# ---- design 1 ----
`src/rtl/i2s_dac_transmitter.sv`:
```
// i2s_dac_transmitter: serializes a buffered signed stereo pair to an I2S codec DAC
// whose bit clock and word clock are mastered by the codec.
module i2s_dac_transmitter (
    input  logic        CLK,
    input  logic        RESET,
    input  logic        AUD_BCLK,
    input  logic        AUD_DACLRCK,
    input  logic [15:0] left_frame,
    input  logic [15:0] right_frame,
    input  logic        frame_valid,
    output logic        frame_ready,
    output logic        AUD_DACDAT,
    output logic        underrun
);
    typedef enum logic [1:0] {IDLE, LEFT, RIGHT} state_t;
    state_t      state;
    logic [2:0]  bclk_s, lrck_s;
    logic        hold_full;
    logic [15:0] hold_l, hold_r, shift_l, shift_r, last_l, last_r;
    logic [4:0]  cnt;
    logic        bclk_fall, lrck_fall, lrck_rise, accept, cur_bit;
    // Bit [2] is the edge-detect flop; equal depth keeps coincident BCLK/LRCK edges aligned.
    assign bclk_fall   = bclk_s[2] & ~bclk_s[1];
    assign lrck_fall   = lrck_s[2] & ~lrck_s[1];
    assign lrck_rise   = ~lrck_s[2] & lrck_s[1];
    assign frame_ready = ~hold_full;
    assign accept      = frame_valid & frame_ready;
    assign cur_bit     = (state == LEFT) ? shift_l[4'd15 - cnt[3:0]] : shift_r[4'd15 - cnt[3:0]];
    always_ff @(posedge CLK or posedge RESET) begin
        if (RESET) begin
            state      <= IDLE;
            bclk_s     <= '0;
            lrck_s     <= '0;
            hold_full  <= 1'b0;
            hold_l     <= '0;
            hold_r     <= '0;
            shift_l    <= '0;
            shift_r    <= '0;
            last_l     <= '0;
            last_r     <= '0;
            cnt        <= '0;
            AUD_DACDAT <= 1'b0;
            underrun   <= 1'b0;
        end else begin
            bclk_s   <= {bclk_s[1:0], AUD_BCLK};
            lrck_s   <= {lrck_s[1:0], AUD_DACLRCK};
            underrun <= lrck_fall & ~hold_full;
            if (lrck_fall) begin
                state <= LEFT;
                if (hold_full) begin
                    shift_l   <= hold_l;
                    shift_r   <= hold_r;
                    last_l    <= hold_l;
                    last_r    <= hold_r;
                    hold_full <= 1'b0;
                end else begin
                    shift_l <= last_l;
                    shift_r <= last_r;
                end
            end else if (lrck_rise && state != IDLE) begin
                state <= RIGHT;
            end
            // A pair accepted on an empty-register fall waits for the following period.
            if (accept) begin
                hold_l    <= left_frame;
                hold_r    <= right_frame;
                hold_full <= 1'b1;
            end
            if (lrck_fall || lrck_rise) begin
                cnt        <= '0;
                AUD_DACDAT <= 1'b0;
            end else if (state != IDLE && bclk_fall) begin
                if (cnt[4]) begin
                    AUD_DACDAT <= 1'b0;
                end else begin
                    AUD_DACDAT <= cur_bit;
                    cnt        <= cnt + 5'd1;
                end
            end
        end
    end
endmodule
```
`config.mk`:
```
export PLATFORM = sky130hd
export DESIGN_NAME = i2s_dac_transmitter
export DESIGN_NICKNAME = d
export VERILOG_FILES = /design/src/rtl/i2s_dac_transmitter.sv
export SDC_FILE = /design/constraint.sdc
export NUM_CORES = 1
export LEC_CHECK = 0
export ABC_AREA = 1
export CORE_MARGIN = 1
export CORE_UTILIZATION = 55
export CTS_CLUSTER_DIAMETER = 80
export DETAILED_ROUTE_END_ITERATION = 8
export GPL_ROUTABILITY_DRIVEN = 0
export PLACE_DENSITY = 0.87
export SLEW_MARGIN = 5
export SYNTH_ARGS = -nofsm -noshare
export SYNTH_HDL_FRONTEND = slang
export SYNTH_SLANG_ARGS = --single-unit
```
`constraint.sdc`:
```
create_clock -name CLK -period 2.6 [get_ports CLK]
set_input_delay 0.26 -clock CLK [delete_from_list [all_inputs] [get_ports CLK]]
set_output_delay 0.26 -clock CLK [all_outputs]
set_load 0.1 [all_outputs]
```
==> flow_metrics.env <==
# physical design summary
export IMPL_status="finished, final reports clean"
export IMPL_place_area_um2=3810
export IMPL_dominant_cells="sequential cells"
export IMPL_powerDensity_nw_per_um2=955
export IMPL_ys_ff=80
export IMPL_required_ns=2.83
export IMPL_met3_usage_pct=7.05
export IMPL_clk_latency_ns=0.35
export IMPL_worstMarginPinSlew_ns=0.762
export IMPL_syn_area_um2=3390
export IMPL_syn_inst=286
export IMPL_cts_tree="yes"
export IMPL_synth_area_per_cell_um2=11.9
export IMPL_clock_sinks=80
export IMPL_path_depth=5
export IMPL_flop_area_um2=2000
export IMPL_die_area_um2=6480
export IMPL_synth_area_leader_cell="dfrtp_1"
export IMPL_leakage_uw=0.00183
export IMPL_postCtsSetupRepairBufs=0
export IMPL_nClkBuffers=10
export IMPL_tns_ns=0
export IMPL_r2r_start="lrck_s[1]"
export IMPL_maxCapViolCount=0
export IMPL_clk_pin_slew_ns=0.08
export IMPL_layout_top_cell="dfrtp_1"
export IMPL_dp_hpwl_um=4120
cell usage after synthesis:
library cell and instances:
buf_2 4, nand4_1 1, nand2_1 45, mux2_1 2, nand2_2 6, buf_12 1, nand3_2 1, buf_4 2
clkbuf_1 1, clkinv_16 1, ha_1 3, nand3_1 30, buf_8 1, o22ai_1 1, dfrtp_1 80, mux2_2 50
nor2_1 11, inv_8 1, a21oi_1 9, buf_6 4, xor2_1 1, o21ai_0 12, inv_1 19
cell families (layout without fill, tap and decap cells):
family                   Yosys count  after routing  synth area share (%)
buffers and inverters             34             81                  6.83
multiplexers                      52             52                  17.3
AND/OR/NAND/NOR                   94             94                  12.2
AND-OR/OR-AND                     22             22                  3.28
XOR/XNOR                           1              1                 0.258
adder cells (fa/ha/maj)            3              3                  1.11
flip-flops                        80             80                  59.0
power breakdown:
part / internal [µW] / total (µW) / switching [µW] / leakage (µW)
logic: 483 / 877 / 394 / 0.000771
registers: 1690 / 1960 / 265 / 0.000951
clock network: 570 / 1020 / 454 / 0.000109
state kept, by name, summed over array words and instances, names as in the netlist:
signal	count
AUD_DACDAT	1
bclk_s	3
cnt	5
hold_full	1
hold_l	16
hold_r	16
last_l	16
last_r	16
lrck_s	3
state	2
underrun	1
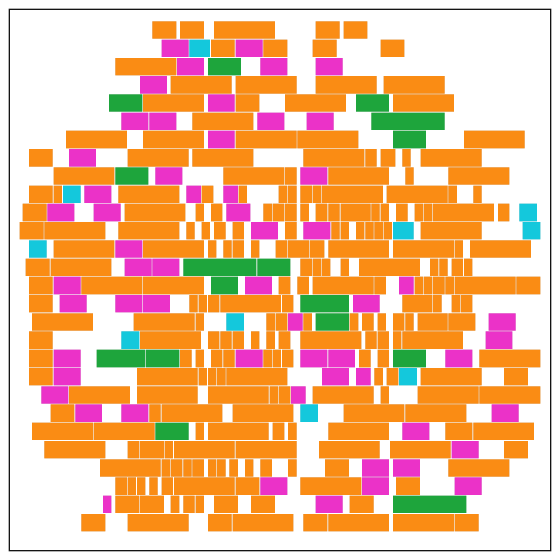
(design_1/sizes.png)
legend:
  _0 and _1 cells:
    colour: orange
    cells: 249
    share: 75%
  _3 and _4 cells:
    colour: cyan
    cells: 10
    share: 3.0%
  _6 and larger:
    colour: green
    cells: 16
    share: 4.8%
  _2 cells:
    colour: magenta
    cells: 58
    share: 17%
Buffers excl. clock: 44
Layout area overhead: 19.2%
worst setup margin: 0.775 ns
final instance area: 4040 µm²

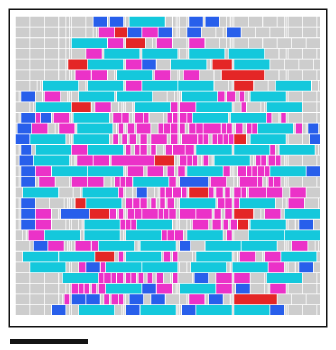
(design_1/placement_by_type.png)
Bar = 20 µm. Fill, decap, tap and diode cells in grey.
legend:
  flops:
    colour: cyan
    cells: 80
    share_of_their_area: 51%
  clock drivers and dummy loads:
    colour: red
    cells: 16
    share_of_their_area: 5.8%
  combinational and other logic:
    colour: magenta
    cells: 193
    share_of_their_area: 32%
  other buffers and delay cells:
    colour: blue
    cells: 44
    share_of_their_area: 11%


# ---- design 2 ----
<file path="config.mk">
export PLATFORM = sky130hd
export DESIGN_NAME = val2_shift_seq
export DESIGN_NICKNAME = d
export VERILOG_FILES = /design/src/rtl/val2_shift_seq.sv
export SDC_FILE = /design/constraint.sdc
export NUM_CORES = 1
export LEC_CHECK = 0
export CORE_MARGIN = 2
export CORE_UTILIZATION = 43
export DETAILED_ROUTE_END_ITERATION = 10
export GPL_ROUTABILITY_DRIVEN = 1
export PLACE_DENSITY = 0.82
export SYNTH_ARGS = -nofsm -noshare
export SYNTH_HDL_FRONTEND = slang
export SYNTH_SLANG_ARGS = --single-unit
</file>
<file path="constraint.sdc">
create_clock -name clk -period 1.9 [get_ports clk]
set_input_delay 0.475 -clock clk [delete_from_list [all_inputs] [get_ports clk]]
set_output_delay 0.475 -clock clk [all_outputs]
set_load 0.01 [all_outputs]
</file>
<file path="src/rtl/val2_shift_seq.sv">
// ==========================================================================
// val2_shift_seq : sequential ARM val2 shifter, one 1-bit step per cycle
// Rev 1.0
// ==========================================================================
`default_nettype none

module val2_shift_seq #(
  parameter int WORD = 32
) (
  input  logic            clk,
  input  logic            rst,
  input  logic            start,
  input  logic            flush,
  input  logic [11:0]     shift_op,
  input  logic [WORD-1:0] val_Rm,
  input  logic            imm,
  input  logic            is_mem_cmd,
  output logic            busy,
  output logic            done,
  output logic [WORD-1:0] out
);

  localparam logic [1:0] IDLE  = 2'd0;
  localparam logic [1:0] SHIFT = 2'd1;
  localparam logic [1:0] DONE  = 2'd2;

  localparam logic [1:0] M_LSL = 2'd0;
  localparam logic [1:0] M_LSR = 2'd1;
  localparam logic [1:0] M_ASR = 2'd2;
  localparam logic [1:0] M_ROR = 2'd3;

  logic [1:0]      state;
  logic [1:0]      state_nxt;
  logic [WORD-1:0] work;
  logic [WORD-1:0] dec_work;
  logic [WORD-1:0] step_work;
  logic [4:0]      count;
  logic [4:0]      dec_count;
  logic [1:0]      mode;
  logic [1:0]      dec_mode;
  logic            accept;

  assign accept = start && !flush;

  // Operand decode, priority mem > imm > immediate-shift > register-shift.
  always_comb begin
    dec_work  = val_Rm;
    dec_count = 5'd0;
    dec_mode  = M_LSL;
    if (is_mem_cmd) begin
      dec_work = {{(WORD-12){1'b0}}, shift_op};
    end else if (imm) begin
      dec_work  = {{(WORD-8){1'b0}}, shift_op[7:0]};
      dec_mode  = M_ROR;
      dec_count = {shift_op[11:8], 1'b0};
    end else if (!shift_op[4]) begin
      dec_mode  = shift_op[6:5];
      dec_count = shift_op[11:7];
    end
  end

  always_comb begin
    step_work = work;
    case (mode)
      M_LSL:   step_work = {work[WORD-2:0], 1'b0};
      M_LSR:   step_work = {1'b0, work[WORD-1:1]};
      M_ASR:   step_work = {work[WORD-1], work[WORD-1:1]};
      M_ROR:   step_work = {work[0], work[WORD-1:1]};
      default: step_work = work;
    endcase
  end

  always_ff @(posedge clk or negedge rst) begin
    if (!rst) state <= IDLE;
    else      state <= state_nxt;
  end

  always_comb begin
    state_nxt = state;
    case (state)
      IDLE: begin
        if (accept) state_nxt = (dec_count == 5'd0) ? DONE : SHIFT;
      end
      SHIFT: begin
        if (flush)                state_nxt = IDLE;
        else if (count <= 5'd1)   state_nxt = DONE;
      end
      DONE:    state_nxt = IDLE;
      default: state_nxt = IDLE;
    endcase
  end

  always_comb begin
    busy = (state != IDLE);
  end

  // Result is published on the edge that leaves DONE, so done and out rise together.
  always_ff @(posedge clk or negedge rst) begin
    if (!rst) begin
      work  <= '0;
      count <= '0;
      mode  <= M_LSL;
      done  <= 1'b0;
      out   <= '0;
    end else begin
      done <= 1'b0;
      case (state)
        IDLE: begin
          if (accept) begin
            work  <= dec_work;
            count <= dec_count;
            mode  <= dec_mode;
          end
        end
        SHIFT: begin
          if (flush) begin
            work  <= '0;
            count <= '0;
          end else begin
            work  <= step_work;
            count <= count - 5'd1;
          end
        end
        DONE: begin
          if (!flush) begin
            out  <= work;
            done <= 1'b1;
          end
        end
        default: ;
      endcase
    end
  end

endmodule

`default_nettype wire

</file>
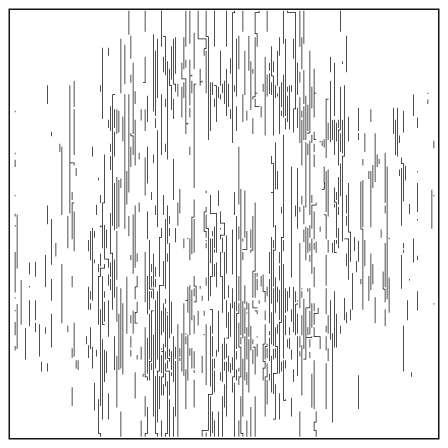
(design_2/layer_met2.png)
wire length on this layer: 4440 µm
main direction: vertical
share of all routed wire: 49%
nets with wire on the layer: 422
wirelength, routed: 9050 µm
DR vias: 3012

==> flow_metrics.env <==
# physical design summary
export IMPL_status="finished, final reports clean"
export IMPL_path_depth=2
export IMPL_die_y_um=96.8
export IMPL_clock_fmax_mhz=552
export IMPL_period_used_pct=95.3
export IMPL_floorplan_nets=384
export IMPL_highest_layer="met4"
export IMPL_muxShareOfSynthArea_pct=20.6
export IMPL_max_stage_delay_ns=0.38
export IMPL_pg_seq_uw=2260
export IMPL_post_route_drc_count=0
export IMPL_io_pins=84
export IMPL_final_cell_mix="81 x clkdlybuf4s50_1, 74 x dfrtp_1, 51 x mux2_2"
export IMPL_internal_power_uw=3660
export IMPL_die_area_um2=9370
export IMPL_startpoint="state[1]"
export IMPL_ys_top_logic_family="multiplexers"
export IMPL_grt_pass1_vias=3025
export IMPL_crit_arrival_ns=1.34
export IMPL_cp_max_fo=2
export IMPL_openroad_warnings=27
export IMPL_wire_per_inst_um=16.7
export IMPL_ys_ff=74
export IMPL_yosysWarnings=0
export IMPL_min_period_ns=1.81
export IMPL_tns_ns=0
export IMPL_final_cell_count_no_fill=542
export IMPL_powerDensity_nw_per_um2=1040
export IMPL_grt_first_pass_wirelength_um=15000
export IMPL_core_um2=8300
export IMPL_edf_count=0
export IMPL_dp_hpwl_um=6610
export IMPL_clock_sinks=74
export IMPL_num_antenna_cells=0
export IMPL_relSlewSlack_pct=66.9
export IMPL_dpl_cell_count=526
export IMPL_fill_cells=674
export IMPL_top_power_group="sequential cells"
export IMPL_detail_route_antenna_nets=0
export IMPL_leakage_uw=0.00219
export IMPL_layout_drive_gt1_share_pct=24.0
export IMPL_top_cells_by_area="dfrtp_1 50%, mux2_2 16%, mux2i_1 5.1%, o21ai_0 4.7%, a22oi_1 4.7%"
export IMPL_cts_tree="yes"
export IMPL_crit_chain="or2_2 > dlygate4sd2_1"
export IMPL_drv_slew=0
export IMPL_rsz0062_at_grt="no"
export IMPL_track_usage_pct=19.9
export IMPL_xor_area_share_pct=0
export IMPL_place_area_um2=4830
export IMPL_clockRootBuffer="clkbuf_8"
export IMPL_layout_top_cell="clkdlybuf4s50_1"
export IMPL_yosysChipArea_um2=3700
export IMPL_ys_sh_adder_pct=0.675
export IMPL_finalPower_uw=5240
export IMPL_maxCapViolCount=0
export IMPL_wl_met3_um=443
export IMPL_clk_latency_ns=0.34
export IMPL_hold_path_class="in2async"
export IMPL_reg2reg_to="out[16]"
export IMPL_timing_hold_ws_ns=0.0940
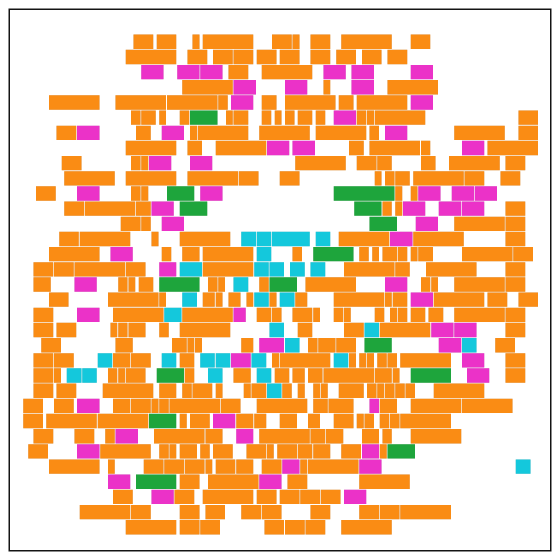
(design_2/sizes.png)
legend:
  _6 and larger:
    colour: green
    cells: 15
    share: 3.4%
  _3 and _4 cells:
    colour: cyan
    cells: 31
    share: 7.1%
  _0 and _1 cells:
    colour: orange
    cells: 332
    share: 76%
  _2 cells:
    colour: magenta
    cells: 59
    share: 14%
final instance area: 5020 µm²
Buffers excl. clock: 113
worst setup margin: 0.0888 ns
Layout area overhead: 35.5%

[sequential cells by signal, summed over array words and instances, names as in the netlist]
name and cells:
work 32, state 2, count 5, mode 2
done 1, out 32
[cell usage after synthesis (2+ instances only)]
cell / number
o31ai_1: 3
nand2_1: 37
mux2_2: 51
buf_2: 11
nor3_1: 3
dfrtp_1: 74
mux2i_1: 19
ha_1: 2
a211oi_1: 2
o21ai_0: 35
buf_6: 2
nand2b_1: 2
a21oi_1: 7
a32oi_1: 3
a22oi_1: 23
o22a_1: 11
o21ai_2: 3
a2bb2oi_1: 2
nor2_1: 8
inv_1: 7
o21ai_1: 3
nor2b_1: 2
clkbuf_1: 9
[what timing repair did]
action                     4_1_cts  5_1_grt
gates resized                    1        0
setup endpoints to repair        1        0
hold buffers                     0        0
[worst reg2reg max path, cell delays in order (launching register included)]
cell and delay, ns:
dfrtp_1 0.38, buf_4 0.17, nor2_1 0.14, and2_1 0.26
buf_4 0.22, mux2_2 0.35
[final cells by class]
class	count	area [µm²]	share of cell area, %
inverter	7	26.3	0.523
multi-input combinational	227	1710	34.1
clock inverter	4	51.3	1.02
timing repair buffer	113	1100	22.0
clock buffer	12	145	2.89
sequential	74	1850	36.9
tap	105	131	2.62

# ---- design 3 ----
### src/rtl/multiexp_result_tx.sv
// ---------------------------------------------------------------------------
// multiexp_result_tx
//
// Host-bound writer of the multiexp command link. It takes decoded commands
// from the command decoder, fetches wide results from the result store, and
// writes framed 32-bit packets into the output FIFO that PCIe drains.
//
// Packet formats written to the FIFO:
//   result packet : header {op, idx, 16'(res_words)} followed by res_words
//                   data words, least-significant word first, in
//                   consecutive cycles
//   NAK           : single word {8'hEE, op, 16'h0000}
//
// Commands:
//   0x20 READ_RESULT   : one result packet for slot cmd_addr (NAK if out of range)
//   0x40 FLUSH_RESULTS : one result packet per slot, slot 0 .. n_res-1
//   other              : NAK
//
// Ports:
//   clk, resetn        clock; synchronous active-low reset
//   cmd_valid/ready    command handshake. cmd_valid may change freely; a
//                      command (cmd_op, cmd_addr) is consumed on a rising
//                      edge where cmd_valid & cmd_ready. cmd_ready is high
//                      only while the block is idle, so commands offered
//                      while busy stay pending and are not consumed.
//   cmd_op, cmd_addr   opcode byte and result index
//   res_req/res_addr   result fetch request, held until res_ack
//   res_ack/res_data   result store answer; res_data sampled with res_ack
//   fifo_datao         word to the output FIFO (holds when not writing)
//   fifo_wren          one word written per asserted cycle
//   fifo_usedw_out     output FIFO fill level, MSB = full
//   busy               ~cmd_ready
// ---------------------------------------------------------------------------
module multiexp_result_tx #(
    parameter int fifo_widthu  = 13,
    parameter int res_words    = 32,
    parameter int n_res        = 2,
    parameter int space_margin = 4
) (
    input  logic                       clk,
    input  logic                       resetn,
    input  logic                       cmd_valid,
    output logic                       cmd_ready,
    input  logic [7:0]                 cmd_op,
    input  logic [7:0]                 cmd_addr,
    output logic                       res_req,
    output logic [7:0]                 res_addr,
    input  logic                       res_ack,
    input  logic [32*res_words-1:0]    res_data,
    output logic [31:0]                fifo_datao,
    output logic                       fifo_wren,
    input  logic [fifo_widthu:0]       fifo_usedw_out,
    output logic                       busy
);

    localparam int CW = (res_words > 1) ? $clog2(res_words) : 1;
    localparam int UW = fifo_widthu + 1;

    // Highest fill level at which a whole packet (plus margin for the
    // FIFO's usedw latency) is guaranteed to fit. The full flag (MSB) makes
    // usedw exceed both limits, so a full FIFO always stalls.
    localparam logic [UW-1:0] PKT_LIMIT = UW'((2 ** fifo_widthu) - (res_words + 1 + space_margin));
    localparam logic [UW-1:0] NAK_LIMIT = UW'((2 ** fifo_widthu) - (1 + space_margin));

    localparam logic [7:0]    OP_READ   = 8'h20;
    localparam logic [7:0]    OP_FLUSH  = 8'h40;
    localparam logic [7:0]    LAST_IDX  = 8'(n_res - 1);
    localparam logic [8:0]    NUM_RES   = 9'(n_res);
    localparam logic [CW-1:0] LAST_WORD = CW'(res_words - 1);
    localparam logic [15:0]   HDR_LEN   = 16'(res_words);

    typedef enum logic [2:0] {
        S_IDLE       = 3'd0,
        S_FETCH      = 3'd1,
        S_WAIT_SPACE = 3'd2,
        S_HDR        = 3'd3,
        S_DATA       = 3'd4,
        S_NAK        = 3'd5
    } state_t;

    state_t                   state, state_nxt;
    logic [7:0]               op_q, op_nxt;
    logic [7:0]               idx_q, idx_nxt;
    logic [CW-1:0]            cnt_q, cnt_nxt;
    logic [32*res_words-1:0]  shreg_q, shreg_nxt;
    logic [31:0]              datao_q, datao_nxt;

    // ------------------------------------------------------------------
    // State and datapath registers
    // ------------------------------------------------------------------
    always_ff @(posedge clk) begin
        if (!resetn) begin
            state   <= S_IDLE;
            op_q    <= 8'h00;
            idx_q   <= 8'h00;
            cnt_q   <= '0;
            shreg_q <= '0;
            datao_q <= 32'h0000_0000;
        end else begin
            state   <= state_nxt;
            op_q    <= op_nxt;
            idx_q   <= idx_nxt;
            cnt_q   <= cnt_nxt;
            shreg_q <= shreg_nxt;
            datao_q <= datao_nxt;
        end
    end

    // ------------------------------------------------------------------
    // Next-state and outputs
    // ------------------------------------------------------------------
    always_comb begin
        state_nxt  = state;
        op_nxt     = op_q;
        idx_nxt    = idx_q;
        cnt_nxt    = cnt_q;
        shreg_nxt  = shreg_q;
        datao_nxt  = datao_q;
        cmd_ready  = 1'b0;
        res_req    = 1'b0;
        fifo_wren  = 1'b0;
        fifo_datao = datao_q;

        case (state)
            S_IDLE: begin
                cmd_ready = 1'b1;
                if (cmd_valid) begin
                    op_nxt = cmd_op;
                    if ((cmd_op == OP_READ) && ({1'b0, cmd_addr} < NUM_RES)) begin
                        idx_nxt   = cmd_addr;
                        state_nxt = S_FETCH;
                    end else if (cmd_op == OP_FLUSH) begin
                        idx_nxt   = 8'h00;
                        state_nxt = S_FETCH;
                    end else begin
                        state_nxt = S_NAK;
                    end
                end
            end

            S_FETCH: begin
                res_req = 1'b1;
                if (res_ack) begin
                    shreg_nxt = res_data;
                    state_nxt = S_WAIT_SPACE;
                end
            end

            // Space is checked once; from here on the packet streams
            // without looking at usedw again.
            S_WAIT_SPACE: begin
                if (fifo_usedw_out <= PKT_LIMIT) begin
                    state_nxt = S_HDR;
                end
            end

            S_HDR: begin
                fifo_wren  = 1'b1;
                fifo_datao = {op_q, idx_q, HDR_LEN};
                datao_nxt  = {op_q, idx_q, HDR_LEN};
                cnt_nxt    = '0;
                state_nxt  = S_DATA;
            end

            // The shift register presents the next word in its low 32 bits,
            // giving least-significant-word-first order.
            S_DATA: begin
                fifo_wren  = 1'b1;
                fifo_datao = shreg_q[31:0];
                datao_nxt  = shreg_q[31:0];
                shreg_nxt  = shreg_q >> 32;
                cnt_nxt    = cnt_q + 1'b1;
                if (cnt_q == LAST_WORD) begin
                    if ((op_q == OP_FLUSH) && (idx_q < LAST_IDX)) begin
                        idx_nxt   = idx_q + 8'h01;
                        state_nxt = S_FETCH;
                    end else begin
                        state_nxt = S_IDLE;
                    end
                end
            end

            // The NAK word is written in the first cycle with enough room.
            S_NAK: begin
                if (fifo_usedw_out <= NAK_LIMIT) begin
                    fifo_wren  = 1'b1;
                    fifo_datao = {8'hEE, op_q, 16'h0000};
                    datao_nxt  = {8'hEE, op_q, 16'h0000};
                    state_nxt  = S_IDLE;
                end
            end

            default: begin
                state_nxt = S_IDLE;
            end
        endcase
    end

    assign res_addr = idx_q;
    assign busy     = ~cmd_ready;

endmodule

### config.mk
export PLATFORM = sky130hd
export DESIGN_NAME = multiexp_result_tx
export DESIGN_NICKNAME = d
export VERILOG_FILES = /design/src/rtl/multiexp_result_tx.sv
export SDC_FILE = /design/constraint.sdc
export NUM_CORES = 2
export LEC_CHECK = 0
export CAP_MARGIN = 20
export CELL_PAD_IN_SITES_DETAIL_PLACEMENT = 0
export CELL_PAD_IN_SITES_GLOBAL_PLACEMENT = 2
export CORE_ASPECT_RATIO = 0.7
export CORE_MARGIN = 3
export CORE_UTILIZATION = 28
export DETAILED_ROUTE_END_ITERATION = 7
export GPL_TIMING_DRIVEN = 0
export PLACE_DENSITY = 0.89
export SLEW_MARGIN = 10
export SYNTH_ARGS = -nofsm -noshare
export SYNTH_HDL_FRONTEND = slang
export SYNTH_SLANG_ARGS = --single-unit
### constraint.sdc
create_clock -name clk -period 2.3 [get_ports clk]
set_clock_uncertainty 0.1 [all_clocks]
set_input_delay 0.46 -clock clk [delete_from_list [all_inputs] [get_ports clk]]
set_output_delay 0.46 -clock clk [all_outputs]
set_load 0.01 [all_outputs]
==> flow_metrics.env <==
# physical design summary
export IMPL_max_stage_delay_ns=0.32
export IMPL_violations="setup timing"
export IMPL_grt_overflow=0
export IMPL_die_area_um2=169000
export IMPL_common_cells="2044 x nand2_1, 1080 x dfxtp_1, 1022 x nor2_1, 992 x a311oi_1, 303 x clkbuf_1"
export IMPL_muxShareOfSynthArea_pct=0.0899
export IMPL_hold_path_class="in2reg"
export IMPL_fill_cells=16658
export IMPL_final_cell_count_no_fill=9508
export IMPL_swShare_pct=43.0
export IMPL_area_growth_pct=42.3
export IMPL_rsz0062_at_grt="yes"
export IMPL_period_used_pct=137
export IMPL_cts_tree="yes"
export IMPL_hold_depth=3
export IMPL_routed_wl_um=268000
export IMPL_clock_area_share_pct=5.61
export IMPL_required_ns=1.74
export IMPL_seq_share_pct=33.1
export IMPL_top_area_share_pct=47.1
export IMPL_p_comb_share_pct=45.5
export IMPL_finalWorstSetupSlack_ns=-0.848
export IMPL_floorplan_nets=6982
export IMPL_ff_type="dfxtp_1"
export IMPL_viasPerCell=5.39
export IMPL_hold_end="shreg_q[995]"
export IMPL_nMultiInputCombCells=4251
export IMPL_worstMarginPinSlew_ns=1.06
export IMPL_powerDensity_nw_per_um2=1430
export IMPL_top_register="shreg_q"
export IMPL_dominant_cells="multi-input combinational cells"
export IMPL_grt_start_max_net_pins=20
export IMPL_grt_pass1_vias=48436
export IMPL_worst_path_dominant_cell_family="buffers and inverters"
export IMPL_async_reset_ff_share_pct=0
export IMPL_top_cells_by_area="dfxtp_1 47%, a311oi_1 19%, nand2_1 17%, nor2_1 8.4%, clkbuf_1 2.5%"
export IMPL_maxCapViolCount=0
export IMPL_crit_top_cell="buf_6"
export IMPL_cp_start_kind="register"
export IMPL_largest_reg_flops=1024
export IMPL_syn_area_um2=45900
export IMPL_status="complete, but fails checks"
export IMPL_die_y_um=345
export IMPL_startpoint="state[1]"
export IMPL_yosysWarnings=0
export IMPL_drv_slew=0
export IMPL_hold_viol=0
export IMPL_track_usage_pct=30.1
export IMPL_setup_viol=503
export IMPL_firstDrtPassIters=6
export IMPL_crit_chain="buf_6 > nor3b_4 > nor2_4 > o31a_1 > buf_6 > buf_8 > buf_4 > buf_6 > buf_4 > a22o_4 > buf_6"
export IMPL_edf_count=0
export IMPL_pg_seq_uw=32200
export IMPL_fp_dieW_um=490
export IMPL_detail_route_antenna_nets=0
export IMPL_grt_first_pass_wirelength_um=367000
export IMPL_fp_util_pct=28.4
export IMPL_yosys_cells=5920
export IMPL_num_nonclk_buffers=1722
export IMPL_yosysUniqueCellTypes=47
==> through the flow <==
| step | instance area (µm²) | setup TNS, ns | total power, µW |
|---|---|---|---|
| after detailed placement | 59700 | -1099.96 | 70500 |
| after global routing | 65300 | -82.21 | 98700 |
| after global placement | 59700 | -1335.45 | 69900 |
| final | 65400 | -37.97 | 93300 |
| after floorplan | 45900 | 0 | 55300 |
| after CTS | 64400 | -30.05 | 91200 |
==> per-layer routing <==
metal  wire length (µm)  global-route usage (%)
met4               9040                    10.8
met3              23500                    7.49
met1             125000                    43.7
met5                276                       0
met2             111000                    42.8
==> cells in the final DEF (no fill, tap or decap), drive strengths merged, types with 8 or more instances in the layout <==
cell type | netlist | routed
a21oi | 31 | 31
dfxtp | 1080 | 1080
clkbuf | 309 | 499
buf | 271 | 328
nand2 | 2045 | 2045
and2 | 29 | 29
clkdlybuf4s50 | 0 | 1053
a31oi | 8 | 8
a221o | 9 | 9
a311oi | 992 | 992
nand3 | 10 | 10
nor2 | 1022 | 1022
a22o | 23 | 23
dlygate4sd2 | 0 | 9
a22oi | 25 | 25
inv | 8 | 15
diode | 0 | 59
clkinv | 1 | 20
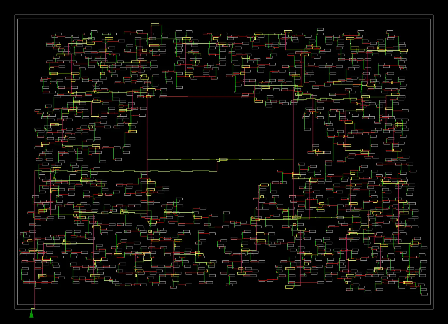
(design_3/clocks.png)
clk ins delay skew pair: 0.74 ns
Num CTS Buffers: 111
Clk. pwr: 18700 µW
flop count: 1080

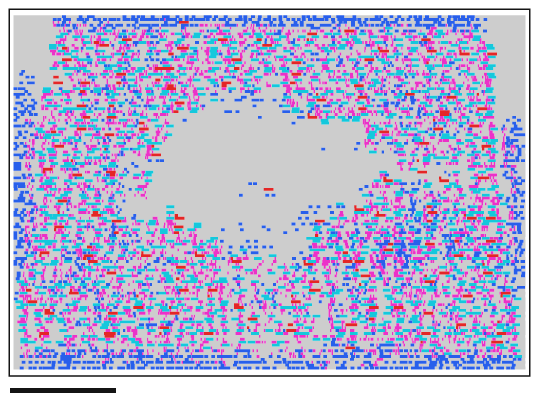
(design_3/placement_by_type.png)
Bar = 100 µm. Fill, decap, tap and diode cells in grey.
legend:
  combinational and other logic:
    colour: magenta
    cells: 4260
    share_of_their_area: 35%
  clock drivers and dummy loads:
    colour: red
    cells: 200
    share_of_their_area: 5.9%
  flops:
    colour: cyan
    cells: 1080
    share_of_their_area: 35%
  other buffers and delay cells:
    colour: blue
    cells: 1722
    share_of_their_area: 24%
final instance area: 65400 µm²
final core utilization: 40.4%
area of the core: 162000 µm²
std cell rows: 123


# ---- design 4 ----
==> design_4/sizes.png <==
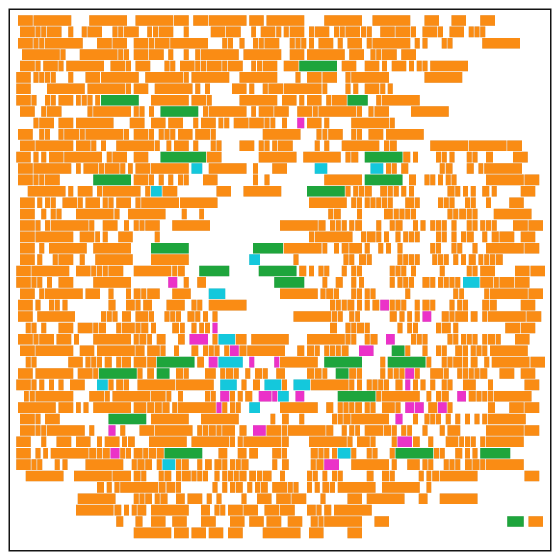
$ cat src/rtl/mem_axis_tx_seq.sv
// Replays a table of AXI-Stream beats read from a combinational stimulus memory.
// Define MEM_AXIS_TX_SEQ_LOOP_EN to replay the table continuously until gen_stop.
module mem_axis_tx_seq #(
    parameter int DATA_WIDTH = 64,
    parameter int START_ADDR = 0,
    parameter int LAST_ADDR  = 16383
) (
    input  logic                    tx_mac_aclk,
    input  logic                    reset_,
    input  logic                    gen_start,
    input  logic                    gen_stop,
    output logic [31:0]             mem_wr_address,
    input  logic [31:0]             mem_axis_wctrl,
    input  logic [DATA_WIDTH-1:0]   mem_axis_wdata,
    output logic [DATA_WIDTH-1:0]   m_axis_tdata,
    output logic [DATA_WIDTH/8-1:0] m_axis_tkeep,
    output logic                    m_axis_tlast,
    output logic                    m_axis_tvalid,
    input  logic                    m_axis_tready,
    output logic                    gen_busy,
    output logic                    gen_done,
    output logic [15:0]             pkt_count
);
    localparam int          KEEP_W  = DATA_WIDTH / 8;
    localparam logic [31:0] START_A = 32'(START_ADDR);
    localparam logic [31:0] LAST_A  = 32'(LAST_ADDR);

    typedef enum logic [2:0] {
        ST_IDLE = 3'd0,
        ST_LOAD = 3'd1,
        ST_GAP  = 3'd2,
        ST_SEND = 3'd3,
        ST_DONE = 3'd4
    } state_t;

    state_t                r_state,  w_state_nx;
    logic [31:0]           r_addr,   w_addr_nx;
    logic                  r_eot,    w_eot_nx;
    logic [DATA_WIDTH-1:0] r_tdata,  w_tdata_nx;
    logic [KEEP_W-1:0]     r_tkeep,  w_tkeep_nx;
    logic                  r_tlast,  w_tlast_nx;
    logic                  r_tvalid, w_tvalid_nx;
    logic [7:0]            r_gap,    w_gap_nx;
    logic [15:0]           r_pkt,    w_pkt_nx;
    logic                  r_stop,   w_stop_nx;
    logic                  r_busy,   w_busy_nx;
    logic                  r_done,   w_done_nx;

    logic       w_entry_ok;
    logic [7:0] w_entry_gap;
    logic       w_active;
    logic       w_hs;
    logic       w_stop_now;
    logic       w_ld;
    logic       w_end;
    logic       w_unused_ctrl;

    // r_eot marks that LAST_ADDR was consumed: the next read is end-of-table
    // without ever driving LAST_ADDR+1 onto the memory address.
    assign w_entry_ok    = mem_axis_wctrl[31] & ~r_eot;
    assign w_entry_gap   = mem_axis_wctrl[15:8];
    assign w_active      = (r_state == ST_LOAD) || (r_state == ST_GAP) || (r_state == ST_SEND);
    assign w_hs          = (r_state == ST_SEND) & m_axis_tready;
    assign w_stop_now    = r_stop | gen_stop;
    assign w_unused_ctrl = ^mem_axis_wctrl[30:17];

    // Next-state, datapath and registered-output computation.
    always_comb begin
        w_state_nx = r_state;
        w_addr_nx  = r_addr;
        w_eot_nx   = r_eot;
        w_tdata_nx = r_tdata;
        w_tkeep_nx = r_tkeep;
        w_tlast_nx = r_tlast;
        w_gap_nx   = r_gap;
        w_pkt_nx   = r_pkt;
        w_ld       = 1'b0;
        w_end      = 1'b0;
        if (gen_stop && w_active) begin
            w_stop_nx = 1'b1;
        end else begin
            w_stop_nx = r_stop;
        end

        case (r_state)
            ST_IDLE, ST_DONE: begin
                if (gen_start) begin
                    w_state_nx = ST_LOAD;
                    w_addr_nx  = START_A;
                    w_eot_nx   = 1'b0;
                    w_pkt_nx   = 16'd0;
                    w_stop_nx  = 1'b0;
                end else begin
                    w_state_nx = r_state;
                end
            end
            ST_LOAD: begin
                if (!w_entry_ok) begin
                    w_end = 1'b1;
                end else begin
                    w_ld       = 1'b1;
                    w_state_nx = (w_entry_gap != 8'd0) ? ST_GAP : ST_SEND;
                end
            end
            ST_GAP: begin
                if (r_gap <= 8'd1) begin
                    w_state_nx = ST_SEND;
                end else begin
                    w_gap_nx = r_gap - 8'd1;
                end
            end
            ST_SEND: begin
                if (w_hs) begin
                    if (r_tlast) begin
                        w_pkt_nx = r_pkt + 16'd1;
                    end else begin
                        w_pkt_nx = r_pkt;
                    end
                    if (r_tlast && w_stop_now) begin
                        w_state_nx = ST_DONE;
                        w_stop_nx  = 1'b0;
                    end else if (w_entry_ok && (w_entry_gap == 8'd0)) begin
                        w_ld = 1'b1;
                    end else begin
                        w_state_nx = ST_LOAD;
                    end
                end else begin
                    w_state_nx = ST_SEND;
                end
            end
            default: begin
                w_state_nx = ST_IDLE;
            end
        endcase

        if (w_ld) begin
            w_tdata_nx = mem_axis_wdata;
            w_tkeep_nx = mem_axis_wctrl[KEEP_W-1:0];
            w_tlast_nx = mem_axis_wctrl[16];
            w_gap_nx   = w_entry_gap;
            if (r_addr == LAST_A) begin
                w_eot_nx = 1'b1;
            end else begin
                w_addr_nx = r_addr + 32'd1;
            end
        end else begin
            w_tdata_nx = w_tdata_nx;
        end

        if (w_end) begin
`ifdef MEM_AXIS_TX_SEQ_LOOP_EN
            w_addr_nx  = START_A;
            w_eot_nx   = 1'b0;
            w_state_nx = ST_LOAD;
`else
            w_state_nx = ST_DONE;
            w_stop_nx  = 1'b0;
`endif
        end else begin
            w_state_nx = w_state_nx;
        end

        w_tvalid_nx = (w_state_nx == ST_SEND);
        w_busy_nx   = (w_state_nx == ST_LOAD) || (w_state_nx == ST_GAP) || (w_state_nx == ST_SEND);
        w_done_nx   = (w_state_nx == ST_DONE) && (r_state != ST_DONE);
    end

    // State and output registers.
    always_ff @(posedge tx_mac_aclk or negedge reset_) begin
        if (!reset_) begin
            r_state  <= ST_IDLE;
            r_addr   <= START_A;
            r_eot    <= 1'b0;
            r_tdata  <= {DATA_WIDTH{1'b0}};
            r_tkeep  <= {KEEP_W{1'b0}};
            r_tlast  <= 1'b0;
            r_tvalid <= 1'b0;
            r_gap    <= 8'd0;
            r_pkt    <= 16'd0;
            r_stop   <= 1'b0;
            r_busy   <= 1'b0;
            r_done   <= 1'b0;
        end else begin
            r_state  <= w_state_nx;
            r_addr   <= w_addr_nx;
            r_eot    <= w_eot_nx;
            r_tdata  <= w_tdata_nx;
            r_tkeep  <= w_tkeep_nx;
            r_tlast  <= w_tlast_nx;
            r_tvalid <= w_tvalid_nx;
            r_gap    <= w_gap_nx;
            r_pkt    <= w_pkt_nx;
            r_stop   <= w_stop_nx;
            r_busy   <= w_busy_nx;
            r_done   <= w_done_nx;
        end
    end

    assign mem_wr_address = r_addr;
    assign m_axis_tdata   = r_tdata;
    assign m_axis_tkeep   = r_tkeep;
    assign m_axis_tlast   = r_tlast;
    assign m_axis_tvalid  = r_tvalid;
    assign gen_busy       = r_busy;
    assign gen_done       = r_done;
    assign pkt_count      = r_pkt;

endmodule
$ cat config.mk
export PLATFORM = sky130hd
export DESIGN_NAME = mem_axis_tx_seq
export DESIGN_NICKNAME = d
export VERILOG_FILES = /design/src/rtl/mem_axis_tx_seq.sv
export SDC_FILE = /design/constraint.sdc
export NUM_CORES = 1
export LEC_CHECK = 0
export ABC_AREA = 1
export ABC_CLOCK_PERIOD_IN_PS = 2900
export CAP_MARGIN = 5
export CORE_UTILIZATION = 45
export CTS_CLUSTER_DIAMETER = 40
export DETAILED_ROUTE_END_ITERATION = 8
export PLACE_DENSITY = 0.78
export SETUP_SLACK_MARGIN = 0.1
export SYNTH_ARGS = -nofsm -noshare
export SYNTH_HDL_FRONTEND = slang
export SYNTH_SLANG_ARGS = --single-unit
$ cat constraint.sdc
create_clock -name tx_mac_aclk -period 2.9 [get_ports tx_mac_aclk]
set_input_delay 0.29 -clock tx_mac_aclk [delete_from_list [all_inputs] [get_ports tx_mac_aclk]]
set_output_delay 0.29 -clock tx_mac_aclk [all_outputs]
set_load 0.01 [all_outputs]
==> flow_metrics.env <==
# physical design summary
export IMPL_maxCapViolCount=0
export IMPL_setup_viol=0
export IMPL_core_um2=15800
export IMPL_drv_slew=0
export IMPL_wire_per_inst_um=13.9
export IMPL_fp_dieW_um=129
export IMPL_period_used_pct=80.5
export IMPL_port_buffers=210
export IMPL_yosysWarnings=0
export IMPL_synthSimpleGateAreaFrac_pct=41.0
export IMPL_ys_top_logic_family="simple AND/OR/NAND/NOR gates"
export IMPL_die_area_um2=16600
export IMPL_required_ns=3.22
export IMPL_grt_start_max_net_pins=72
export IMPL_yosysChipArea_um2=7260
export IMPL_cts_max_path_buffers=2
export IMPL_wl_met3_um=1320
export IMPL_peakVddDrop_mv=0.501
export IMPL_area_growth_pct=39.7
export IMPL_grt_first_pass_wirelength_um=33100
export IMPL_async_reset_ff_share_pct=100
export IMPL_top_area_share_pct=47.2
export IMPL_ff_type="dfrtp_1"
export IMPL_wl_met1_um=8570
export IMPL_synth_area_leader_cell="dfrtp_1"
export IMPL_fp_util_pct=45.8
export IMPL_tns_ns=0
export IMPL_path_depth=8
export IMPL_openroad_warnings=41
export IMPL_reg2reg_depth=8
export IMPL_r2r_start="m_axis_tlast"
export IMPL_clockRootBuffer="clkbuf_16"
export IMPL_place_congestion=0.961
export IMPL_ys_ff=137
export IMPL_status="finished, final reports clean"
export IMPL_crit_arrival_ns=2.65
export IMPL_io_pins=225
export IMPL_highest_layer="met4"
export IMPL_antenna_found_initial=0
export IMPL_rsz0062_at_grt="no"
## Picture notes: design_4/sizes.png
legend:
  _6 and larger:
    colour: green
    cells: 27
    share: 2.2%
  _2 cells:
    colour: magenta
    cells: 29
    share: 2.4%
  _0 and _1 cells:
    colour: orange
    cells: 1159
    share: 94%
  _3 and _4 cells:
    colour: cyan
    cells: 17
    share: 1.4%

-- area by class of cell --
| cell class | count | area (µm²) |
|---|---|---|
| clock buffers | 19 | 443 |
| clock inverters | 13 | 121 |
| fillers | 1383 | 5690 |
| inverters | 75 | 282 |
| multi-input cells | 769 | 3370 |
| flip-flops and latches | 137 | 3430 |
| well taps | 216 | 270 |
| repair buffers | 219 | 2220 |
-- cell families after synthesis --
family                   count (synthesis)
AND/OR/NAND/NOR                        714
XOR/XNOR                                17
AND-OR/OR-AND                           34
buffers and inverters                  107
flip-flops                             137
adder cells (fa/ha/maj)                  4
-- power by group --
group          total [µW]  switching [µW]  internal [µW]
registers            2890             385           2500
logic                2960            1540           1420
clock network        2080             871           1210
-- placed cells by master (no fill, tap or decap), types with 6 or more instances in the layout --
master,count
nand2_1,479
clkdlybuf4s50_1,209
dfrtp_1,137
nor2_1,91
nand3_1,82
inv_1,68
o21ai_0,25
nand4_1,25
clkbuf_16,17
xor2_1,11
nor3_1,10
nor2_2,7
inv_2,6
xnor2_1,6
-- routing by layer --
layer	global-route usage, %	vias to the layer above
met1	32.5	3295
met4	10.1	0
li1	-	3577
met3	6.03	37
met2	41.8	246
met5	0	-

# ---- design 5 ----
==> design_5/placement_by_type.png <==
Bar = 100 µm. Fill, decap, tap and diode cells in grey.
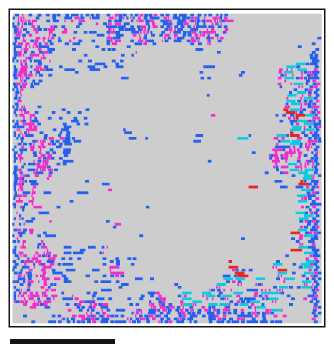
==> design_5/sizes.png <==
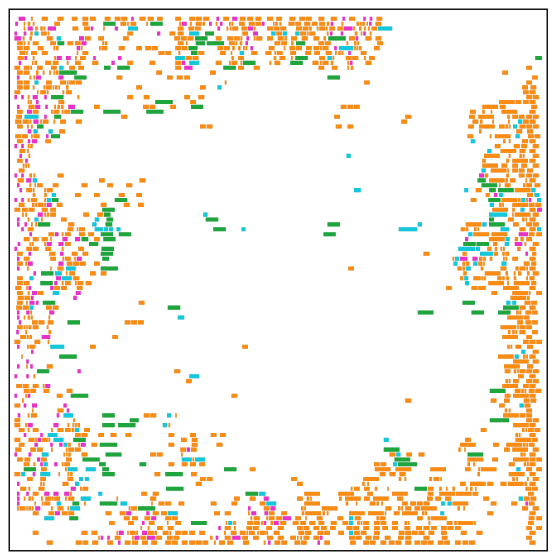
**config.mk**
```make
export PLATFORM = sky130hd
export DESIGN_NAME = axi_write_arb
export DESIGN_NICKNAME = d
export VERILOG_FILES = /design/src/rtl/axi_write_arb_pkg.sv /design/src/rtl/axi_rr_pick.sv /design/src/rtl/axi_write_arb.sv
export SDC_FILE = /design/constraint.sdc
export NUM_CORES = 1
export LEC_CHECK = 0
export ABC_CLOCK_PERIOD_IN_PS = 2500
export CORE_AREA = 2 2 296 298
export DETAILED_ROUTE_END_ITERATION = 6
export DIE_AREA = 0 0 298 300
export SLEW_MARGIN = 20
export SYNTH_ARGS = -nofsm -noshare
export SYNTH_HDL_FRONTEND = slang
export SYNTH_SLANG_ARGS = --single-unit
```
**constraint.sdc**
```tcl
create_clock -name sys_clk -period 2.5 [get_ports sys_clk]
set_input_delay 0.5 -clock sys_clk [delete_from_list [all_inputs] [get_ports sys_clk]]
set_output_delay 0.5 -clock sys_clk [all_outputs]
set_load 0.01 [all_outputs]
```
**src/rtl/axi_write_arb_pkg.sv**
```systemverilog
// Shared types and helpers for the AXI write arbiter slice.
package axi_write_arb_pkg;

  typedef enum logic [1:0] {
    IDLE = 2'd0,
    CMD  = 2'd1,
    DATA = 2'd2,
    RESP = 2'd3
  } arb_state_t;

  function automatic int clog2(input int value);
    int r;
    int v;
    r = 0;
    v = value - 1;
    while (v > 0) begin
      r++;
      v = v >> 1;
    end
    return r;
  endfunction

  // Index width for a requester count; a single requester still needs one bit.
  function automatic int idx_width(input int n);
    return (n > 1) ? clog2(n) : 1;
  endfunction

endpackage

```
**src/rtl/axi_rr_pick.sv**
```systemverilog
// Combinational round-robin picker: first set request at or after ptr, wrapping.
module axi_rr_pick
  import axi_write_arb_pkg::*;
#(
  parameter int ARB_NUM = 3,
  parameter int IDX_W   = idx_width(ARB_NUM)
) (
  input  logic [ARB_NUM-1:0] req,
  input  logic [IDX_W-1:0]   ptr,
  output logic               valid,
  output logic [IDX_W-1:0]   idx
);

  // Scan ARB_NUM positions starting at ptr; the first hit wins.
  always_comb begin
    int unsigned pos;
    valid = 1'b0;
    idx   = '0;
    pos   = 0;
    for (int unsigned k = 0; k < ARB_NUM; k++) begin
      pos = 32'(ptr) + k;
      if (pos >= ARB_NUM) pos = pos - ARB_NUM;
      if (!valid && req[pos[IDX_W-1:0]]) begin
        valid = 1'b1;
        idx   = pos[IDX_W-1:0];
      end
    end
  end

endmodule

```
**src/rtl/axi_write_arb.sv**
```systemverilog
// Round-robin arbiter serializing whole write transactions onto one AXI write master.
module axi_write_arb
  import axi_write_arb_pkg::*;
#(
  parameter int AXI_ADDR_BITWIDTH = 29,
  parameter int AXI_DATA_BITWIDTH = 128,
  parameter int ARB_NUM           = 3
) (
  input  logic                                   sys_clk,
  input  logic                                   sys_rst,
  input  logic [ARB_NUM-1:0]                     write_cmd_start,
  input  logic [ARB_NUM*AXI_ADDR_BITWIDTH-1:0]   write_cmd_addr,
  input  logic [ARB_NUM*AXI_ADDR_BITWIDTH-1:0]   write_cmd_len,
  output logic [ARB_NUM-1:0]                     write_cmd_ack,
  output logic [ARB_NUM-1:0]                     write_cmd_done,
  input  logic [ARB_NUM-1:0]                     write_axis_valid,
  input  logic [ARB_NUM-1:0]                     write_axis_last,
  input  logic [ARB_NUM*AXI_DATA_BITWIDTH-1:0]   write_axis_data,
  output logic [ARB_NUM-1:0]                     write_axis_ready,
  output logic                                   arb_write_cmd_start,
  input  logic                                   arb_write_cmd_ready,
  output logic [AXI_ADDR_BITWIDTH-1:0]           arb_write_cmd_addr,
  output logic [AXI_ADDR_BITWIDTH-1:0]           arb_write_cmd_len,
  input  logic                                   arb_write_cmd_done,
  output logic                                   arb_write_axis_valid,
  output logic                                   arb_write_axis_last,
  output logic [AXI_DATA_BITWIDTH-1:0]           arb_write_axis_data,
  input  logic                                   arb_write_axis_ready
);

  localparam int IDX_W = idx_width(ARB_NUM);

  arb_state_t                   state, state_nxt;
  logic [IDX_W-1:0]             grant, grant_nxt;
  logic [IDX_W-1:0]             ptr, ptr_nxt;
  logic [IDX_W-1:0]             pick_idx;
  logic                         pick_valid;
  logic [AXI_ADDR_BITWIDTH-1:0] addr_q, addr_nxt;
  logic [AXI_ADDR_BITWIDTH-1:0] len_q, len_nxt;
  logic [ARB_NUM-1:0]           ack_q, ack_nxt;
  logic [ARB_NUM-1:0]           done_q, done_nxt;
  logic                         beat_last;
  logic                         finish;

  axi_rr_pick #(
    .ARB_NUM (ARB_NUM),
    .IDX_W   (IDX_W)
  ) u_pick (
    .req   (write_cmd_start),
    .ptr   (ptr),
    .valid (pick_valid),
    .idx   (pick_idx)
  );

  assign arb_write_cmd_start = (state == CMD);
  assign arb_write_cmd_addr  = addr_q;
  assign arb_write_cmd_len   = len_q;
  assign write_cmd_ack       = ack_q;
  assign write_cmd_done      = done_q;

  // Zero-latency stream mux from the granted requester, only while in DATA.
  always_comb begin
    arb_write_axis_valid = 1'b0;
    arb_write_axis_last  = 1'b0;
    arb_write_axis_data  = '0;
    write_axis_ready     = '0;
    if (state == DATA) begin
      arb_write_axis_valid    = write_axis_valid[grant];
      arb_write_axis_last     = write_axis_last[grant];
      arb_write_axis_data     = write_axis_data[grant*AXI_DATA_BITWIDTH +: AXI_DATA_BITWIDTH];
      write_axis_ready[grant] = arb_write_axis_ready;
    end
  end

  assign beat_last = arb_write_axis_valid & arb_write_axis_ready & arb_write_axis_last;

  // A response coincident with the final beat completes the transaction directly from DATA.
  assign finish = arb_write_cmd_done & ((state == RESP) | ((state == DATA) & beat_last));

  // Next-state, grant/pointer update, command latch and handshake pulses.
  always_comb begin
    state_nxt = state;
    grant_nxt = grant;
    ptr_nxt   = ptr;
    addr_nxt  = addr_q;
    len_nxt   = len_q;
    ack_nxt   = '0;
    done_nxt  = '0;
    case (state)
      IDLE: begin
        if (pick_valid) begin
          grant_nxt         = pick_idx;
          addr_nxt          = write_cmd_addr[pick_idx*AXI_ADDR_BITWIDTH +: AXI_ADDR_BITWIDTH];
          len_nxt           = write_cmd_len[pick_idx*AXI_ADDR_BITWIDTH +: AXI_ADDR_BITWIDTH];
          ack_nxt[pick_idx] = 1'b1;
          state_nxt         = CMD;
        end
      end
      CMD:     if (arb_write_cmd_ready) state_nxt = DATA;
      DATA:    if (beat_last) state_nxt = RESP;
      RESP:    state_nxt = RESP;
      default: state_nxt = IDLE;
    endcase
    if (finish) begin
      done_nxt[grant] = 1'b1;
      ptr_nxt         = (grant == IDX_W'(ARB_NUM - 1)) ? '0 : grant + 1'b1;
      state_nxt       = IDLE;
    end
  end

  // State and datapath registers; reset aborts any transaction silently.
  always_ff @(posedge sys_clk or posedge sys_rst) begin
    if (sys_rst) begin
      state  <= IDLE;
      grant  <= '0;
      ptr    <= '0;
      addr_q <= '0;
      len_q  <= '0;
      ack_q  <= '0;
      done_q <= '0;
    end else begin
      state  <= state_nxt;
      grant  <= grant_nxt;
      ptr    <= ptr_nxt;
      addr_q <= addr_nxt;
      len_q  <= len_nxt;
      ack_q  <= ack_nxt;
      done_q <= done_nxt;
    end
  end

endmodule

```
==> flow_metrics.env <==
# physical design summary
export IMPL_status="complete, but fails checks"
export IMPL_violations="DRC, setup timing"
export IMPL_yosys_cells=911
export IMPL_post_route_drc_count=4
export IMPL_synth_area_leader_cell="dfrtp_1"
export IMPL_rsz0062_at_grt="yes"
export IMPL_startpoint="grant[0]"
export IMPL_setup_viol=74
export IMPL_synth_area_per_cell_um2=7.16
export IMPL_finalWorstSetupSlack_ns=-0.118
export IMPL_maxCapViolCount=0
export IMPL_synthSimpleGateAreaFrac_pct=21.0
export IMPL_cts_buffers=9
export IMPL_final_cell_count_no_fill=2919
export IMPL_grt_pass1_vias=10889
export IMPL_fp_dieW_um=298
export IMPL_ys_top_logic_family="AND-OR/OR-AND gates"
export IMPL_pre_cts_slack_ns=-0.300
export IMPL_internal_power_uw=8600
export IMPL_cp_slowest_cell="dfrtp_4"
export IMPL_final_util_pct=20.7
export IMPL_ys_sh_adder_pct=0.384
About design_5/placement_by_type.png:
legend:
  other buffers and delay cells:
    colour: blue
    cells: 910
    share_of_their_area: 56%
  combinational and other logic:
    colour: magenta
    cells: 752
    share_of_their_area: 31%
  flops:
    colour: cyan
    cells: 70
    share_of_their_area: 11%
  clock drivers and dummy loads:
    colour: red
    cells: 16
    share_of_their_area: 2.0%

About design_5/sizes.png:
legend:
  _0 and _1 cells:
    colour: orange
    cells: 1331
    share: 76%
  _3 and _4 cells:
    colour: cyan
    cells: 119
    share: 6.8%
  _6 and larger:
    colour: green
    cells: 101
    share: 5.8%
  _2 cells:
    colour: magenta
    cells: 197
    share: 11%
Buffers excl. clock: 910
worst setup margin: -0.118 ns
Layout area overhead: 174%
final instance area: 17900 µm²

==> sequential cells by signal, indices dropped and copies added (netlist names) <==
register / count
arb_write_cmd_addr: 29
arb_write_cmd_len: 29
grant: 2
ptr: 2
state: 2
write_cmd_ack: 3
write_cmd_done: 3
==> Yosys cell counts, types with 2 or more instances <==
cell type	count
a21o_1	3
a21oi_1	134
a222oi_1	58
and2_1	2
buf_1	13
buf_2	28
buf_6	2
clkbuf_1	45
dfrtp_1	70
ha_1	2
inv_1	4
mux2i_1	130
nand2_1	61
nand2b_1	5
nand3b_1	2
nor2_1	264
nor2b_1	6
nor3_1	3
o21ai_0	46
o21ai_1	18
or2_1	2
==> final cells by class <==
class                   instances  area (µm²)  share of cell area (%)
diodes                         16        40.0                   0.224
clock buffers                  10         239                    1.34
clock inverters                 6        92.6                   0.519
inverters                       4        16.3                  0.0911
multi-input cells             748        5040                    28.2
flip-flops and latches         70        1760                    9.85
well taps                    1155        1450                    8.09
repair buffers                910        9220                    51.6
==> timing repair <==
item,CTS,global route
endpoints found under the setup margin,132,130
pin swaps,45,26
resized,600,55
buffers inserted,30,11
gates cloned,14,2

# ---- design 6 ----
==> design_6/placement_by_type.png <==
Bar = 50 µm. Fill, decap, tap and diode cells in grey.
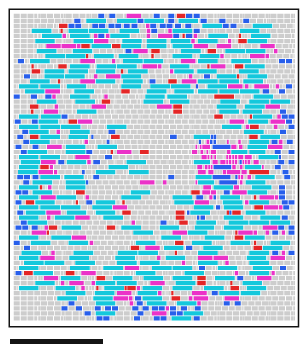
==> src/rtl/fetch_queue_if.sv <==
// rtl/fetch_queue_if.sv - fetch/decode handshake bundle for the fetch_queue instruction buffer
interface fetch_queue_if #(
    parameter int DEPTH = 4,
    parameter int AW    = 32,
    parameter int DW    = 32
);
    logic                     in_valid;
    logic                     in_ready;
    logic [AW-1:0]            in_pc;
    logic [DW-1:0]            in_instr;
    logic                     out_valid;
    logic                     out_ready;
    logic [AW-1:0]            out_pc;
    logic [DW-1:0]            out_instr;
    logic                     flush;
    logic [$clog2(DEPTH):0]   count;

    modport master (
        output in_valid, in_pc, in_instr, out_ready, flush,
        input  in_ready, out_valid, out_pc, out_instr, count
    );

    modport slave (
        input  in_valid, in_pc, in_instr, out_ready, flush,
        output in_ready, out_valid, out_pc, out_instr, count
    );
endinterface

==> src/rtl/fetch_queue.sv <==
// rtl/fetch_queue.sv - circular {PC, instruction} FIFO between fetch and decode with flush
// Optional zero-latency empty-queue bypass is enabled by defining FETCH_QUEUE_BYPASS_EN.
module fetch_queue #(
    parameter int DEPTH = 4,
    parameter int AW    = 32,
    parameter int DW    = 32
) (
    input  logic          clk,
    input  logic          reset,
    fetch_queue_if.slave  bus
);
    localparam int PW = $clog2(DEPTH);
    localparam int CW = PW + 1;

    logic [AW+DW-1:0] mem [DEPTH];
    logic [PW-1:0]    rd_ptr;
    logic [PW-1:0]    wr_ptr;
    logic [CW-1:0]    count_q;
    logic [AW+DW-1:0] head;
    logic             empty;
    logic             full;
    logic             push;
    logic             pop;
    logic             bypass_take;

    assign empty = (count_q == '0);
    assign full  = (count_q == CW'(DEPTH));
    assign head  = mem[rd_ptr];

`ifdef FETCH_QUEUE_BYPASS_EN
    logic bypass;
    assign bypass      = empty && !bus.flush;
    // A pair consumed straight through the bypass never occupies a slot.
    assign bypass_take = bypass && bus.in_valid && bus.out_ready;

    always_comb begin
        bus.out_valid = 1'b0;
        bus.out_pc    = '0;
        bus.out_instr = '0;
        if (bypass) begin
            bus.out_valid = bus.in_valid;
            if (bus.in_valid) begin
                bus.out_pc    = bus.in_pc;
                bus.out_instr = bus.in_instr;
            end
        end else if (!empty) begin
            bus.out_valid = 1'b1;
            bus.out_pc    = head[AW+DW-1:DW];
            bus.out_instr = head[DW-1:0];
        end
    end
`else
    assign bypass_take = 1'b0;

    always_comb begin
        bus.out_valid = 1'b0;
        bus.out_pc    = '0;
        bus.out_instr = '0;
        if (!empty) begin
            bus.out_valid = 1'b1;
            bus.out_pc    = head[AW+DW-1:DW];
            bus.out_instr = head[DW-1:0];
        end
    end
`endif

    // in_ready depends only on registered occupancy, so a same-cycle pop never frees a full queue.
    assign bus.in_ready = !full;
    assign bus.count    = count_q;

    assign push = bus.in_valid && !full && !bypass_take;
    assign pop  = !empty && bus.out_ready;

    always_ff @(posedge clk or posedge reset) begin
        if (reset) begin
            rd_ptr  <= '0;
            wr_ptr  <= '0;
            count_q <= '0;
        end else if (bus.flush) begin
            rd_ptr  <= '0;
            wr_ptr  <= '0;
            count_q <= '0;
        end else begin
            if (push) begin
                wr_ptr <= wr_ptr + 1'b1;
            end
            if (pop) begin
                rd_ptr <= rd_ptr + 1'b1;
            end
            case ({push, pop})
                2'b10:   count_q <= count_q + 1'b1;
                2'b01:   count_q <= count_q - 1'b1;
                default: count_q <= count_q;
            endcase
        end
    end

    always_ff @(posedge clk) begin
        if (push && !bus.flush) begin
            mem[wr_ptr] <= {bus.in_pc, bus.in_instr};
        end
    end
endmodule

==> src/flat_wrapper.sv <==
// flat-port wrapper written by rule: the top's interface ports become plain ports
module fetch_queue_flat 
#(
    parameter int DEPTH = 4,
    parameter int AW    = 32,
    parameter int DW    = 32
)
  (clk, reset, bus_in_valid, bus_in_pc, bus_in_instr, bus_out_ready, bus_flush, bus_in_ready, bus_out_valid, bus_out_pc, bus_out_instr, bus_count);
  fetch_queue_if #(.DEPTH(DEPTH), .AW(AW), .DW(DW)) bus_i ();
  input  logic clk;
  input  logic reset;
  input wire logic [$bits(bus_i.in_valid)-1:0] bus_in_valid;
  input wire logic [$bits(bus_i.in_pc)-1:0] bus_in_pc;
  input wire logic [$bits(bus_i.in_instr)-1:0] bus_in_instr;
  input wire logic [$bits(bus_i.out_ready)-1:0] bus_out_ready;
  input wire logic [$bits(bus_i.flush)-1:0] bus_flush;
  output wire logic [$bits(bus_i.in_ready)-1:0] bus_in_ready;
  output wire logic [$bits(bus_i.out_valid)-1:0] bus_out_valid;
  output wire logic [$bits(bus_i.out_pc)-1:0] bus_out_pc;
  output wire logic [$bits(bus_i.out_instr)-1:0] bus_out_instr;
  output wire logic [$bits(bus_i.count)-1:0] bus_count;
  assign bus_i.in_valid = bus_in_valid;
  assign bus_i.in_pc = bus_in_pc;
  assign bus_i.in_instr = bus_in_instr;
  assign bus_i.out_ready = bus_out_ready;
  assign bus_i.flush = bus_flush;
  assign bus_in_ready = bus_i.in_ready;
  assign bus_out_valid = bus_i.out_valid;
  assign bus_out_pc = bus_i.out_pc;
  assign bus_out_instr = bus_i.out_instr;
  assign bus_count = bus_i.count;
  fetch_queue #(.DEPTH(DEPTH), .AW(AW), .DW(DW)) u_core (.clk(clk), .reset(reset), .bus(bus_i));
endmodule
==> config.mk <==
export PLATFORM = sky130hd
export DESIGN_NAME = fetch_queue_flat
export DESIGN_NICKNAME = d
export VERILOG_FILES = /design/src/rtl/fetch_queue_if.sv /design/src/rtl/fetch_queue.sv /design/src/flat_wrapper.sv
export SDC_FILE = /design/constraint.sdc
export NUM_CORES = 1
export LEC_CHECK = 0
export CORE_ASPECT_RATIO = 1.1
export CORE_MARGIN = 1.5
export CORE_UTILIZATION = 40
export CTS_BUF_LIST = sky130_fd_sc_hd__clkbuf_8
export CTS_CLUSTER_SIZE = 10
export DETAILED_ROUTE_END_ITERATION = 16
export GPL_TIMING_DRIVEN = 0
export HOLD_SLACK_MARGIN = 0.15
export PLACE_DENSITY = 0.67
export SLEW_MARGIN = 20
export SYNTH_ARGS = -nofsm -noshare
export SYNTH_HDL_FRONTEND = slang
export SYNTH_SLANG_ARGS = --single-unit
==> constraint.sdc <==
create_clock -name clk -period 8.3 [get_ports clk]
set_input_delay 0.83 -clock clk [delete_from_list [all_inputs] [get_ports clk]]
set_output_delay 0.83 -clock clk [all_outputs]
set_load 0.005 [all_outputs]
==> flow_metrics.env <==
# physical design summary
export IMPL_status="finished, final reports clean"
export IMPL_flop_area_um2=7860
export IMPL_hold_viol=0
export IMPL_tns_ns=0
export IMPL_flops=263
export IMPL_cts_max_path_buffers=3
export IMPL_timing_hold_ws_ns=0.572
export IMPL_routed_wl_um=19800
export IMPL_cts_htree_levels=2
export IMPL_clock_area_share_pct=6.28
export IMPL_finalWorstSetupSlack_ns=4.73
export IMPL_yosysWarnings=0
export IMPL_fp_dieW_um=155
export IMPL_synth_area_leader_cell="edfxtp_1"
export IMPL_area_growth_pct=26.3
export IMPL_grt_overflow=0
export IMPL_die_area_um2=26400
export IMPL_cp_slowest_cell="dfrtp_1"
export IMPL_clockRootBuffer="clkbuf_8"
export IMPL_reg2reg_depth=7
export IMPL_skew_ns=0.0213
export IMPL_viasPerCell=5.09
export IMPL_min_period_ns=3.57
export IMPL_finalPower_uw=3160
export IMPL_cts_repair_resized=0
export IMPL_tapCellCount=315
export IMPL_period_used_pct=43.0
export IMPL_final_cell_count_no_fill=999
export IMPL_place_congestion=0.729
export IMPL_antenna_found_initial=0
export IMPL_relSlewSlack_pct=53.7
export IMPL_crit_arrival_ns=2.74
export IMPL_crit_path_end_kind="output port"
export IMPL_startpoint="u_core.bus.count[0]"
export IMPL_final_util_pct=51.1
export IMPL_drt_initial_drc_count=237
export IMPL_cp_start_kind="register"
export IMPL_inv_count=3
export IMPL_dominant_cells="sequential cells"
export IMPL_worst_path_dominant_cell_family="buffers and inverters"
export IMPL_holdBufCountCts=0
export IMPL_worstMarginPinSlew_ns=0.694
export IMPL_place_area_um2=12100
export IMPL_layout_drive_gt1_share_pct=20.5
export IMPL_top_area_share_pct=75.4
export IMPL_detail_route_antenna_nets=0
export IMPL_clk_latency_ns=0.53
export IMPL_firstDrtPassIters=4
export IMPL_floorplan_nets=543
export IMPL_grt_first_pass_wirelength_um=30600
export IMPL_nClkBuffers=47
export IMPL_ys_seq_share_pct=77.1
export IMPL_port_buffers=136
export IMPL_core_um2=25200
export IMPL_maxCapViolCount=0
## Picture notes: design_6/placement_by_type.png
legend:
  other buffers and delay cells:
    colour: blue
    cells: 164
    share_of_their_area: 13%
  combinational and other logic:
    colour: magenta
    cells: 182
    share_of_their_area: 18%
  flops:
    colour: cyan
    cells: 263
    share_of_their_area: 63%
  clock drivers and dummy loads:
    colour: red
    cells: 75
    share_of_their_area: 6.5%

[metal layers]
metal  wire, µm  share of wire, %  GRT usage [%]
met5          0                 0              0
met1       7900                40           18.8
met4        397               2.0           4.84
met2      10300                52           27.2
met3       1250               6.3           3.87
[sequential cells by signal, summed over array words and instances (netlist names)]
register,cells
u_core.rd_ptr,2
u_core.mem,256
u_core.wr_ptr,2
u_core.bus.count,3
[worst register-to-register path: stages (launching register included)]
cell,delay [ns]
dfrtp_1,0.49
or3_1,0.53
buf_2,0.25
nand2_1,0.13
a21oi_1,0.07
fa_1,0.53
a41oi_1,0.12
nor3_1,0.27
[cells by family (layout without fill, tap and decap cells)]
| kind of cell | count (synthesis) | after routing | synth area share (%) |
|---|---|---|---|
| AOI/OAI and AO/OA | 9 | 9 | 0.528 |
| xor gates and xnor gates | 4 | 4 | 0.344 |
| adders and majority gates | 5 | 5 | 0.687 |
| buffers and inverters | 27 | 242 | 1.52 |
| DFF | 263 | 263 | 77.1 |
| muxes | 65 | 65 | 14.3 |
| and+or+nand+nor | 96 | 96 | 5.52 |
[power by group]
group / internal [µW] / switching (µW) / total [µW]
Clock: 579 / 468 / 1050
Combinational: 341 / 244 / 585
Sequential: 1510 / 17.9 / 1530

# ---- design 7 ----
[src/rtl/cla_pipe_adder_pkg.sv]
// cla_pipe_adder_pkg
//   Shared definitions for the pipelined carry-lookahead adder/accumulator:
//   op encodings, an accumulator-writer predicate and the parameter
//   legality check used by the top level at elaboration time.
package cla_pipe_adder_pkg;

  // Operation encodings on the 2-bit op port.
  localparam logic [1:0] OP_ADD  = 2'b00;
  localparam logic [1:0] OP_SUB  = 2'b01;
  localparam logic [1:0] OP_ACC  = 2'b10;
  localparam logic [1:0] OP_LOAD = 2'b11;

  // ACC and LOAD results are written into the accumulator on transfer.
  function automatic logic op_writes_acc(input logic [1:0] opc);
    return (opc == OP_ACC) || (opc == OP_LOAD);
  endfunction

  // WIDTH must split evenly into STAGES slices of whole 4-bit groups.
  function automatic bit cla_params_ok(input int unsigned width, input int unsigned stages);
    return (width >= 8) && (width % 4 == 0) && (stages >= 1) &&
           (width % (4 * stages) == 0);
  endfunction

endpackage

[src/rtl/cla_pipe_adder_group4.sv]
// cla_group4
//   4-bit full carry-lookahead adder group. All four internal carries and
//   the group carry-out are computed directly from propagate/generate terms
//   and the group carry-in, with no internal ripple.
// Ports:
//   a, b  in  4  addend bits
//   cin   in  1  group carry-in
//   s     out 4  sum bits
//   cout  out 1  carry out of bit 3
module cla_group4 (
  input  logic [3:0] a,
  input  logic [3:0] b,
  input  logic       cin,
  output logic [3:0] s,
  output logic       cout
);

  logic [3:0] p;
  logic [3:0] g;
  logic [3:0] c;

  assign p = a ^ b;
  assign g = a & b;

  always_comb begin
    c[0] = cin;
    c[1] = g[0] | (p[0] & cin);
    c[2] = g[1] | (p[1] & g[0]) | (p[1] & p[0] & cin);
    c[3] = g[2] | (p[2] & g[1]) | (p[2] & p[1] & g[0]) | (p[2] & p[1] & p[0] & cin);
    cout = g[3] | (p[3] & g[2]) | (p[3] & p[2] & g[1]) | (p[3] & p[2] & p[1] & g[0]) |
           (p[3] & p[2] & p[1] & p[0] & cin);
  end

  assign s = p ^ c;

endmodule

[src/rtl/cla_pipe_adder.sv]
// cla_pipe_adder
//   Pipelined carry-lookahead adder/accumulator. The WIDTH-bit add is split
//   into STAGES slices; each slice is a chain of 4-bit lookahead groups and
//   the carry between slices is registered. Stage s works on slice s one
//   cycle after stage s-1, so unused upper operand bits travel down the
//   pipeline (skew) and finished lower sum bits travel alongside (deskew).
//   Result latency is STAGES cycles, throughput one op per cycle.
// Ports:
//   clk, rst          clock (rising edge), async active-high reset
//   in_valid/in_ready operation handshake; op/a/b/cin are the operation
//   out_valid/out_ready result handshake; sum/cout/ovf are the result
//   acc               current accumulator value
module cla_pipe_adder
  import cla_pipe_adder_pkg::*;
#(
  parameter int unsigned WIDTH  = 16,
  parameter int unsigned STAGES = 2
) (
  input  logic             clk,
  input  logic             rst,
  input  logic             in_valid,
  output logic             in_ready,
  input  logic [1:0]       op,
  input  logic [WIDTH-1:0] a,
  input  logic [WIDTH-1:0] b,
  input  logic             cin,
  output logic             out_valid,
  input  logic             out_ready,
  output logic [WIDTH-1:0] sum,
  output logic             cout,
  output logic             ovf,
  output logic [WIDTH-1:0] acc
);

  localparam int unsigned NG  = WIDTH / 4;     // total lookahead groups
  localparam int unsigned GPS = NG / STAGES;   // groups per stage
  localparam int unsigned SW  = 4 * GPS;       // slice width per stage
  localparam int unsigned LST = STAGES - 1;

  if (!cla_params_ok(WIDTH, STAGES)) begin : gen_param_check
    $error("cla_pipe_adder: WIDTH must be >= 8 and a multiple of 4*STAGES");
  end

  // Pipeline registers, one entry per stage. x_q/y_q hold the operand bits
  // still to be added, shifted so the next stage's slice sits at bit 0.
  logic [STAGES-1:0] v_q;
  logic [STAGES-1:0] c_q;
  logic [1:0]        op_q [STAGES];
  logic [WIDTH-1:0]  x_q  [STAGES];
  logic [WIDTH-1:0]  y_q  [STAGES];
  logic [WIDTH-1:0]  s_q  [STAGES];
  logic              ovf_q;
  logic [WIDTH-1:0]  acc_q;

  // Handshake / interlock.
  logic stall;
  logic acc_busy;
  logic hazard;
  logic accept;

  // Effective operands for the op being offered.
  logic [WIDTH-1:0] eff_x;
  logic [WIDTH-1:0] eff_y;
  logic             eff_c;

  // Per-stage combinational inputs and results.
  logic [WIDTH-1:0]  stg_x [STAGES];
  logic [WIDTH-1:0]  stg_y [STAGES];
  logic [WIDTH-1:0]  stg_s [STAGES];
  logic [1:0]        stg_op [STAGES];
  logic [STAGES-1:0] stg_v;
  logic [STAGES-1:0] stg_c;
  logic [STAGES-1:0] stage_co;
  logic [WIDTH-1:0]  grp_s;
  logic [WIDTH-1:0]  nx_s [STAGES];
  logic              ovf_d;

  // ---------------------------------------------------------------------------
  // Interlock and handshake
  // ---------------------------------------------------------------------------
  assign stall = v_q[LST] & ~out_ready;

  // Any ACC/LOAD in flight (including the one at the output) makes acc stale.
  always_comb begin
    acc_busy = 1'b0;
    for (int k = 0; k < STAGES; k++) begin
      if (v_q[k] && op_writes_acc(op_q[k])) acc_busy = 1'b1;
    end
  end

  assign hazard   = in_valid & (op == OP_ACC) & acc_busy;
  assign in_ready = ~rst & ~stall & ~hazard;
  assign accept   = in_valid & in_ready;

  // ---------------------------------------------------------------------------
  // Operand selection
  // ---------------------------------------------------------------------------
  always_comb begin
    eff_x = a;
    eff_y = b;
    eff_c = 1'b0;
    case (op)
      OP_ADD: eff_c = cin;
      OP_SUB: begin
        eff_y = ~b;
        eff_c = 1'b1;
      end
      OP_ACC: begin
        eff_x = acc_q;
        eff_y = a;
      end
      OP_LOAD: eff_y = '0;
      default: ;
    endcase
  end

  // ---------------------------------------------------------------------------
  // Stage inputs: stage 0 takes the new op, later stages take the register
  // of the stage before.
  // ---------------------------------------------------------------------------
  always_comb begin
    stg_x[0]  = eff_x;
    stg_y[0]  = eff_y;
    stg_s[0]  = '0;
    stg_op[0] = op;
    stg_v[0]  = accept;
    stg_c[0]  = eff_c;
    for (int k = 1; k < STAGES; k++) begin
      stg_x[k]  = x_q[k-1];
      stg_y[k]  = y_q[k-1];
      stg_s[k]  = s_q[k-1];
      stg_op[k] = op_q[k-1];
      stg_v[k]  = v_q[k-1];
      stg_c[k]  = c_q[k-1];
    end
  end

  // ---------------------------------------------------------------------------
  // Lookahead groups. Group g belongs to stage g/GPS and handles bits
  // [4*(g%GPS)+3 : 4*(g%GPS)] of that stage's slice. Carries ripple between
  // groups inside a stage; the last group's carry-out leaves the stage.
  // ---------------------------------------------------------------------------
  for (genvar g = 0; g < NG; g++) begin : gen_grp
    localparam int unsigned S = g / GPS;
    localparam int unsigned L = g % GPS;
    logic ci;
    logic co;

    if (L == 0) begin : gen_first
      assign ci = stg_c[S];
    end else begin : gen_chain
      assign ci = gen_grp[g-1].co;
    end

    if (L == GPS - 1) begin : gen_last
      assign stage_co[S] = co;
    end

    cla_group4 u_grp (
      .a    (stg_x[S][4*L +: 4]),
      .b    (stg_y[S][4*L +: 4]),
      .cin  (ci),
      .s    (grp_s[4*g +: 4]),
      .cout (co)
    );
  end

  // Merge each stage's new slice into the sum bits carried from earlier stages.
  always_comb begin
    for (int k = 0; k < STAGES; k++) begin
      nx_s[k]            = stg_s[k];
      nx_s[k][k*SW +: SW] = grp_s[k*SW +: SW];
    end
  end

  // The MSB lives in the last stage's slice, so overflow is decided there.
  assign ovf_d = (stg_x[LST][SW-1] == stg_y[LST][SW-1]) &&
                 (grp_s[WIDTH-1] != stg_x[LST][SW-1]);

  // ---------------------------------------------------------------------------
  // Stage registers: everything holds while the output is stalled; bubbles
  // advance like real ops otherwise.
  // ---------------------------------------------------------------------------
  always_ff @(posedge clk or posedge rst) begin
    if (rst) begin
      v_q   <= '0;
      c_q   <= '0;
      ovf_q <= 1'b0;
      for (int k = 0; k < STAGES; k++) begin
        op_q[k] <= OP_ADD;
        x_q[k]  <= '0;
        y_q[k]  <= '0;
        s_q[k]  <= '0;
      end
    end else if (!stall) begin
      v_q   <= stg_v;
      c_q   <= stage_co;
      ovf_q <= ovf_d;
      for (int k = 0; k < STAGES; k++) begin
        op_q[k] <= stg_op[k];
        x_q[k]  <= stg_x[k] >> SW;
        y_q[k]  <= stg_y[k] >> SW;
        s_q[k]  <= nx_s[k];
      end
    end
  end

  // Accumulator only changes when an ACC/LOAD result actually transfers.
  always_ff @(posedge clk or posedge rst) begin
    if (rst) begin
      acc_q <= '0;
    end else if (v_q[LST] && out_ready && op_writes_acc(op_q[LST])) begin
      acc_q <= s_q[LST];
    end
  end

  assign out_valid = v_q[LST];
  assign sum       = s_q[LST];
  assign cout      = c_q[LST];
  assign ovf       = ovf_q;
  assign acc       = acc_q;

endmodule

[config.mk]
export PLATFORM = sky130hd
export DESIGN_NAME = cla_pipe_adder
export DESIGN_NICKNAME = d
export VERILOG_FILES = /design/src/rtl/cla_pipe_adder_pkg.sv /design/src/rtl/cla_pipe_adder_group4.sv /design/src/rtl/cla_pipe_adder.sv
export SDC_FILE = /design/constraint.sdc
export NUM_CORES = 1
export LEC_CHECK = 0
export CORE_ASPECT_RATIO = 1.5
export CORE_MARGIN = 4
export CORE_UTILIZATION = 30
export DETAILED_ROUTE_END_ITERATION = 7
export GPL_TIMING_DRIVEN = 0
export PLACE_DENSITY = 0.57
export SKIP_LAST_GASP = 1
export SYNTH_ARGS = -nofsm -noshare
export SYNTH_HDL_FRONTEND = slang
export SYNTH_SLANG_ARGS = --single-unit
export TNS_END_PERCENT = 50
[constraint.sdc]
create_clock -name clk -period 3.4 [get_ports clk]
set_clock_uncertainty 0.15 [all_clocks]
set_input_delay 0.85 -clock clk [delete_from_list [all_inputs] [get_ports clk]]
set_output_delay 0.85 -clock clk [all_outputs]
set_load 0.005 [all_outputs]
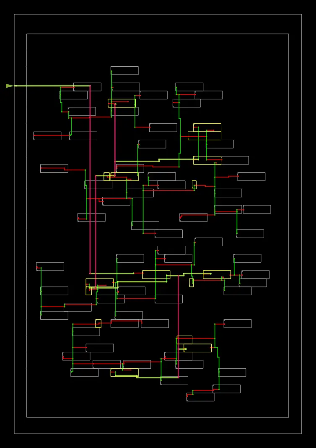
(design_7/clocks.png)
Num CTS Buffers: 9
final-layout clock buffer total: 12
Sink Count: 63
flop count: 63
clk ins delay skew pair: 0.34 ns

==> flow_metrics.env <==
# physical design summary
export IMPL_status="finished, final reports clean"
export IMPL_comb_cell_power_uw=1280
export IMPL_final_cell_mix="71 x clkdlybuf4s50_1, 63 x dfrtp_1, 62 x nand2_1"
export IMPL_floorplan_nets=408
export IMPL_syn_inst=349
export IMPL_setup_viol=0
export IMPL_min_period_ns=3.25
export IMPL_track_usage_pct=16.4
export IMPL_layout_drive_gt1_share_pct=15.1
export IMPL_sh_comb_area_pct=38.0
export IMPL_post_route_drc_count=0
export IMPL_holdBufCountCts=0
export IMPL_reg2reg_to="nx_s[5]"
export IMPL_clk_pin_slew_ns=0.05
export IMPL_reg2reg_depth=8
export IMPL_num_antenna_cells=0
export IMPL_drt_initial_drc_count=92
export IMPL_crit_arrival_ns=2.25
export IMPL_tns_ns=0
export IMPL_viasPerCell=4.91
export IMPL_ys_sh_aoi_pct=14.0
export IMPL_dp_hpwl_um=7420
export IMPL_postCtsSetupRepairBufs=3
export IMPL_layout_top_cell="clkdlybuf4s50_1"
export IMPL_antenna_found_initial=0
export IMPL_detail_route_antenna_nets=0
export IMPL_synthSimpleGateAreaFrac_pct=11.9
export IMPL_finalPower_uw=3470
-- worst reg2reg max path: cells and delay by family (launching register included) --
family / cells / cell delay, ns
adder cells (fa/ha/maj): 2 / 0.68
AND/OR/NAND/NOR: 1 / 0.14
AND-OR/OR-AND: 2 / 0.39
multiplexers: 1 / 0.30
XOR/XNOR: 1 / 0.15
flip-flops: 1 / 0.39
buffers and inverters: 1 / 0.09
-- worst max-delay path by stage --
stage,cells past startpoint,end,startpoint,slack (ns)
after floorplan,11,nx_s[5],op[1],0.20
after global placement,12,nx_s[5],op[1],-0.81
after global routing,12,nx_s[5],op[1],0.01
final,5,in_ready,out_ready,0.15
after detailed placement,12,nx_s[5],op[1],-0.85
after CTS,5,in_ready,out_ready,0.14
-- per-layer routing --
| metal | part of all wire [%] | GRT usage, % |
|---|---|---|
| met1 | 39 | 18.3 |
| met2 | 53 | 28.2 |
| met3 | 4.2 | 4.16 |
| met4 | 4.0 | 8.17 |
| met5 | 0 | 0 |
-- flip-flops by register name (all words and copies together) (netlist names) --
| signal | cells |
|---|---|
| ovf | 1 |
| c_q | 2 |
| sum | 16 |
| stg_x | 8 |
| nx_s | 8 |
| v_q | 2 |
| op_q | 2 |
| stg_y | 8 |
| acc | 16 |

# ---- design 8 ----
File: src/rtl/multi_cycle_core.sv
// Multi-cycle RV32I/RV64I integer core: one stage per clock through
// FETCH/DECODE/EXECUTE/WRITEBACK, with local instruction memory and register file.
module multi_cycle_core #(
  parameter int          XLEN       = 32,
  parameter int          IMEM_DEPTH = 64,
  parameter int          NUM_REGS   = 32,
  parameter int unsigned RESET_PC   = 0
) (
  input  logic                          clk,
  input  logic                          rst_n,
  input  logic                          start,
  input  logic                          imem_we,
  input  logic [$clog2(IMEM_DEPTH)-1:0] imem_waddr,
  input  logic [31:0]                   imem_wdata,
  input  logic [4:0]                    dbg_raddr,
  output logic [XLEN-1:0]               dbg_rdata,
  output logic [XLEN-1:0]               pc,
  output logic                          busy,
  output logic                          halted,
  output logic [1:0]                    halt_cause,
  output logic                          retire_valid,
  output logic [4:0]                    retire_rd,
  output logic [XLEN-1:0]               retire_data
);

  localparam int unsigned AW  = $clog2(IMEM_DEPTH);
  localparam int unsigned SHW = $clog2(XLEN);
  localparam int unsigned RW  = $clog2(NUM_REGS);
  localparam int unsigned NR  = NUM_REGS;
  localparam logic [5:0]      NREG = 6'(NUM_REGS);
  localparam logic [XLEN-1:0] PC0  = XLEN'(RESET_PC);

  typedef enum logic [2:0] {
    S_IDLE, S_FETCH, S_DECODE, S_EXECUTE, S_WRITEBACK, S_HALT
  } state_e;

  state_e          state_q, state_d;
  logic [XLEN-1:0] pc_q, pc_d;
  logic [31:0]     ir_q, ir_d;
  logic [XLEN-1:0] opa_q, opa_d, opb_q, opb_d, res_q, res_d;
  logic [1:0]      cause_q, cause_d;

  logic [31:0]     imem [IMEM_DEPTH];
  logic [XLEN-1:0] rf_q [NUM_REGS];

  logic [6:0]      opcode, funct7;
  logic [2:0]      funct3;
  logic [4:0]      rd, rs1, rs2;
  logic [XLEN-1:0] imm;
  logic            is_r, is_i, upper_zero, legal, fetch_fault;
  logic [SHW-1:0]  shamt;
  logic [XLEN-1:0] alu;

  assign opcode = ir_q[6:0];
  assign rd     = ir_q[11:7];
  assign funct3 = ir_q[14:12];
  assign rs1    = ir_q[19:15];
  assign rs2    = ir_q[24:20];
  assign funct7 = ir_q[31:25];
  assign imm    = {{(XLEN-12){ir_q[31]}}, ir_q[31:20]};
  assign is_r   = (opcode == 7'b0110011);
  assign is_i   = (opcode == 7'b0010011);
  // Shift-immediate upper field: bit 30 is the SRAI selector, all other bits above shamt must be 0.
  assign upper_zero = ({ir_q[31], ir_q[29:20+SHW]} == '0);
  assign fetch_fault = (pc_q[1:0] != 2'b00) || ((pc_q >> 2) >= XLEN'(IMEM_DEPTH));
  assign shamt = opb_q[SHW-1:0];

  always_comb begin
    legal = 1'b0;
    if (is_r) begin
      legal = (funct7 == 7'b0000000) ||
              (funct7 == 7'b0100000 && (funct3 == 3'd0 || funct3 == 3'd5));
    end else if (is_i) begin
      if (funct3 == 3'd1)      legal = upper_zero && !ir_q[30];
      else if (funct3 == 3'd5) legal = upper_zero;
      else                     legal = 1'b1;
    end
    if ({1'b0, rd} >= NREG || {1'b0, rs1} >= NREG || (is_r && {1'b0, rs2} >= NREG))
      legal = 1'b0;
  end

  always_comb begin
    alu = '0;
    unique case (funct3)
      3'd0: alu = (is_r && ir_q[30]) ? opa_q - opb_q : opa_q + opb_q;
      3'd1: alu = opa_q << shamt;
      3'd2: alu = {{(XLEN-1){1'b0}}, $signed(opa_q) < $signed(opb_q)};
      3'd3: alu = {{(XLEN-1){1'b0}}, opa_q < opb_q};
      3'd4: alu = opa_q ^ opb_q;
      3'd5: begin
        if (ir_q[30]) alu = $signed(opa_q) >>> shamt;
        else          alu = opa_q >> shamt;
      end
      3'd6: alu = opa_q | opb_q;
      3'd7: alu = opa_q & opb_q;
      default: alu = '0;
    endcase
  end

  always_comb begin
    state_d = state_q;
    pc_d    = pc_q;
    ir_d    = ir_q;
    opa_d   = opa_q;
    opb_d   = opb_q;
    res_d   = res_q;
    cause_d = cause_q;
    unique case (state_q)
      S_IDLE: begin
        if (start) begin
          pc_d    = PC0;
          state_d = S_FETCH;
        end
      end
      S_FETCH: begin
        if (fetch_fault) begin
          cause_d = 2'd2;
          state_d = S_HALT;
        end else begin
          ir_d    = imem[pc_q[AW+1:2]];
          state_d = S_DECODE;
        end
      end
      S_DECODE: begin
        if (!legal) begin
          cause_d = 2'd1;
          state_d = S_HALT;
        end else begin
          opa_d   = rf_q[rs1[RW-1:0]];
          opb_d   = is_r ? rf_q[rs2[RW-1:0]] : imm;
          state_d = S_EXECUTE;
        end
      end
      S_EXECUTE: begin
        res_d   = alu;
        state_d = S_WRITEBACK;
      end
      S_WRITEBACK: begin
        pc_d    = pc_q + XLEN'(4);
        state_d = S_FETCH;
      end
      S_HALT: begin
        if (start) begin
          cause_d = 2'd0;
          pc_d    = PC0;
          state_d = S_FETCH;
        end
      end
      default: state_d = S_IDLE;
    endcase
  end

  always_ff @(posedge clk or negedge rst_n) begin
    if (!rst_n) begin
      state_q <= S_IDLE;
      pc_q    <= PC0;
      ir_q    <= '0;
      opa_q   <= '0;
      opb_q   <= '0;
      res_q   <= '0;
      cause_q <= '0;
    end else begin
      state_q <= state_d;
      pc_q    <= pc_d;
      ir_q    <= ir_d;
      opa_q   <= opa_d;
      opb_q   <= opb_d;
      res_q   <= res_d;
      cause_q <= cause_d;
    end
  end

  always_ff @(posedge clk or negedge rst_n) begin
    if (!rst_n) begin
      for (int unsigned i = 0; i < NR; i++) rf_q[i] <= '0;
    end else if (state_q == S_WRITEBACK && rd != 5'd0) begin
      rf_q[rd[RW-1:0]] <= res_q;
    end
  end

  // Program memory has no reset so a loaded program survives rst_n.
  always_ff @(posedge clk) begin
    if (imem_we && (state_q == S_IDLE || state_q == S_HALT))
      imem[imem_waddr] <= imem_wdata;
  end

  assign dbg_rdata    = (dbg_raddr == 5'd0 || {1'b0, dbg_raddr} >= NREG) ? '0
                                                                         : rf_q[dbg_raddr[RW-1:0]];
  assign pc           = pc_q;
  assign busy         = (state_q == S_FETCH) || (state_q == S_DECODE) ||
                        (state_q == S_EXECUTE) || (state_q == S_WRITEBACK);
  assign halted       = (state_q == S_HALT);
  assign halt_cause   = cause_q;
  assign retire_valid = (state_q == S_WRITEBACK);
  assign retire_rd    = rd;
  assign retire_data  = res_q;

endmodule

File: config.mk
export PLATFORM = sky130hd
export DESIGN_NAME = multi_cycle_core
export DESIGN_NICKNAME = d
export VERILOG_FILES = /design/src/rtl/multi_cycle_core.sv
export SDC_FILE = /design/constraint.sdc
export NUM_CORES = 2
export LEC_CHECK = 0
export ABC_AREA = 0
export ABC_CLOCK_PERIOD_IN_PS = 4800
export CORE_ASPECT_RATIO = 1.25
export CORE_MARGIN = 2
export CORE_UTILIZATION = 63
export DETAILED_ROUTE_END_ITERATION = 8
export GPL_TIMING_DRIVEN = 0
export PLACE_DENSITY = 0.87
export SYNTH_ARGS = -nofsm -noshare
export SYNTH_HDL_FRONTEND = slang
export SYNTH_SLANG_ARGS = --single-unit
File: constraint.sdc
create_clock -name clk -period 4.8 [get_ports clk]
set_input_delay 0.96 -clock clk [delete_from_list [all_inputs] [get_ports clk]]
set_output_delay 0.96 -clock clk [all_outputs]
set_load 0.1 [all_outputs]
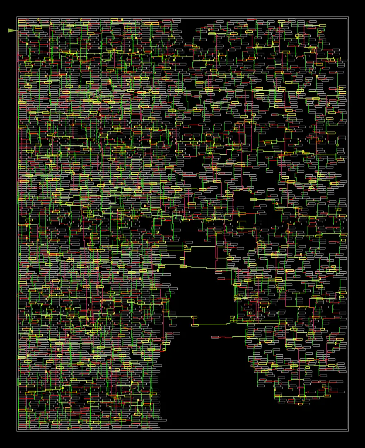
(design_8/clocks.png)
Num CTS Buffers: 321
flop count: 3235

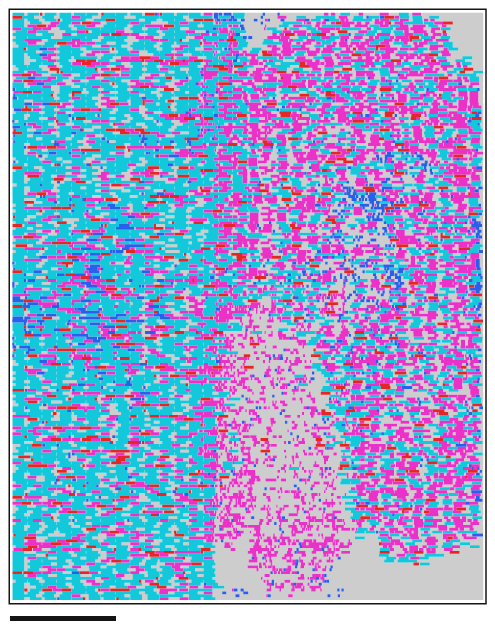
(design_8/placement_by_type.png)
Bar = 100 µm. Fill, decap, tap and diode cells in grey.
legend:
  flops:
    colour: cyan
    cells: 3235
    share_of_their_area: 54%
  clock drivers and dummy loads:
    colour: red
    cells: 567
    share_of_their_area: 6.2%
  other buffers and delay cells:
    colour: blue
    cells: 1027
    share_of_their_area: 4.3%
  combinational and other logic:
    colour: magenta
    cells: 4524
    share_of_their_area: 36%
std cell rows: 203
final core utilization: 71.3%
flop share of the area: 52.3%
area of the core: 244000 µm²
final instance area: 174000 µm²

==> flow_metrics.env <==
# physical design summary
export IMPL_firstDrtPassIters=7
export IMPL_clockRootBuffer="clkbuf_16"
export IMPL_switchingPower_uw=38800
export IMPL_finalWorstSetupSlack_ns=-0.289
export IMPL_powerDensity_nw_per_um2=575
export IMPL_status="complete, but fails checks"
export IMPL_grt_start_max_net_pins=186
export IMPL_drv_slew=198
export IMPL_top_cells_by_area="edfxtp_1 40%, mux4_2 24%, dfrtp_1 19%, mux2_2 7.6%, clkbuf_1 1.1%"
export IMPL_swShare_pct=38.8
export IMPL_cts_tree="yes"
export IMPL_setup_viol=123
export IMPL_wire_per_inst_um=52.8
export IMPL_leakage_uw=0.0633
export IMPL_clk_pin_slew_ns=0.06
export IMPL_dominant_cells="sequential cells"
export IMPL_maxCapViolCount=20
export IMPL_period_used_pct=106
export IMPL_common_cells="2048 x edfxtp_1, 1662 x mux4_2, 1187 x dfrtp_1, 1045 x mux2_2, 459 x clkbuf_1"
export IMPL_violations="capacitance limit, slew limit, setup timing"
export IMPL_fp_dieW_um=447
export IMPL_post_route_drc_count=0
export IMPL_timing_hold_ws_ns=0.0331
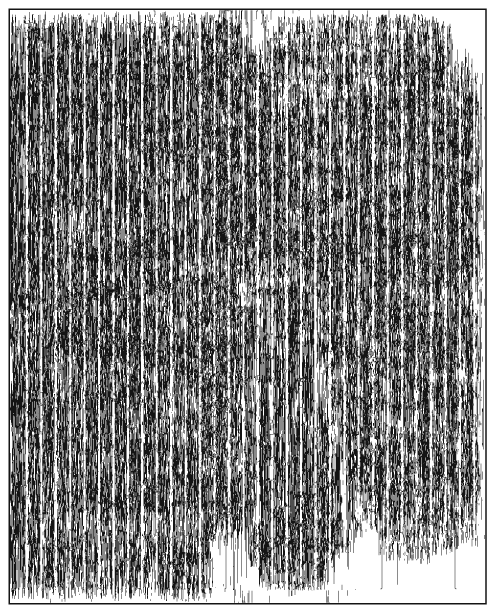
(design_8/layer_met2.png)
share of all routed wire: 43%
nets with wire on the layer: 8776
longest straight run: 127 µm
DR vias: 107053
wirelength, routed: 669000 µm
met2 GRT Util: 79.0%

registers in the layout, indices dropped and copies added, names as in the netlist:
register	flops
pc	30
imem	2048
opa_q	32
halt_cause	2
rf_q	1024
opb_q	32
ir_q	32
retire_data	32
state_q	3
per-layer routing:
layer / global-route usage [%] / wire [µm]
met1: 58.1 / 182000
met2: 79.0 / 291000
met3: 22.6 / 99200
met4: 57.5 / 96300
met5: 0.368 / 505
layout by cell type (no fill, tap or decap), drive strengths merged, types with 158 or more instances in the layout:
cell type / Yosys / final
a21oi: 158 / 158
buf: 307 / 464
clkbuf: 459 / 868
dfrtp: 1187 / 1187
edfxtp: 2048 / 2048
mux2: 1045 / 1045
mux4: 1662 / 1662
nand2: 261 / 261
nor2: 300 / 300
o21ai: 166 / 166
critical path: stages (launching register included):
cell,delay [ns]
dfrtp_1,0.40
clkbuf_1,0.39
clkbuf_1,0.95
clkbuf_1,0.94
mux4_2,0.42
mux4_2,0.53
mux2i_1,1.02
o21ai_0,0.21
what timing repair did:
action,4_1_cts,5_1_grt
setup endpoints to repair,134,288
endpoints found under the hold margin,0,0
buffers inserted,3,1
resized,352,171
pin swaps,3,3

# ---- design 9 ----
==> design_9/layer_met2.png <==
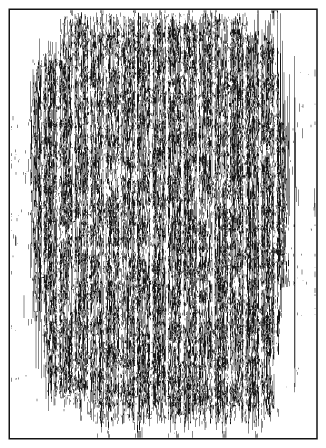
==> design_9/sizes.png <==
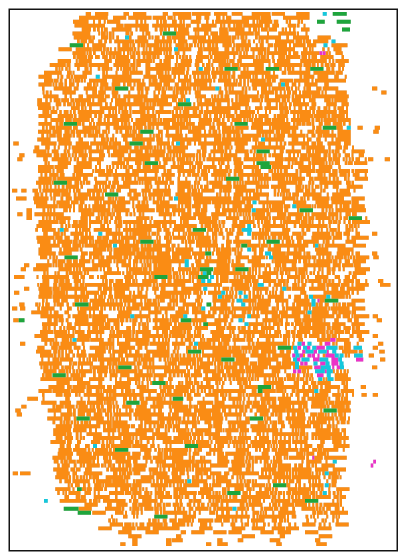
===== src/rtl/r32i_pkg.sv =====
// Shared constants and index type for the RV32I integer register file.
package r32i_pkg;
  localparam int REG_COUNT  = 32;
  localparam int REG_ADDR_W = 5;

  typedef logic [REG_ADDR_W-1:0] reg_idx_t;

  localparam reg_idx_t ZERO_REG = '0;
endpackage


===== src/rtl/regfile_read_port.sv =====
// One combinational read port of the register file; x0 reads as zero.
// Write-through forwarding is compiled in when REG_BYPASS_EN is defined.
module regfile_read_port
  import r32i_pkg::*;
#(
  parameter int dataW = 32
) (
  input  logic [REG_COUNT-1:1][dataW-1:0] regs_i,
  input  reg_idx_t                        idx_i,
  input  logic                            byp_en_i,
  input  reg_idx_t                        byp_idx_i,
  input  logic [dataW-1:0]                byp_data_i,
  output logic [dataW-1:0]                data_o
);

  always_comb begin
    data_o = '0;
    if (idx_i != ZERO_REG) data_o = regs_i[idx_i];
`ifdef REG_BYPASS_EN
    // Forward the in-flight write so the consumer sees it this cycle.
    if (byp_en_i && (byp_idx_i == idx_i) && (idx_i != ZERO_REG)) data_o = byp_data_i;
`endif
  end

`ifndef REG_BYPASS_EN
  logic unused_byp;
  assign unused_byp = ^{byp_en_i, byp_idx_i, byp_data_i};
`endif

endmodule


===== src/rtl/register_r32i.sv =====
// RV32I register file: x1-x31 storage, x0 hard-wired zero, 2 read / 1 write.
// Optional same-cycle write forwarding via the REG_BYPASS_EN macro.
module register_r32i
  import r32i_pkg::*;
#(
  parameter int dataW = 32
) (
  input  logic             clock,
  input  logic             reset,
  input  logic             RegWriteControl,
  input  logic [dataW-1:0] RegDataIn,
  input  logic [dataW-1:0] RegWriteAddr,
  input  logic [dataW-1:0] RegData1,
  input  logic [dataW-1:0] RegData2,
  output logic [dataW-1:0] RegDataOut1,
  output logic [dataW-1:0] RegDataOut2
);

  localparam int NUM_RD = 2;

  logic [REG_COUNT-1:1][dataW-1:0] regs_q, regs_d;
  reg_idx_t                        wr_idx;
  logic                            byp_en;
  logic [NUM_RD-1:0][REG_ADDR_W-1:0] rd_idx;
  logic [NUM_RD-1:0][dataW-1:0]      rd_data;

  // Only the low index bits select a register; higher addresses alias.
  assign wr_idx = RegWriteAddr[REG_ADDR_W-1:0];
  assign rd_idx = {RegData2[REG_ADDR_W-1:0], RegData1[REG_ADDR_W-1:0]};
  assign byp_en = RegWriteControl && !reset;

  always_comb begin
    regs_d = regs_q;
    if (RegWriteControl && (wr_idx != ZERO_REG)) regs_d[wr_idx] = RegDataIn;
  end

  always_ff @(posedge clock or posedge reset) begin
    if (reset) regs_q <= '0;
    else       regs_q <= regs_d;
  end

  for (genvar p = 0; p < NUM_RD; p++) begin : g_rd
    regfile_read_port #(.dataW(dataW)) u_rd (
      .regs_i    (regs_q),
      .idx_i     (rd_idx[p]),
      .byp_en_i  (byp_en),
      .byp_idx_i (wr_idx),
      .byp_data_i(RegDataIn),
      .data_o    (rd_data[p])
    );
  end

  assign RegDataOut1 = rd_data[0];
  assign RegDataOut2 = rd_data[1];

  if (dataW > REG_ADDR_W) begin : g_hi
    logic unused_hi;
    assign unused_hi = ^{RegWriteAddr[dataW-1:REG_ADDR_W],
                         RegData1[dataW-1:REG_ADDR_W],
                         RegData2[dataW-1:REG_ADDR_W]};
  end

endmodule


===== config.mk =====
export PLATFORM = sky130hd
export DESIGN_NAME = register_r32i
export DESIGN_NICKNAME = d
export VERILOG_FILES = /design/src/rtl/r32i_pkg.sv /design/src/rtl/regfile_read_port.sv /design/src/rtl/register_r32i.sv
export SDC_FILE = /design/constraint.sdc
export NUM_CORES = 2
export LEC_CHECK = 0
export ABC_AREA = 1
export CAP_MARGIN = 20
export CORE_ASPECT_RATIO = 1.4
export CORE_UTILIZATION = 56
export CTS_CLUSTER_DIAMETER = 120
export CTS_CLUSTER_SIZE = 25
export DETAILED_ROUTE_END_ITERATION = 12
export PLACE_DENSITY = 0.84
export REMOVE_ABC_BUFFERS = 1
export SYNTH_ARGS = -nofsm -noshare
export SYNTH_HDL_FRONTEND = slang
export SYNTH_SLANG_ARGS = --single-unit

===== constraint.sdc =====
create_clock -name clock -period 34.1 [get_ports clock]
set_input_delay 5.115 -clock clock [delete_from_list [all_inputs] [get_ports clock]]
set_output_delay 5.115 -clock clock [all_outputs]
set_load 0.05 [all_outputs]

==> flow_metrics.env <==
# physical design summary
export IMPL_seq_share_pct=43.1
export IMPL_crit_path_end_kind="output port"
export IMPL_hold_path_class="reg2reg"
export IMPL_openroad_warnings=124
export IMPL_reg_top3="regs_q x992"
export IMPL_cp_start_kind="primary input"
export IMPL_viasPerCell=6.26
export IMPL_final_cell_mix="3009 x nand2_1, 1473 x nand3_1, 992 x dfrtp_1"
export IMPL_clock_net_power_uw=632
export IMPL_final_util_pct=58.8
export IMPL_top_power_group="sequential cells"
export IMPL_fp_util_pct=56.5
export IMPL_seq_power_share_pct=52.7
export IMPL_pg_seq_uw=1540
export IMPL_cts_htree_levels=2
export IMPL_timing_hold_ws_ns=0.492
export IMPL_io_pins=195
export IMPL_postCtsSetupRepairBufs=0
export IMPL_cts_max_path_buffers=3
export IMPL_cts_tree="yes"
export IMPL_syn_area_um2=55300
export IMPL_ys_ff=992
export IMPL_nets=7871
export IMPL_die_area_um2=100000
export IMPL_num_antenna_cells=1
export IMPL_min_period_ns=15.06
export IMPL_comb_cell_power_uw=750
export IMPL_tapCellCount=1311
export IMPL_worst_path_dominant_cell_family="buffers and inverters"
export IMPL_yosysChipArea_um2=55300
export IMPL_cp_max_fo=135
export IMPL_tns_ns=0
export IMPL_track_usage_pct=38.8
export IMPL_layout_top_cell="nand2_1"
export IMPL_reg2reg_depth=2
export IMPL_clockRootBuffer="clkbuf_16"
export IMPL_grt_start_max_net_pins=186
export IMPL_clk_pin_slew_ns=0.09
export IMPL_fill_cells=9022
export IMPL_firstDrtPassIters=8
export IMPL_wire_per_inst_um=21.5
export IMPL_critical_path_class="in2out"
export IMPL_swShare_pct=35.0
export IMPL_rsz0062_at_grt="no"
export IMPL_yosysWarnings=0
export IMPL_edf_count=0
export IMPL_hold_viol=0
export IMPL_inv_count=599
export IMPL_nClkBuffers=47
export IMPL_leakage_uw=0.0276
export IMPL_crit_chain="buf_8 > inv_8 > buf_4 > buf_4 > nand2_1 > nand3_1 > nand2_1 > nand2_1 > nand3_1 > nand2_1 > nand2_1 > nand2_1 > clkdlybuf4s50_1"
export IMPL_clk_latency_ns=0.67
export IMPL_peakVddDrop_mv=0.0436
export IMPL_clock_fmax_mhz=66.4
export IMPL_synth_area_leader_cell="dfrtp_1"
export IMPL_required_ns=28.98
export IMPL_hold_depth=2
export IMPL_path_depth=13
export IMPL_port_buffers=113
export IMPL_maxCapViolCount=0
export IMPL_status="finished, final reports clean"
export IMPL_yosys_cells=8142
export IMPL_p_comb_share_pct=25.7
export IMPL_largest_reg_flops=992
export IMPL_syn_inst=8142
export IMPL_internal_power_uw=1900
export IMPL_dpl_cell_count=9003
export IMPL_fp_dieW_um=268
export IMPL_grt_overflow=0
export IMPL_final_cell_count_no_fill=9054
## Picture notes: design_9/layer_met2.png
nets with wire on the layer: 5783
wire length on this layer: 84.7 mm
main direction: vertical
wirelength, routed: 195000 µm
DR vias: 56672
met2 GRT Util: 60.0%

## Picture notes: design_9/sizes.png
legend:
  _3 and _4 cells:
    colour: cyan
    cells: 100
    share: 1.3%
  _0 and _1 cells:
    colour: orange
    cells: 7531
    share: 97%
  _2 cells:
    colour: magenta
    cells: 45
    share: 0.58%
  _6 and larger:
    colour: green
    cells: 66
    share: 0.85%
Layout area overhead: 4.09%
final instance area: 57600 µm²
Buffers excl. clock: 202

==> worst paths after layout <==
path	start	to	slack [ns]
setup / recovery	RegData1[0]	RegDataOut1[12]	19.04
hold / removal	regs_q[513]	regs_q[513]	0.49
setup reg to reg	regs_q[875]	regs_q[875]	33.31
hold reg to reg	regs_q[513]	regs_q[513]	0.49
max in group asynchronous	reset	regs_q[862]	25.91
min in group asynchronous	reset	regs_q[723]	4.91
==> metal layers <==
metal | track usage, % | routed length, µm | vias up
li1 | - | - | 25205
met4 | 25.8 | 15400 | 4
met2 | 60.0 | 84700 | 4387
met1 | 48.3 | 66900 | 25914
met3 | 8.96 | 28000 | 1162
met5 | 0 | 28 | -
==> stage by stage <==
step / worst slack (ns) / instance area [µm²]
final: 19.04 / 57600
after detailed placement: 19.28 / 56400
after CTS: 19.28 / 57600
after global placement: 19.30 / 56400
after floorplan: 1.08 / 52800
after global routing: 19.01 / 57600
==> cell families (layout without fill, tap and decap cells) <==
kind of cell,count (synthesis),count (layout),share of synthesized area [%]
compound gates,1248,1248,11.3
other cells,0,1,0
flops,992,992,44.9
simple gates,4652,4652,35.1
buf+inv,1250,850,8.73

# ---- design 10 ----
<file path="config.mk">
export PLATFORM = sky130hd
export DESIGN_NAME = config_fabric_flat
export DESIGN_NICKNAME = d
export VERILOG_FILES = /design/src/rtl/config_fabric_if.sv /design/src/rtl/config_fabric.sv /design/src/flat_wrapper.sv
export SDC_FILE = /design/constraint.sdc
export NUM_CORES = 1
export LEC_CHECK = 0
export ABC_CLOCK_PERIOD_IN_PS = 4230
export CAP_MARGIN = 25
export CORE_AREA = 2 2 162 164
export CTS_BUF_LIST = sky130_fd_sc_hd__clkbuf_8
export CTS_CLUSTER_SIZE = 24
export DETAILED_ROUTE_END_ITERATION = 7
export DIE_AREA = 0 0 164 166
export PLACE_DENSITY = 0.61
export SYNTH_ARGS = -nofsm -noshare
export SYNTH_HDL_FRONTEND = slang
export SYNTH_SLANG_ARGS = --single-unit
</file>
<file path="constraint.sdc">
create_clock -name clk -period 4.23 [get_ports clk]
set_input_delay 1.269 -clock clk [delete_from_list [all_inputs] [get_ports clk]]
set_output_delay 1.269 -clock clk [all_outputs]
set_load 0.02 [all_outputs]
</file>
<file path="src/rtl/config_fabric_if.sv">
// Config-bus bundle for config_fabric: the upstream Avalon-MM slave port
// (avs_config_*) and the flattened per-slave downstream ports (m_*).
// The fabric connects through the "slave" modport; the HPS side and the
// downstream slaves together form the "master" view.
//
// Handshake: a request (read or write) is held stable by the requester
// while avs_config_waitrequest / m_waitrequest[i] is 1 and is taken on the
// first rising edge where it is 0; read data is qualified only by
// *_readdatavalid and is returned in the order the reads were accepted.
interface config_fabric_if #(
    parameter int NUM_SLAVES = 4,
    parameter int ADDR_W     = 16,
    parameter int DATA_W     = 32
);
    // upstream (HPS-facing) port
    logic [ADDR_W-1:0]            avs_config_address;
    logic                         avs_config_write;
    logic [DATA_W-1:0]            avs_config_writedata;
    logic                         avs_config_read;
    logic                         avs_config_waitrequest;
    logic [DATA_W-1:0]            avs_config_readdata;
    logic                         avs_config_readdatavalid;

    // downstream ports, slice i belongs to slave i
    logic [NUM_SLAVES*ADDR_W-1:0] m_address;
    logic [NUM_SLAVES-1:0]        m_write;
    logic [NUM_SLAVES*DATA_W-1:0] m_writedata;
    logic [NUM_SLAVES-1:0]        m_read;
    logic [NUM_SLAVES-1:0]        m_waitrequest;
    logic [NUM_SLAVES*DATA_W-1:0] m_readdata;
    logic [NUM_SLAVES-1:0]        m_readdatavalid;

    // router side
    modport slave (
        input  avs_config_address, avs_config_write, avs_config_writedata,
        input  avs_config_read,
        output avs_config_waitrequest, avs_config_readdata,
        output avs_config_readdatavalid,
        output m_address, m_write, m_writedata, m_read,
        input  m_waitrequest, m_readdata, m_readdatavalid
    );

    // environment side: HPS requester plus downstream responders
    modport master (
        output avs_config_address, avs_config_write, avs_config_writedata,
        output avs_config_read,
        input  avs_config_waitrequest, avs_config_readdata,
        input  avs_config_readdatavalid,
        input  m_address, m_write, m_writedata, m_read,
        output m_waitrequest, m_readdata, m_readdatavalid
    );
endinterface

</file>
<file path="src/rtl/config_fabric.sv">
// config_fabric: routes the single HPS config port to NUM_SLAVES config
// slaves. The top SEL_W address bits pick the slave; requests are forwarded
// combinationally, read responses come back registered and strictly in
// order. Reads are only allowed to pile up against one slave at a time, so
// ordering never needs a reorder buffer. Unmapped reads and reads whose
// slave stays silent for TIMEOUT cycles return ERR_WORD; a slave that later
// answers a timed-out read has that answer swallowed through its stale count.
//
// Parameter constraints: MAX_PENDING is a power of 2 and at least 2,
// TIMEOUT >= 1, SEL_W wide enough to encode NUM_SLAVES-1. The interface
// instance must be built with the same NUM_SLAVES/ADDR_W/DATA_W.
module config_fabric #(
    parameter int               NUM_SLAVES  = 4,
    parameter int               ADDR_W      = 16,
    parameter int               DATA_W      = 32,
    parameter int               SEL_W       = 4,
    parameter int               MAX_PENDING = 4,
    parameter int               TIMEOUT     = 255,
    parameter logic [DATA_W-1:0] ERR_WORD   = DATA_W'(32'hDEADBEEF)
) (
    input  logic           clk,
    input  logic           reset,
    config_fabric_if.slave bus
);

    // entry index width: 0..NUM_SLAVES-1 are real slaves, NUM_SLAVES = unmapped
    localparam int IDX_W  = $clog2(NUM_SLAVES + 1);
    localparam int PTR_W  = $clog2(MAX_PENDING);
    localparam int CNT_W  = $clog2(MAX_PENDING + 1);
    localparam int TMR_W  = $clog2(TIMEOUT + 1);
    localparam int STL_W  = $clog2(MAX_PENDING + 1);
    localparam int SEL_W1 = SEL_W + 1;

    localparam logic [IDX_W-1:0]  ERR_IDX   = IDX_W'(NUM_SLAVES);
    localparam logic [CNT_W-1:0]  FULL_CNT  = CNT_W'(MAX_PENDING);
    localparam logic [TMR_W-1:0]  TMO_VAL   = TMR_W'(TIMEOUT);
    localparam logic [STL_W-1:0]  STALE_MAX = STL_W'(MAX_PENDING);
    localparam logic [SEL_W:0]    NUM_SEL   = SEL_W1'(NUM_SLAVES);

    // ------------------------------------------------------------------
    // state
    // ------------------------------------------------------------------
    logic [IDX_W-1:0]  fifo_q [MAX_PENDING];
    logic [IDX_W-1:0]  fifo_d [MAX_PENDING];
    logic [PTR_W-1:0]  wr_ptr_q, wr_ptr_d;
    logic [PTR_W-1:0]  rd_ptr_q, rd_ptr_d;
    logic [CNT_W-1:0]  count_q, count_d;
    logic [IDX_W-1:0]  last_idx_q, last_idx_d;   // index of most recent push
    logic [TMR_W-1:0]  timer_q, timer_d;         // cycles the head has waited
    logic [STL_W-1:0]  stale_q [NUM_SLAVES];     // late answers still owed per slave
    logic [STL_W-1:0]  stale_d [NUM_SLAVES];
    logic              readdatavalid_q, readdatavalid_d;
    logic [DATA_W-1:0] readdata_q, readdata_d;

    // ------------------------------------------------------------------
    // request-side decode
    // ------------------------------------------------------------------
    logic [SEL_W-1:0]      sel;
    logic                  mapped;
    logic [IDX_W-1:0]      req_idx;
    logic                  rblk;
    logic                  sel_wait;
    logic                  waitreq;
    logic                  accept;
    logic [NUM_SLAVES-1:0] m_read_c;
    logic [NUM_SLAVES-1:0] m_write_c;

    // head-of-queue view
    logic [IDX_W-1:0]  head_sel;
    logic              head_rdv;
    logic              head_fresh;
    logic [DATA_W-1:0] head_data;

    // response-side control
    logic has_entries;
    logic pop;
    logic stale_inc;

    assign sel     = bus.avs_config_address[ADDR_W-1 -: SEL_W];
    assign mapped  = ({1'b0, sel} < NUM_SEL);
    assign req_idx = mapped ? IDX_W'(sel) : ERR_IDX;

    // Decode the request, forward strobes to the selected slave and decide the upstream stall.
    always_comb begin
        // A full queue blocks even if it pops this cycle; a different target waits for drain.
        rblk      = (count_q == FULL_CNT) ||
                    ((count_q != '0) && (req_idx != last_idx_q));
        sel_wait  = 1'b0;
        m_read_c  = '0;
        m_write_c = '0;
        for (int i = 0; i < NUM_SLAVES; i++) begin
            if (mapped && (sel == SEL_W'(i))) begin
                m_read_c[i]  = bus.avs_config_read & ~rblk;
                m_write_c[i] = bus.avs_config_write;
                sel_wait     = bus.m_waitrequest[i];
            end
        end
        waitreq = 1'b0;
        if (bus.avs_config_read) begin
            waitreq = mapped ? (sel_wait | rblk) : rblk;
        end else if (bus.avs_config_write) begin
            // unmapped writes complete at once and are simply dropped
            waitreq = mapped & sel_wait;
        end
        accept = bus.avs_config_read & ~waitreq;
    end

    // Look up the oldest outstanding read and what its slave is presenting.
    always_comb begin
        head_sel   = fifo_q[rd_ptr_q];
        head_rdv   = 1'b0;
        head_fresh = 1'b0;
        head_data  = '0;
        for (int i = 0; i < NUM_SLAVES; i++) begin
            if (head_sel == IDX_W'(i)) begin
                head_rdv   = bus.m_readdatavalid[i];
                head_fresh = (stale_q[i] == '0);
                head_data  = bus.m_readdata[i*DATA_W +: DATA_W];
            end
        end
    end

    // Pick the response, advance the tracking queue, timer and stale counters.
    always_comb begin
        fifo_d          = fifo_q;
        wr_ptr_d        = wr_ptr_q;
        rd_ptr_d        = rd_ptr_q;
        count_d         = count_q;
        last_idx_d      = last_idx_q;
        stale_d         = stale_q;
        readdata_d      = readdata_q;
        readdatavalid_d = 1'b0;
        pop             = 1'b0;
        stale_inc       = 1'b0;
        has_entries     = (count_q != '0);

        if (has_entries && (head_sel == ERR_IDX)) begin
            pop        = 1'b1;
            readdata_d = ERR_WORD;
        end else if (has_entries && head_rdv && head_fresh) begin
            pop        = 1'b1;
            readdata_d = head_data;
        end else if (has_entries && (timer_q == TMO_VAL)) begin
            // give up on the head; its slave now owes one answer we must discard
            pop        = 1'b1;
            readdata_d = ERR_WORD;
            stale_inc  = 1'b1;
        end
        readdatavalid_d = pop;

        // A late answer and a new timeout on the same slave cancel out.
        for (int i = 0; i < NUM_SLAVES; i++) begin
            if (stale_inc && (head_sel == IDX_W'(i)) &&
                !(bus.m_readdatavalid[i] && (stale_q[i] != '0))) begin
                if (stale_q[i] != STALE_MAX) begin
                    stale_d[i] = stale_q[i] + 1'b1;
                end
            end else if (!(stale_inc && (head_sel == IDX_W'(i))) &&
                         bus.m_readdatavalid[i] && (stale_q[i] != '0)) begin
                stale_d[i] = stale_q[i] - 1'b1;
            end
        end

        if (!has_entries || pop) begin
            timer_d = '0;
        end else begin
            timer_d = timer_q + 1'b1;
        end

        if (accept) begin
            fifo_d[wr_ptr_q] = req_idx;
            wr_ptr_d         = wr_ptr_q + 1'b1;
            last_idx_d       = req_idx;
        end
        if (pop) begin
            rd_ptr_d = rd_ptr_q + 1'b1;
        end
        if (accept && !pop) begin
            count_d = count_q + 1'b1;
        end else if (!accept && pop) begin
            count_d = count_q - 1'b1;
        end
    end

    // State registers with synchronous active-low reset that flushes everything.
    always_ff @(posedge clk) begin
        if (!reset) begin
            for (int i = 0; i < MAX_PENDING; i++) begin
                fifo_q[i] <= '0;
            end
            for (int i = 0; i < NUM_SLAVES; i++) begin
                stale_q[i] <= '0;
            end
            wr_ptr_q        <= '0;
            rd_ptr_q        <= '0;
            count_q         <= '0;
            last_idx_q      <= '0;
            timer_q         <= '0;
            readdatavalid_q <= 1'b0;
            readdata_q      <= '0;
        end else begin
            fifo_q          <= fifo_d;
            stale_q         <= stale_d;
            wr_ptr_q        <= wr_ptr_d;
            rd_ptr_q        <= rd_ptr_d;
            count_q         <= count_d;
            last_idx_q      <= last_idx_d;
            timer_q         <= timer_d;
            readdatavalid_q <= readdatavalid_d;
            readdata_q      <= readdata_d;
        end
    end

    // ------------------------------------------------------------------
    // outputs
    // ------------------------------------------------------------------
    assign bus.avs_config_waitrequest   = waitreq;
    assign bus.avs_config_readdata      = readdata_q;
    assign bus.avs_config_readdatavalid = readdatavalid_q;
    assign bus.m_address                = {NUM_SLAVES{bus.avs_config_address}};
    assign bus.m_writedata              = {NUM_SLAVES{bus.avs_config_writedata}};
    assign bus.m_read                   = m_read_c;
    assign bus.m_write                  = m_write_c;

endmodule

</file>
<file path="src/flat_wrapper.sv">
// flat-port wrapper written by rule: the top's interface ports become plain ports
module config_fabric_flat 
#(
    parameter int               NUM_SLAVES  = 4,
    parameter int               ADDR_W      = 16,
    parameter int               DATA_W      = 32,
    parameter int               SEL_W       = 4,
    parameter int               MAX_PENDING = 4,
    parameter int               TIMEOUT     = 255,
    parameter logic [DATA_W-1:0] ERR_WORD   = DATA_W'(32'hDEADBEEF)
)
  (clk, reset, bus_avs_config_address, bus_avs_config_write, bus_avs_config_writedata, bus_avs_config_read, bus_avs_config_waitrequest, bus_avs_config_readdata, bus_avs_config_readdatavalid, bus_m_address, bus_m_write, bus_m_writedata, bus_m_read, bus_m_waitrequest, bus_m_readdata, bus_m_readdatavalid);
  config_fabric_if #(.NUM_SLAVES(NUM_SLAVES), .ADDR_W(ADDR_W), .DATA_W(DATA_W)) bus_i ();
  input  logic clk;
  input  logic reset;
  input wire logic [$bits(bus_i.avs_config_address)-1:0] bus_avs_config_address;
  input wire logic [$bits(bus_i.avs_config_write)-1:0] bus_avs_config_write;
  input wire logic [$bits(bus_i.avs_config_writedata)-1:0] bus_avs_config_writedata;
  input wire logic [$bits(bus_i.avs_config_read)-1:0] bus_avs_config_read;
  output wire logic [$bits(bus_i.avs_config_waitrequest)-1:0] bus_avs_config_waitrequest;
  output wire logic [$bits(bus_i.avs_config_readdata)-1:0] bus_avs_config_readdata;
  output wire logic [$bits(bus_i.avs_config_readdatavalid)-1:0] bus_avs_config_readdatavalid;
  output wire logic [$bits(bus_i.m_address)-1:0] bus_m_address;
  output wire logic [$bits(bus_i.m_write)-1:0] bus_m_write;
  output wire logic [$bits(bus_i.m_writedata)-1:0] bus_m_writedata;
  output wire logic [$bits(bus_i.m_read)-1:0] bus_m_read;
  input wire logic [$bits(bus_i.m_waitrequest)-1:0] bus_m_waitrequest;
  input wire logic [$bits(bus_i.m_readdata)-1:0] bus_m_readdata;
  input wire logic [$bits(bus_i.m_readdatavalid)-1:0] bus_m_readdatavalid;
  assign bus_i.avs_config_address = bus_avs_config_address;
  assign bus_i.avs_config_write = bus_avs_config_write;
  assign bus_i.avs_config_writedata = bus_avs_config_writedata;
  assign bus_i.avs_config_read = bus_avs_config_read;
  assign bus_avs_config_waitrequest = bus_i.avs_config_waitrequest;
  assign bus_avs_config_readdata = bus_i.avs_config_readdata;
  assign bus_avs_config_readdatavalid = bus_i.avs_config_readdatavalid;
  assign bus_m_address = bus_i.m_address;
  assign bus_m_write = bus_i.m_write;
  assign bus_m_writedata = bus_i.m_writedata;
  assign bus_m_read = bus_i.m_read;
  assign bus_i.m_waitrequest = bus_m_waitrequest;
  assign bus_i.m_readdata = bus_m_readdata;
  assign bus_i.m_readdatavalid = bus_m_readdatavalid;
  config_fabric #(.NUM_SLAVES(NUM_SLAVES), .ADDR_W(ADDR_W), .DATA_W(DATA_W), .SEL_W(SEL_W), .MAX_PENDING(MAX_PENDING), .TIMEOUT(TIMEOUT), .ERR_WORD(ERR_WORD)) u_core (.clk(clk), .reset(reset), .bus(bus_i));
endmodule
</file>
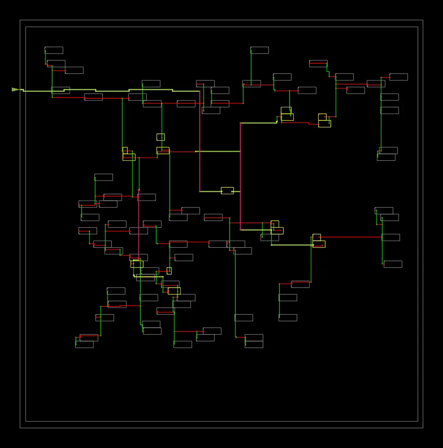
(design_10/clocks.png)
final-layout clock buffer total: 9
Fin Clk Skew: 0.0148 ns

==> flow_metrics.env <==
# physical design summary
export IMPL_grt_overflow=0
export IMPL_place_congestion=0.764
export IMPL_fp_dieW_um=164
export IMPL_status="finished, final reports clean"
export IMPL_antenna_found_initial=3
export IMPL_clock_fmax_mhz=241
export IMPL_ys_ff=75
export IMPL_powerDensity_nw_per_um2=407
export IMPL_common_cells="192 x buf_4, 75 x dfxtp_1, 51 x a21oi_1, 36 x inv_1, 35 x mux4_2"
export IMPL_use_met2_pct=20.1
export IMPL_min_period_ns=4.14
export IMPL_hold_path_class="reg2reg"
export IMPL_hold_depth=2
export IMPL_final_util_pct=29.3
export IMPL_core_um2=25600
export IMPL_cts_htree_levels=3
export IMPL_wl_met1_um=7720
export IMPL_ff_type="dfxtp_1"
export IMPL_async_reset_ff_share_pct=0
export IMPL_reg2reg_to="u_core.stale_q[8]"
export IMPL_syn_inst=684
export IMPL_final_cell_count_no_fill=1042
export IMPL_crit_arrival_ns=2.88
export IMPL_setup_viol=0
export IMPL_layout_drive_gt1_share_pct=17.4
export IMPL_worstMarginPinSlew_ns=0.712
export IMPL_sh_comb_area_pct=39.8
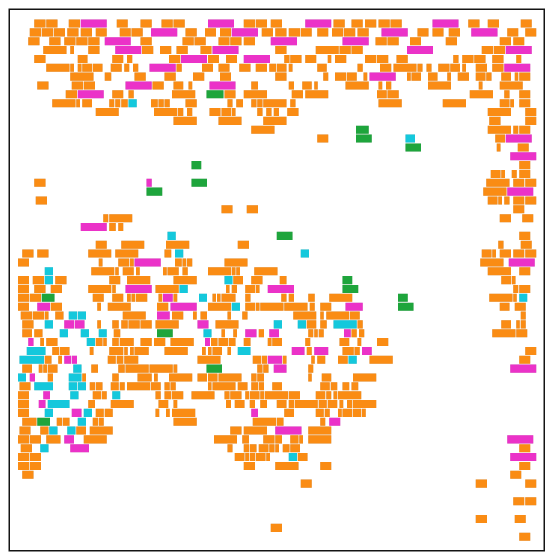
(design_10/sizes.png)
legend:
  _0 and _1 cells:
    colour: orange
    cells: 582
    share: 83%
  _3 and _4 cells:
    colour: cyan
    cells: 43
    share: 6.1%
  _6 and larger:
    colour: green
    cells: 16
    share: 2.3%
  _2 cells:
    colour: magenta
    cells: 64
    share: 9.1%
final instance area: 7510 µm²
Layout area overhead: 22.0%

[metrics by stage]
step	total power, µW	worst slack [ns]	setup TNS (ns)
2_1_floorplan	2100	0.0453	0
3_3_place_gp	2510	-0.555	-3.01
3_5_place_dp	2540	-0.565	-3.24
4_1_cts	3110	-0.00944	-0.00944
5_1_grt	3280	0.0107	0
6_report	3060	0.0851	0
[worst max-delay path, cell delays in order]
cell and delay, ns:
clkdlybuf4s50_1 0.52, nor3b_4 0.26, xnor2_2 0.09, a31o_2 0.28, buf_4 0.18, a21oi_2 0.13
buf_4 0.15
[where the power goes]
| part | switching [µW] | internal (µW) | total (µW) |
|---|---|---|---|
| Sequential | 120 | 883 | 1000 |
| Combinational | 775 | 748 | 1520 |
| Clock | 309 | 222 | 532 |
| Total | 1200 | 1850 | 3060 |
[sequential cells by signal, indices dropped and copies added, names as in the netlist]
| name | count |
|---|---|
| u_core.fifo_q | 12 |
| u_core.rd_ptr_q | 2 |
| u_core.stale_q | 12 |
| u_core.wr_ptr_q | 2 |
| u_core.last_idx_q | 3 |
| u_core.bus.avs_config_readdata | 32 |
| u_core.timer_q | 8 |
| u_core.bus.avs_config_readdatavalid | 1 |
| u_core.count_q | 3 |


==> layout pictures side by side <==
Placed cells, one colour a class.
image #1
Bar = 20 µm. Fill, decap, tap and diode cells in grey.
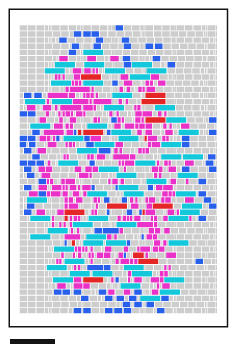
image #2
Bar = 100 µm. Fill, decap, tap and diode cells in grey.
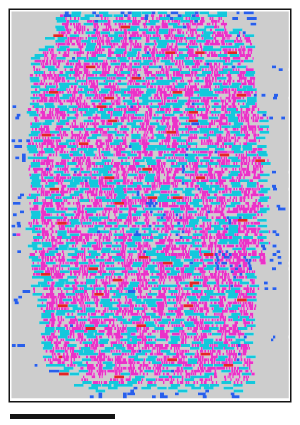
image #3
Bar = 20 µm. Fill, decap, tap and diode cells in grey.
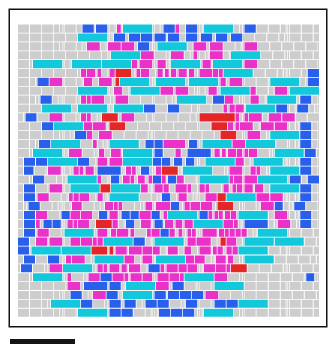
image #4
Bar = 50 µm. Fill, decap, tap and diode cells in grey.
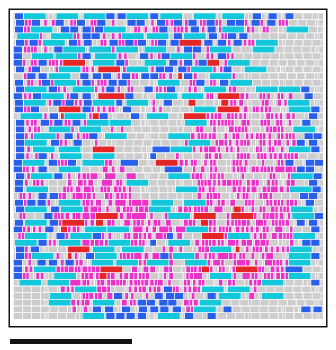
image #5
Bar = 50 µm. Fill, decap, tap and diode cells in grey.
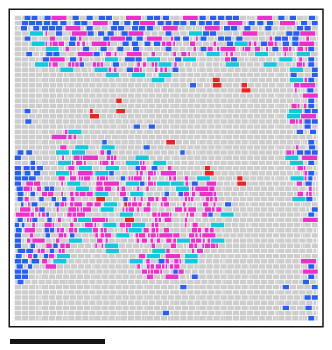
Of these, largest die: image #2
Of these, most cells: image #2
Image #2 comes from design 9.
Image #5 comes from design 10.
Image #3 comes from design 2.
Image #1 comes from design 7.
Image #4 comes from design 4.


==> screenshots <==
Selected gate families.
panel A
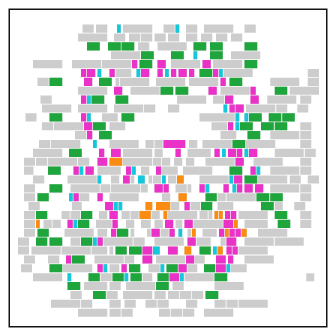
panel B
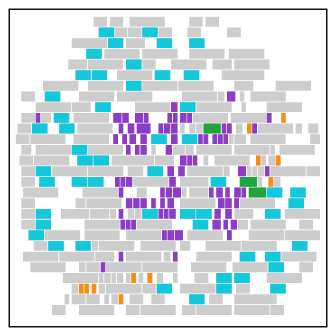
panel C
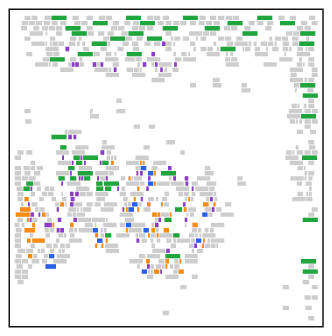
panel D
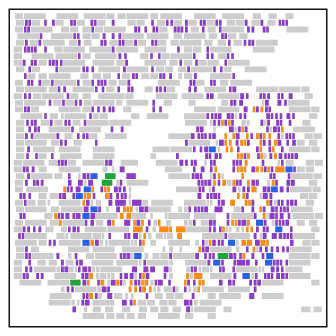
panel E
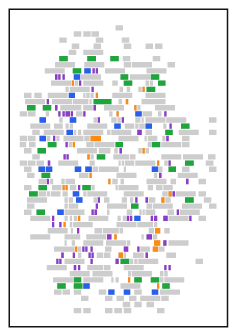
panel F
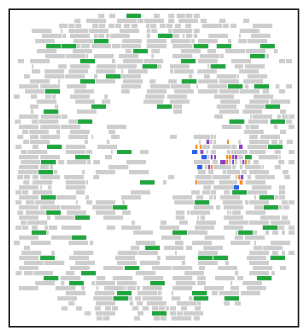
The one with the most cells is panel D.
The one with the fewest cells is panel B.
panel C -> design 10
panel A -> design 2
panel E -> design 7
panel F -> design 6
panel D -> design 4
panel B -> design 1

Power is estimated from default activity; no workload was simulated.
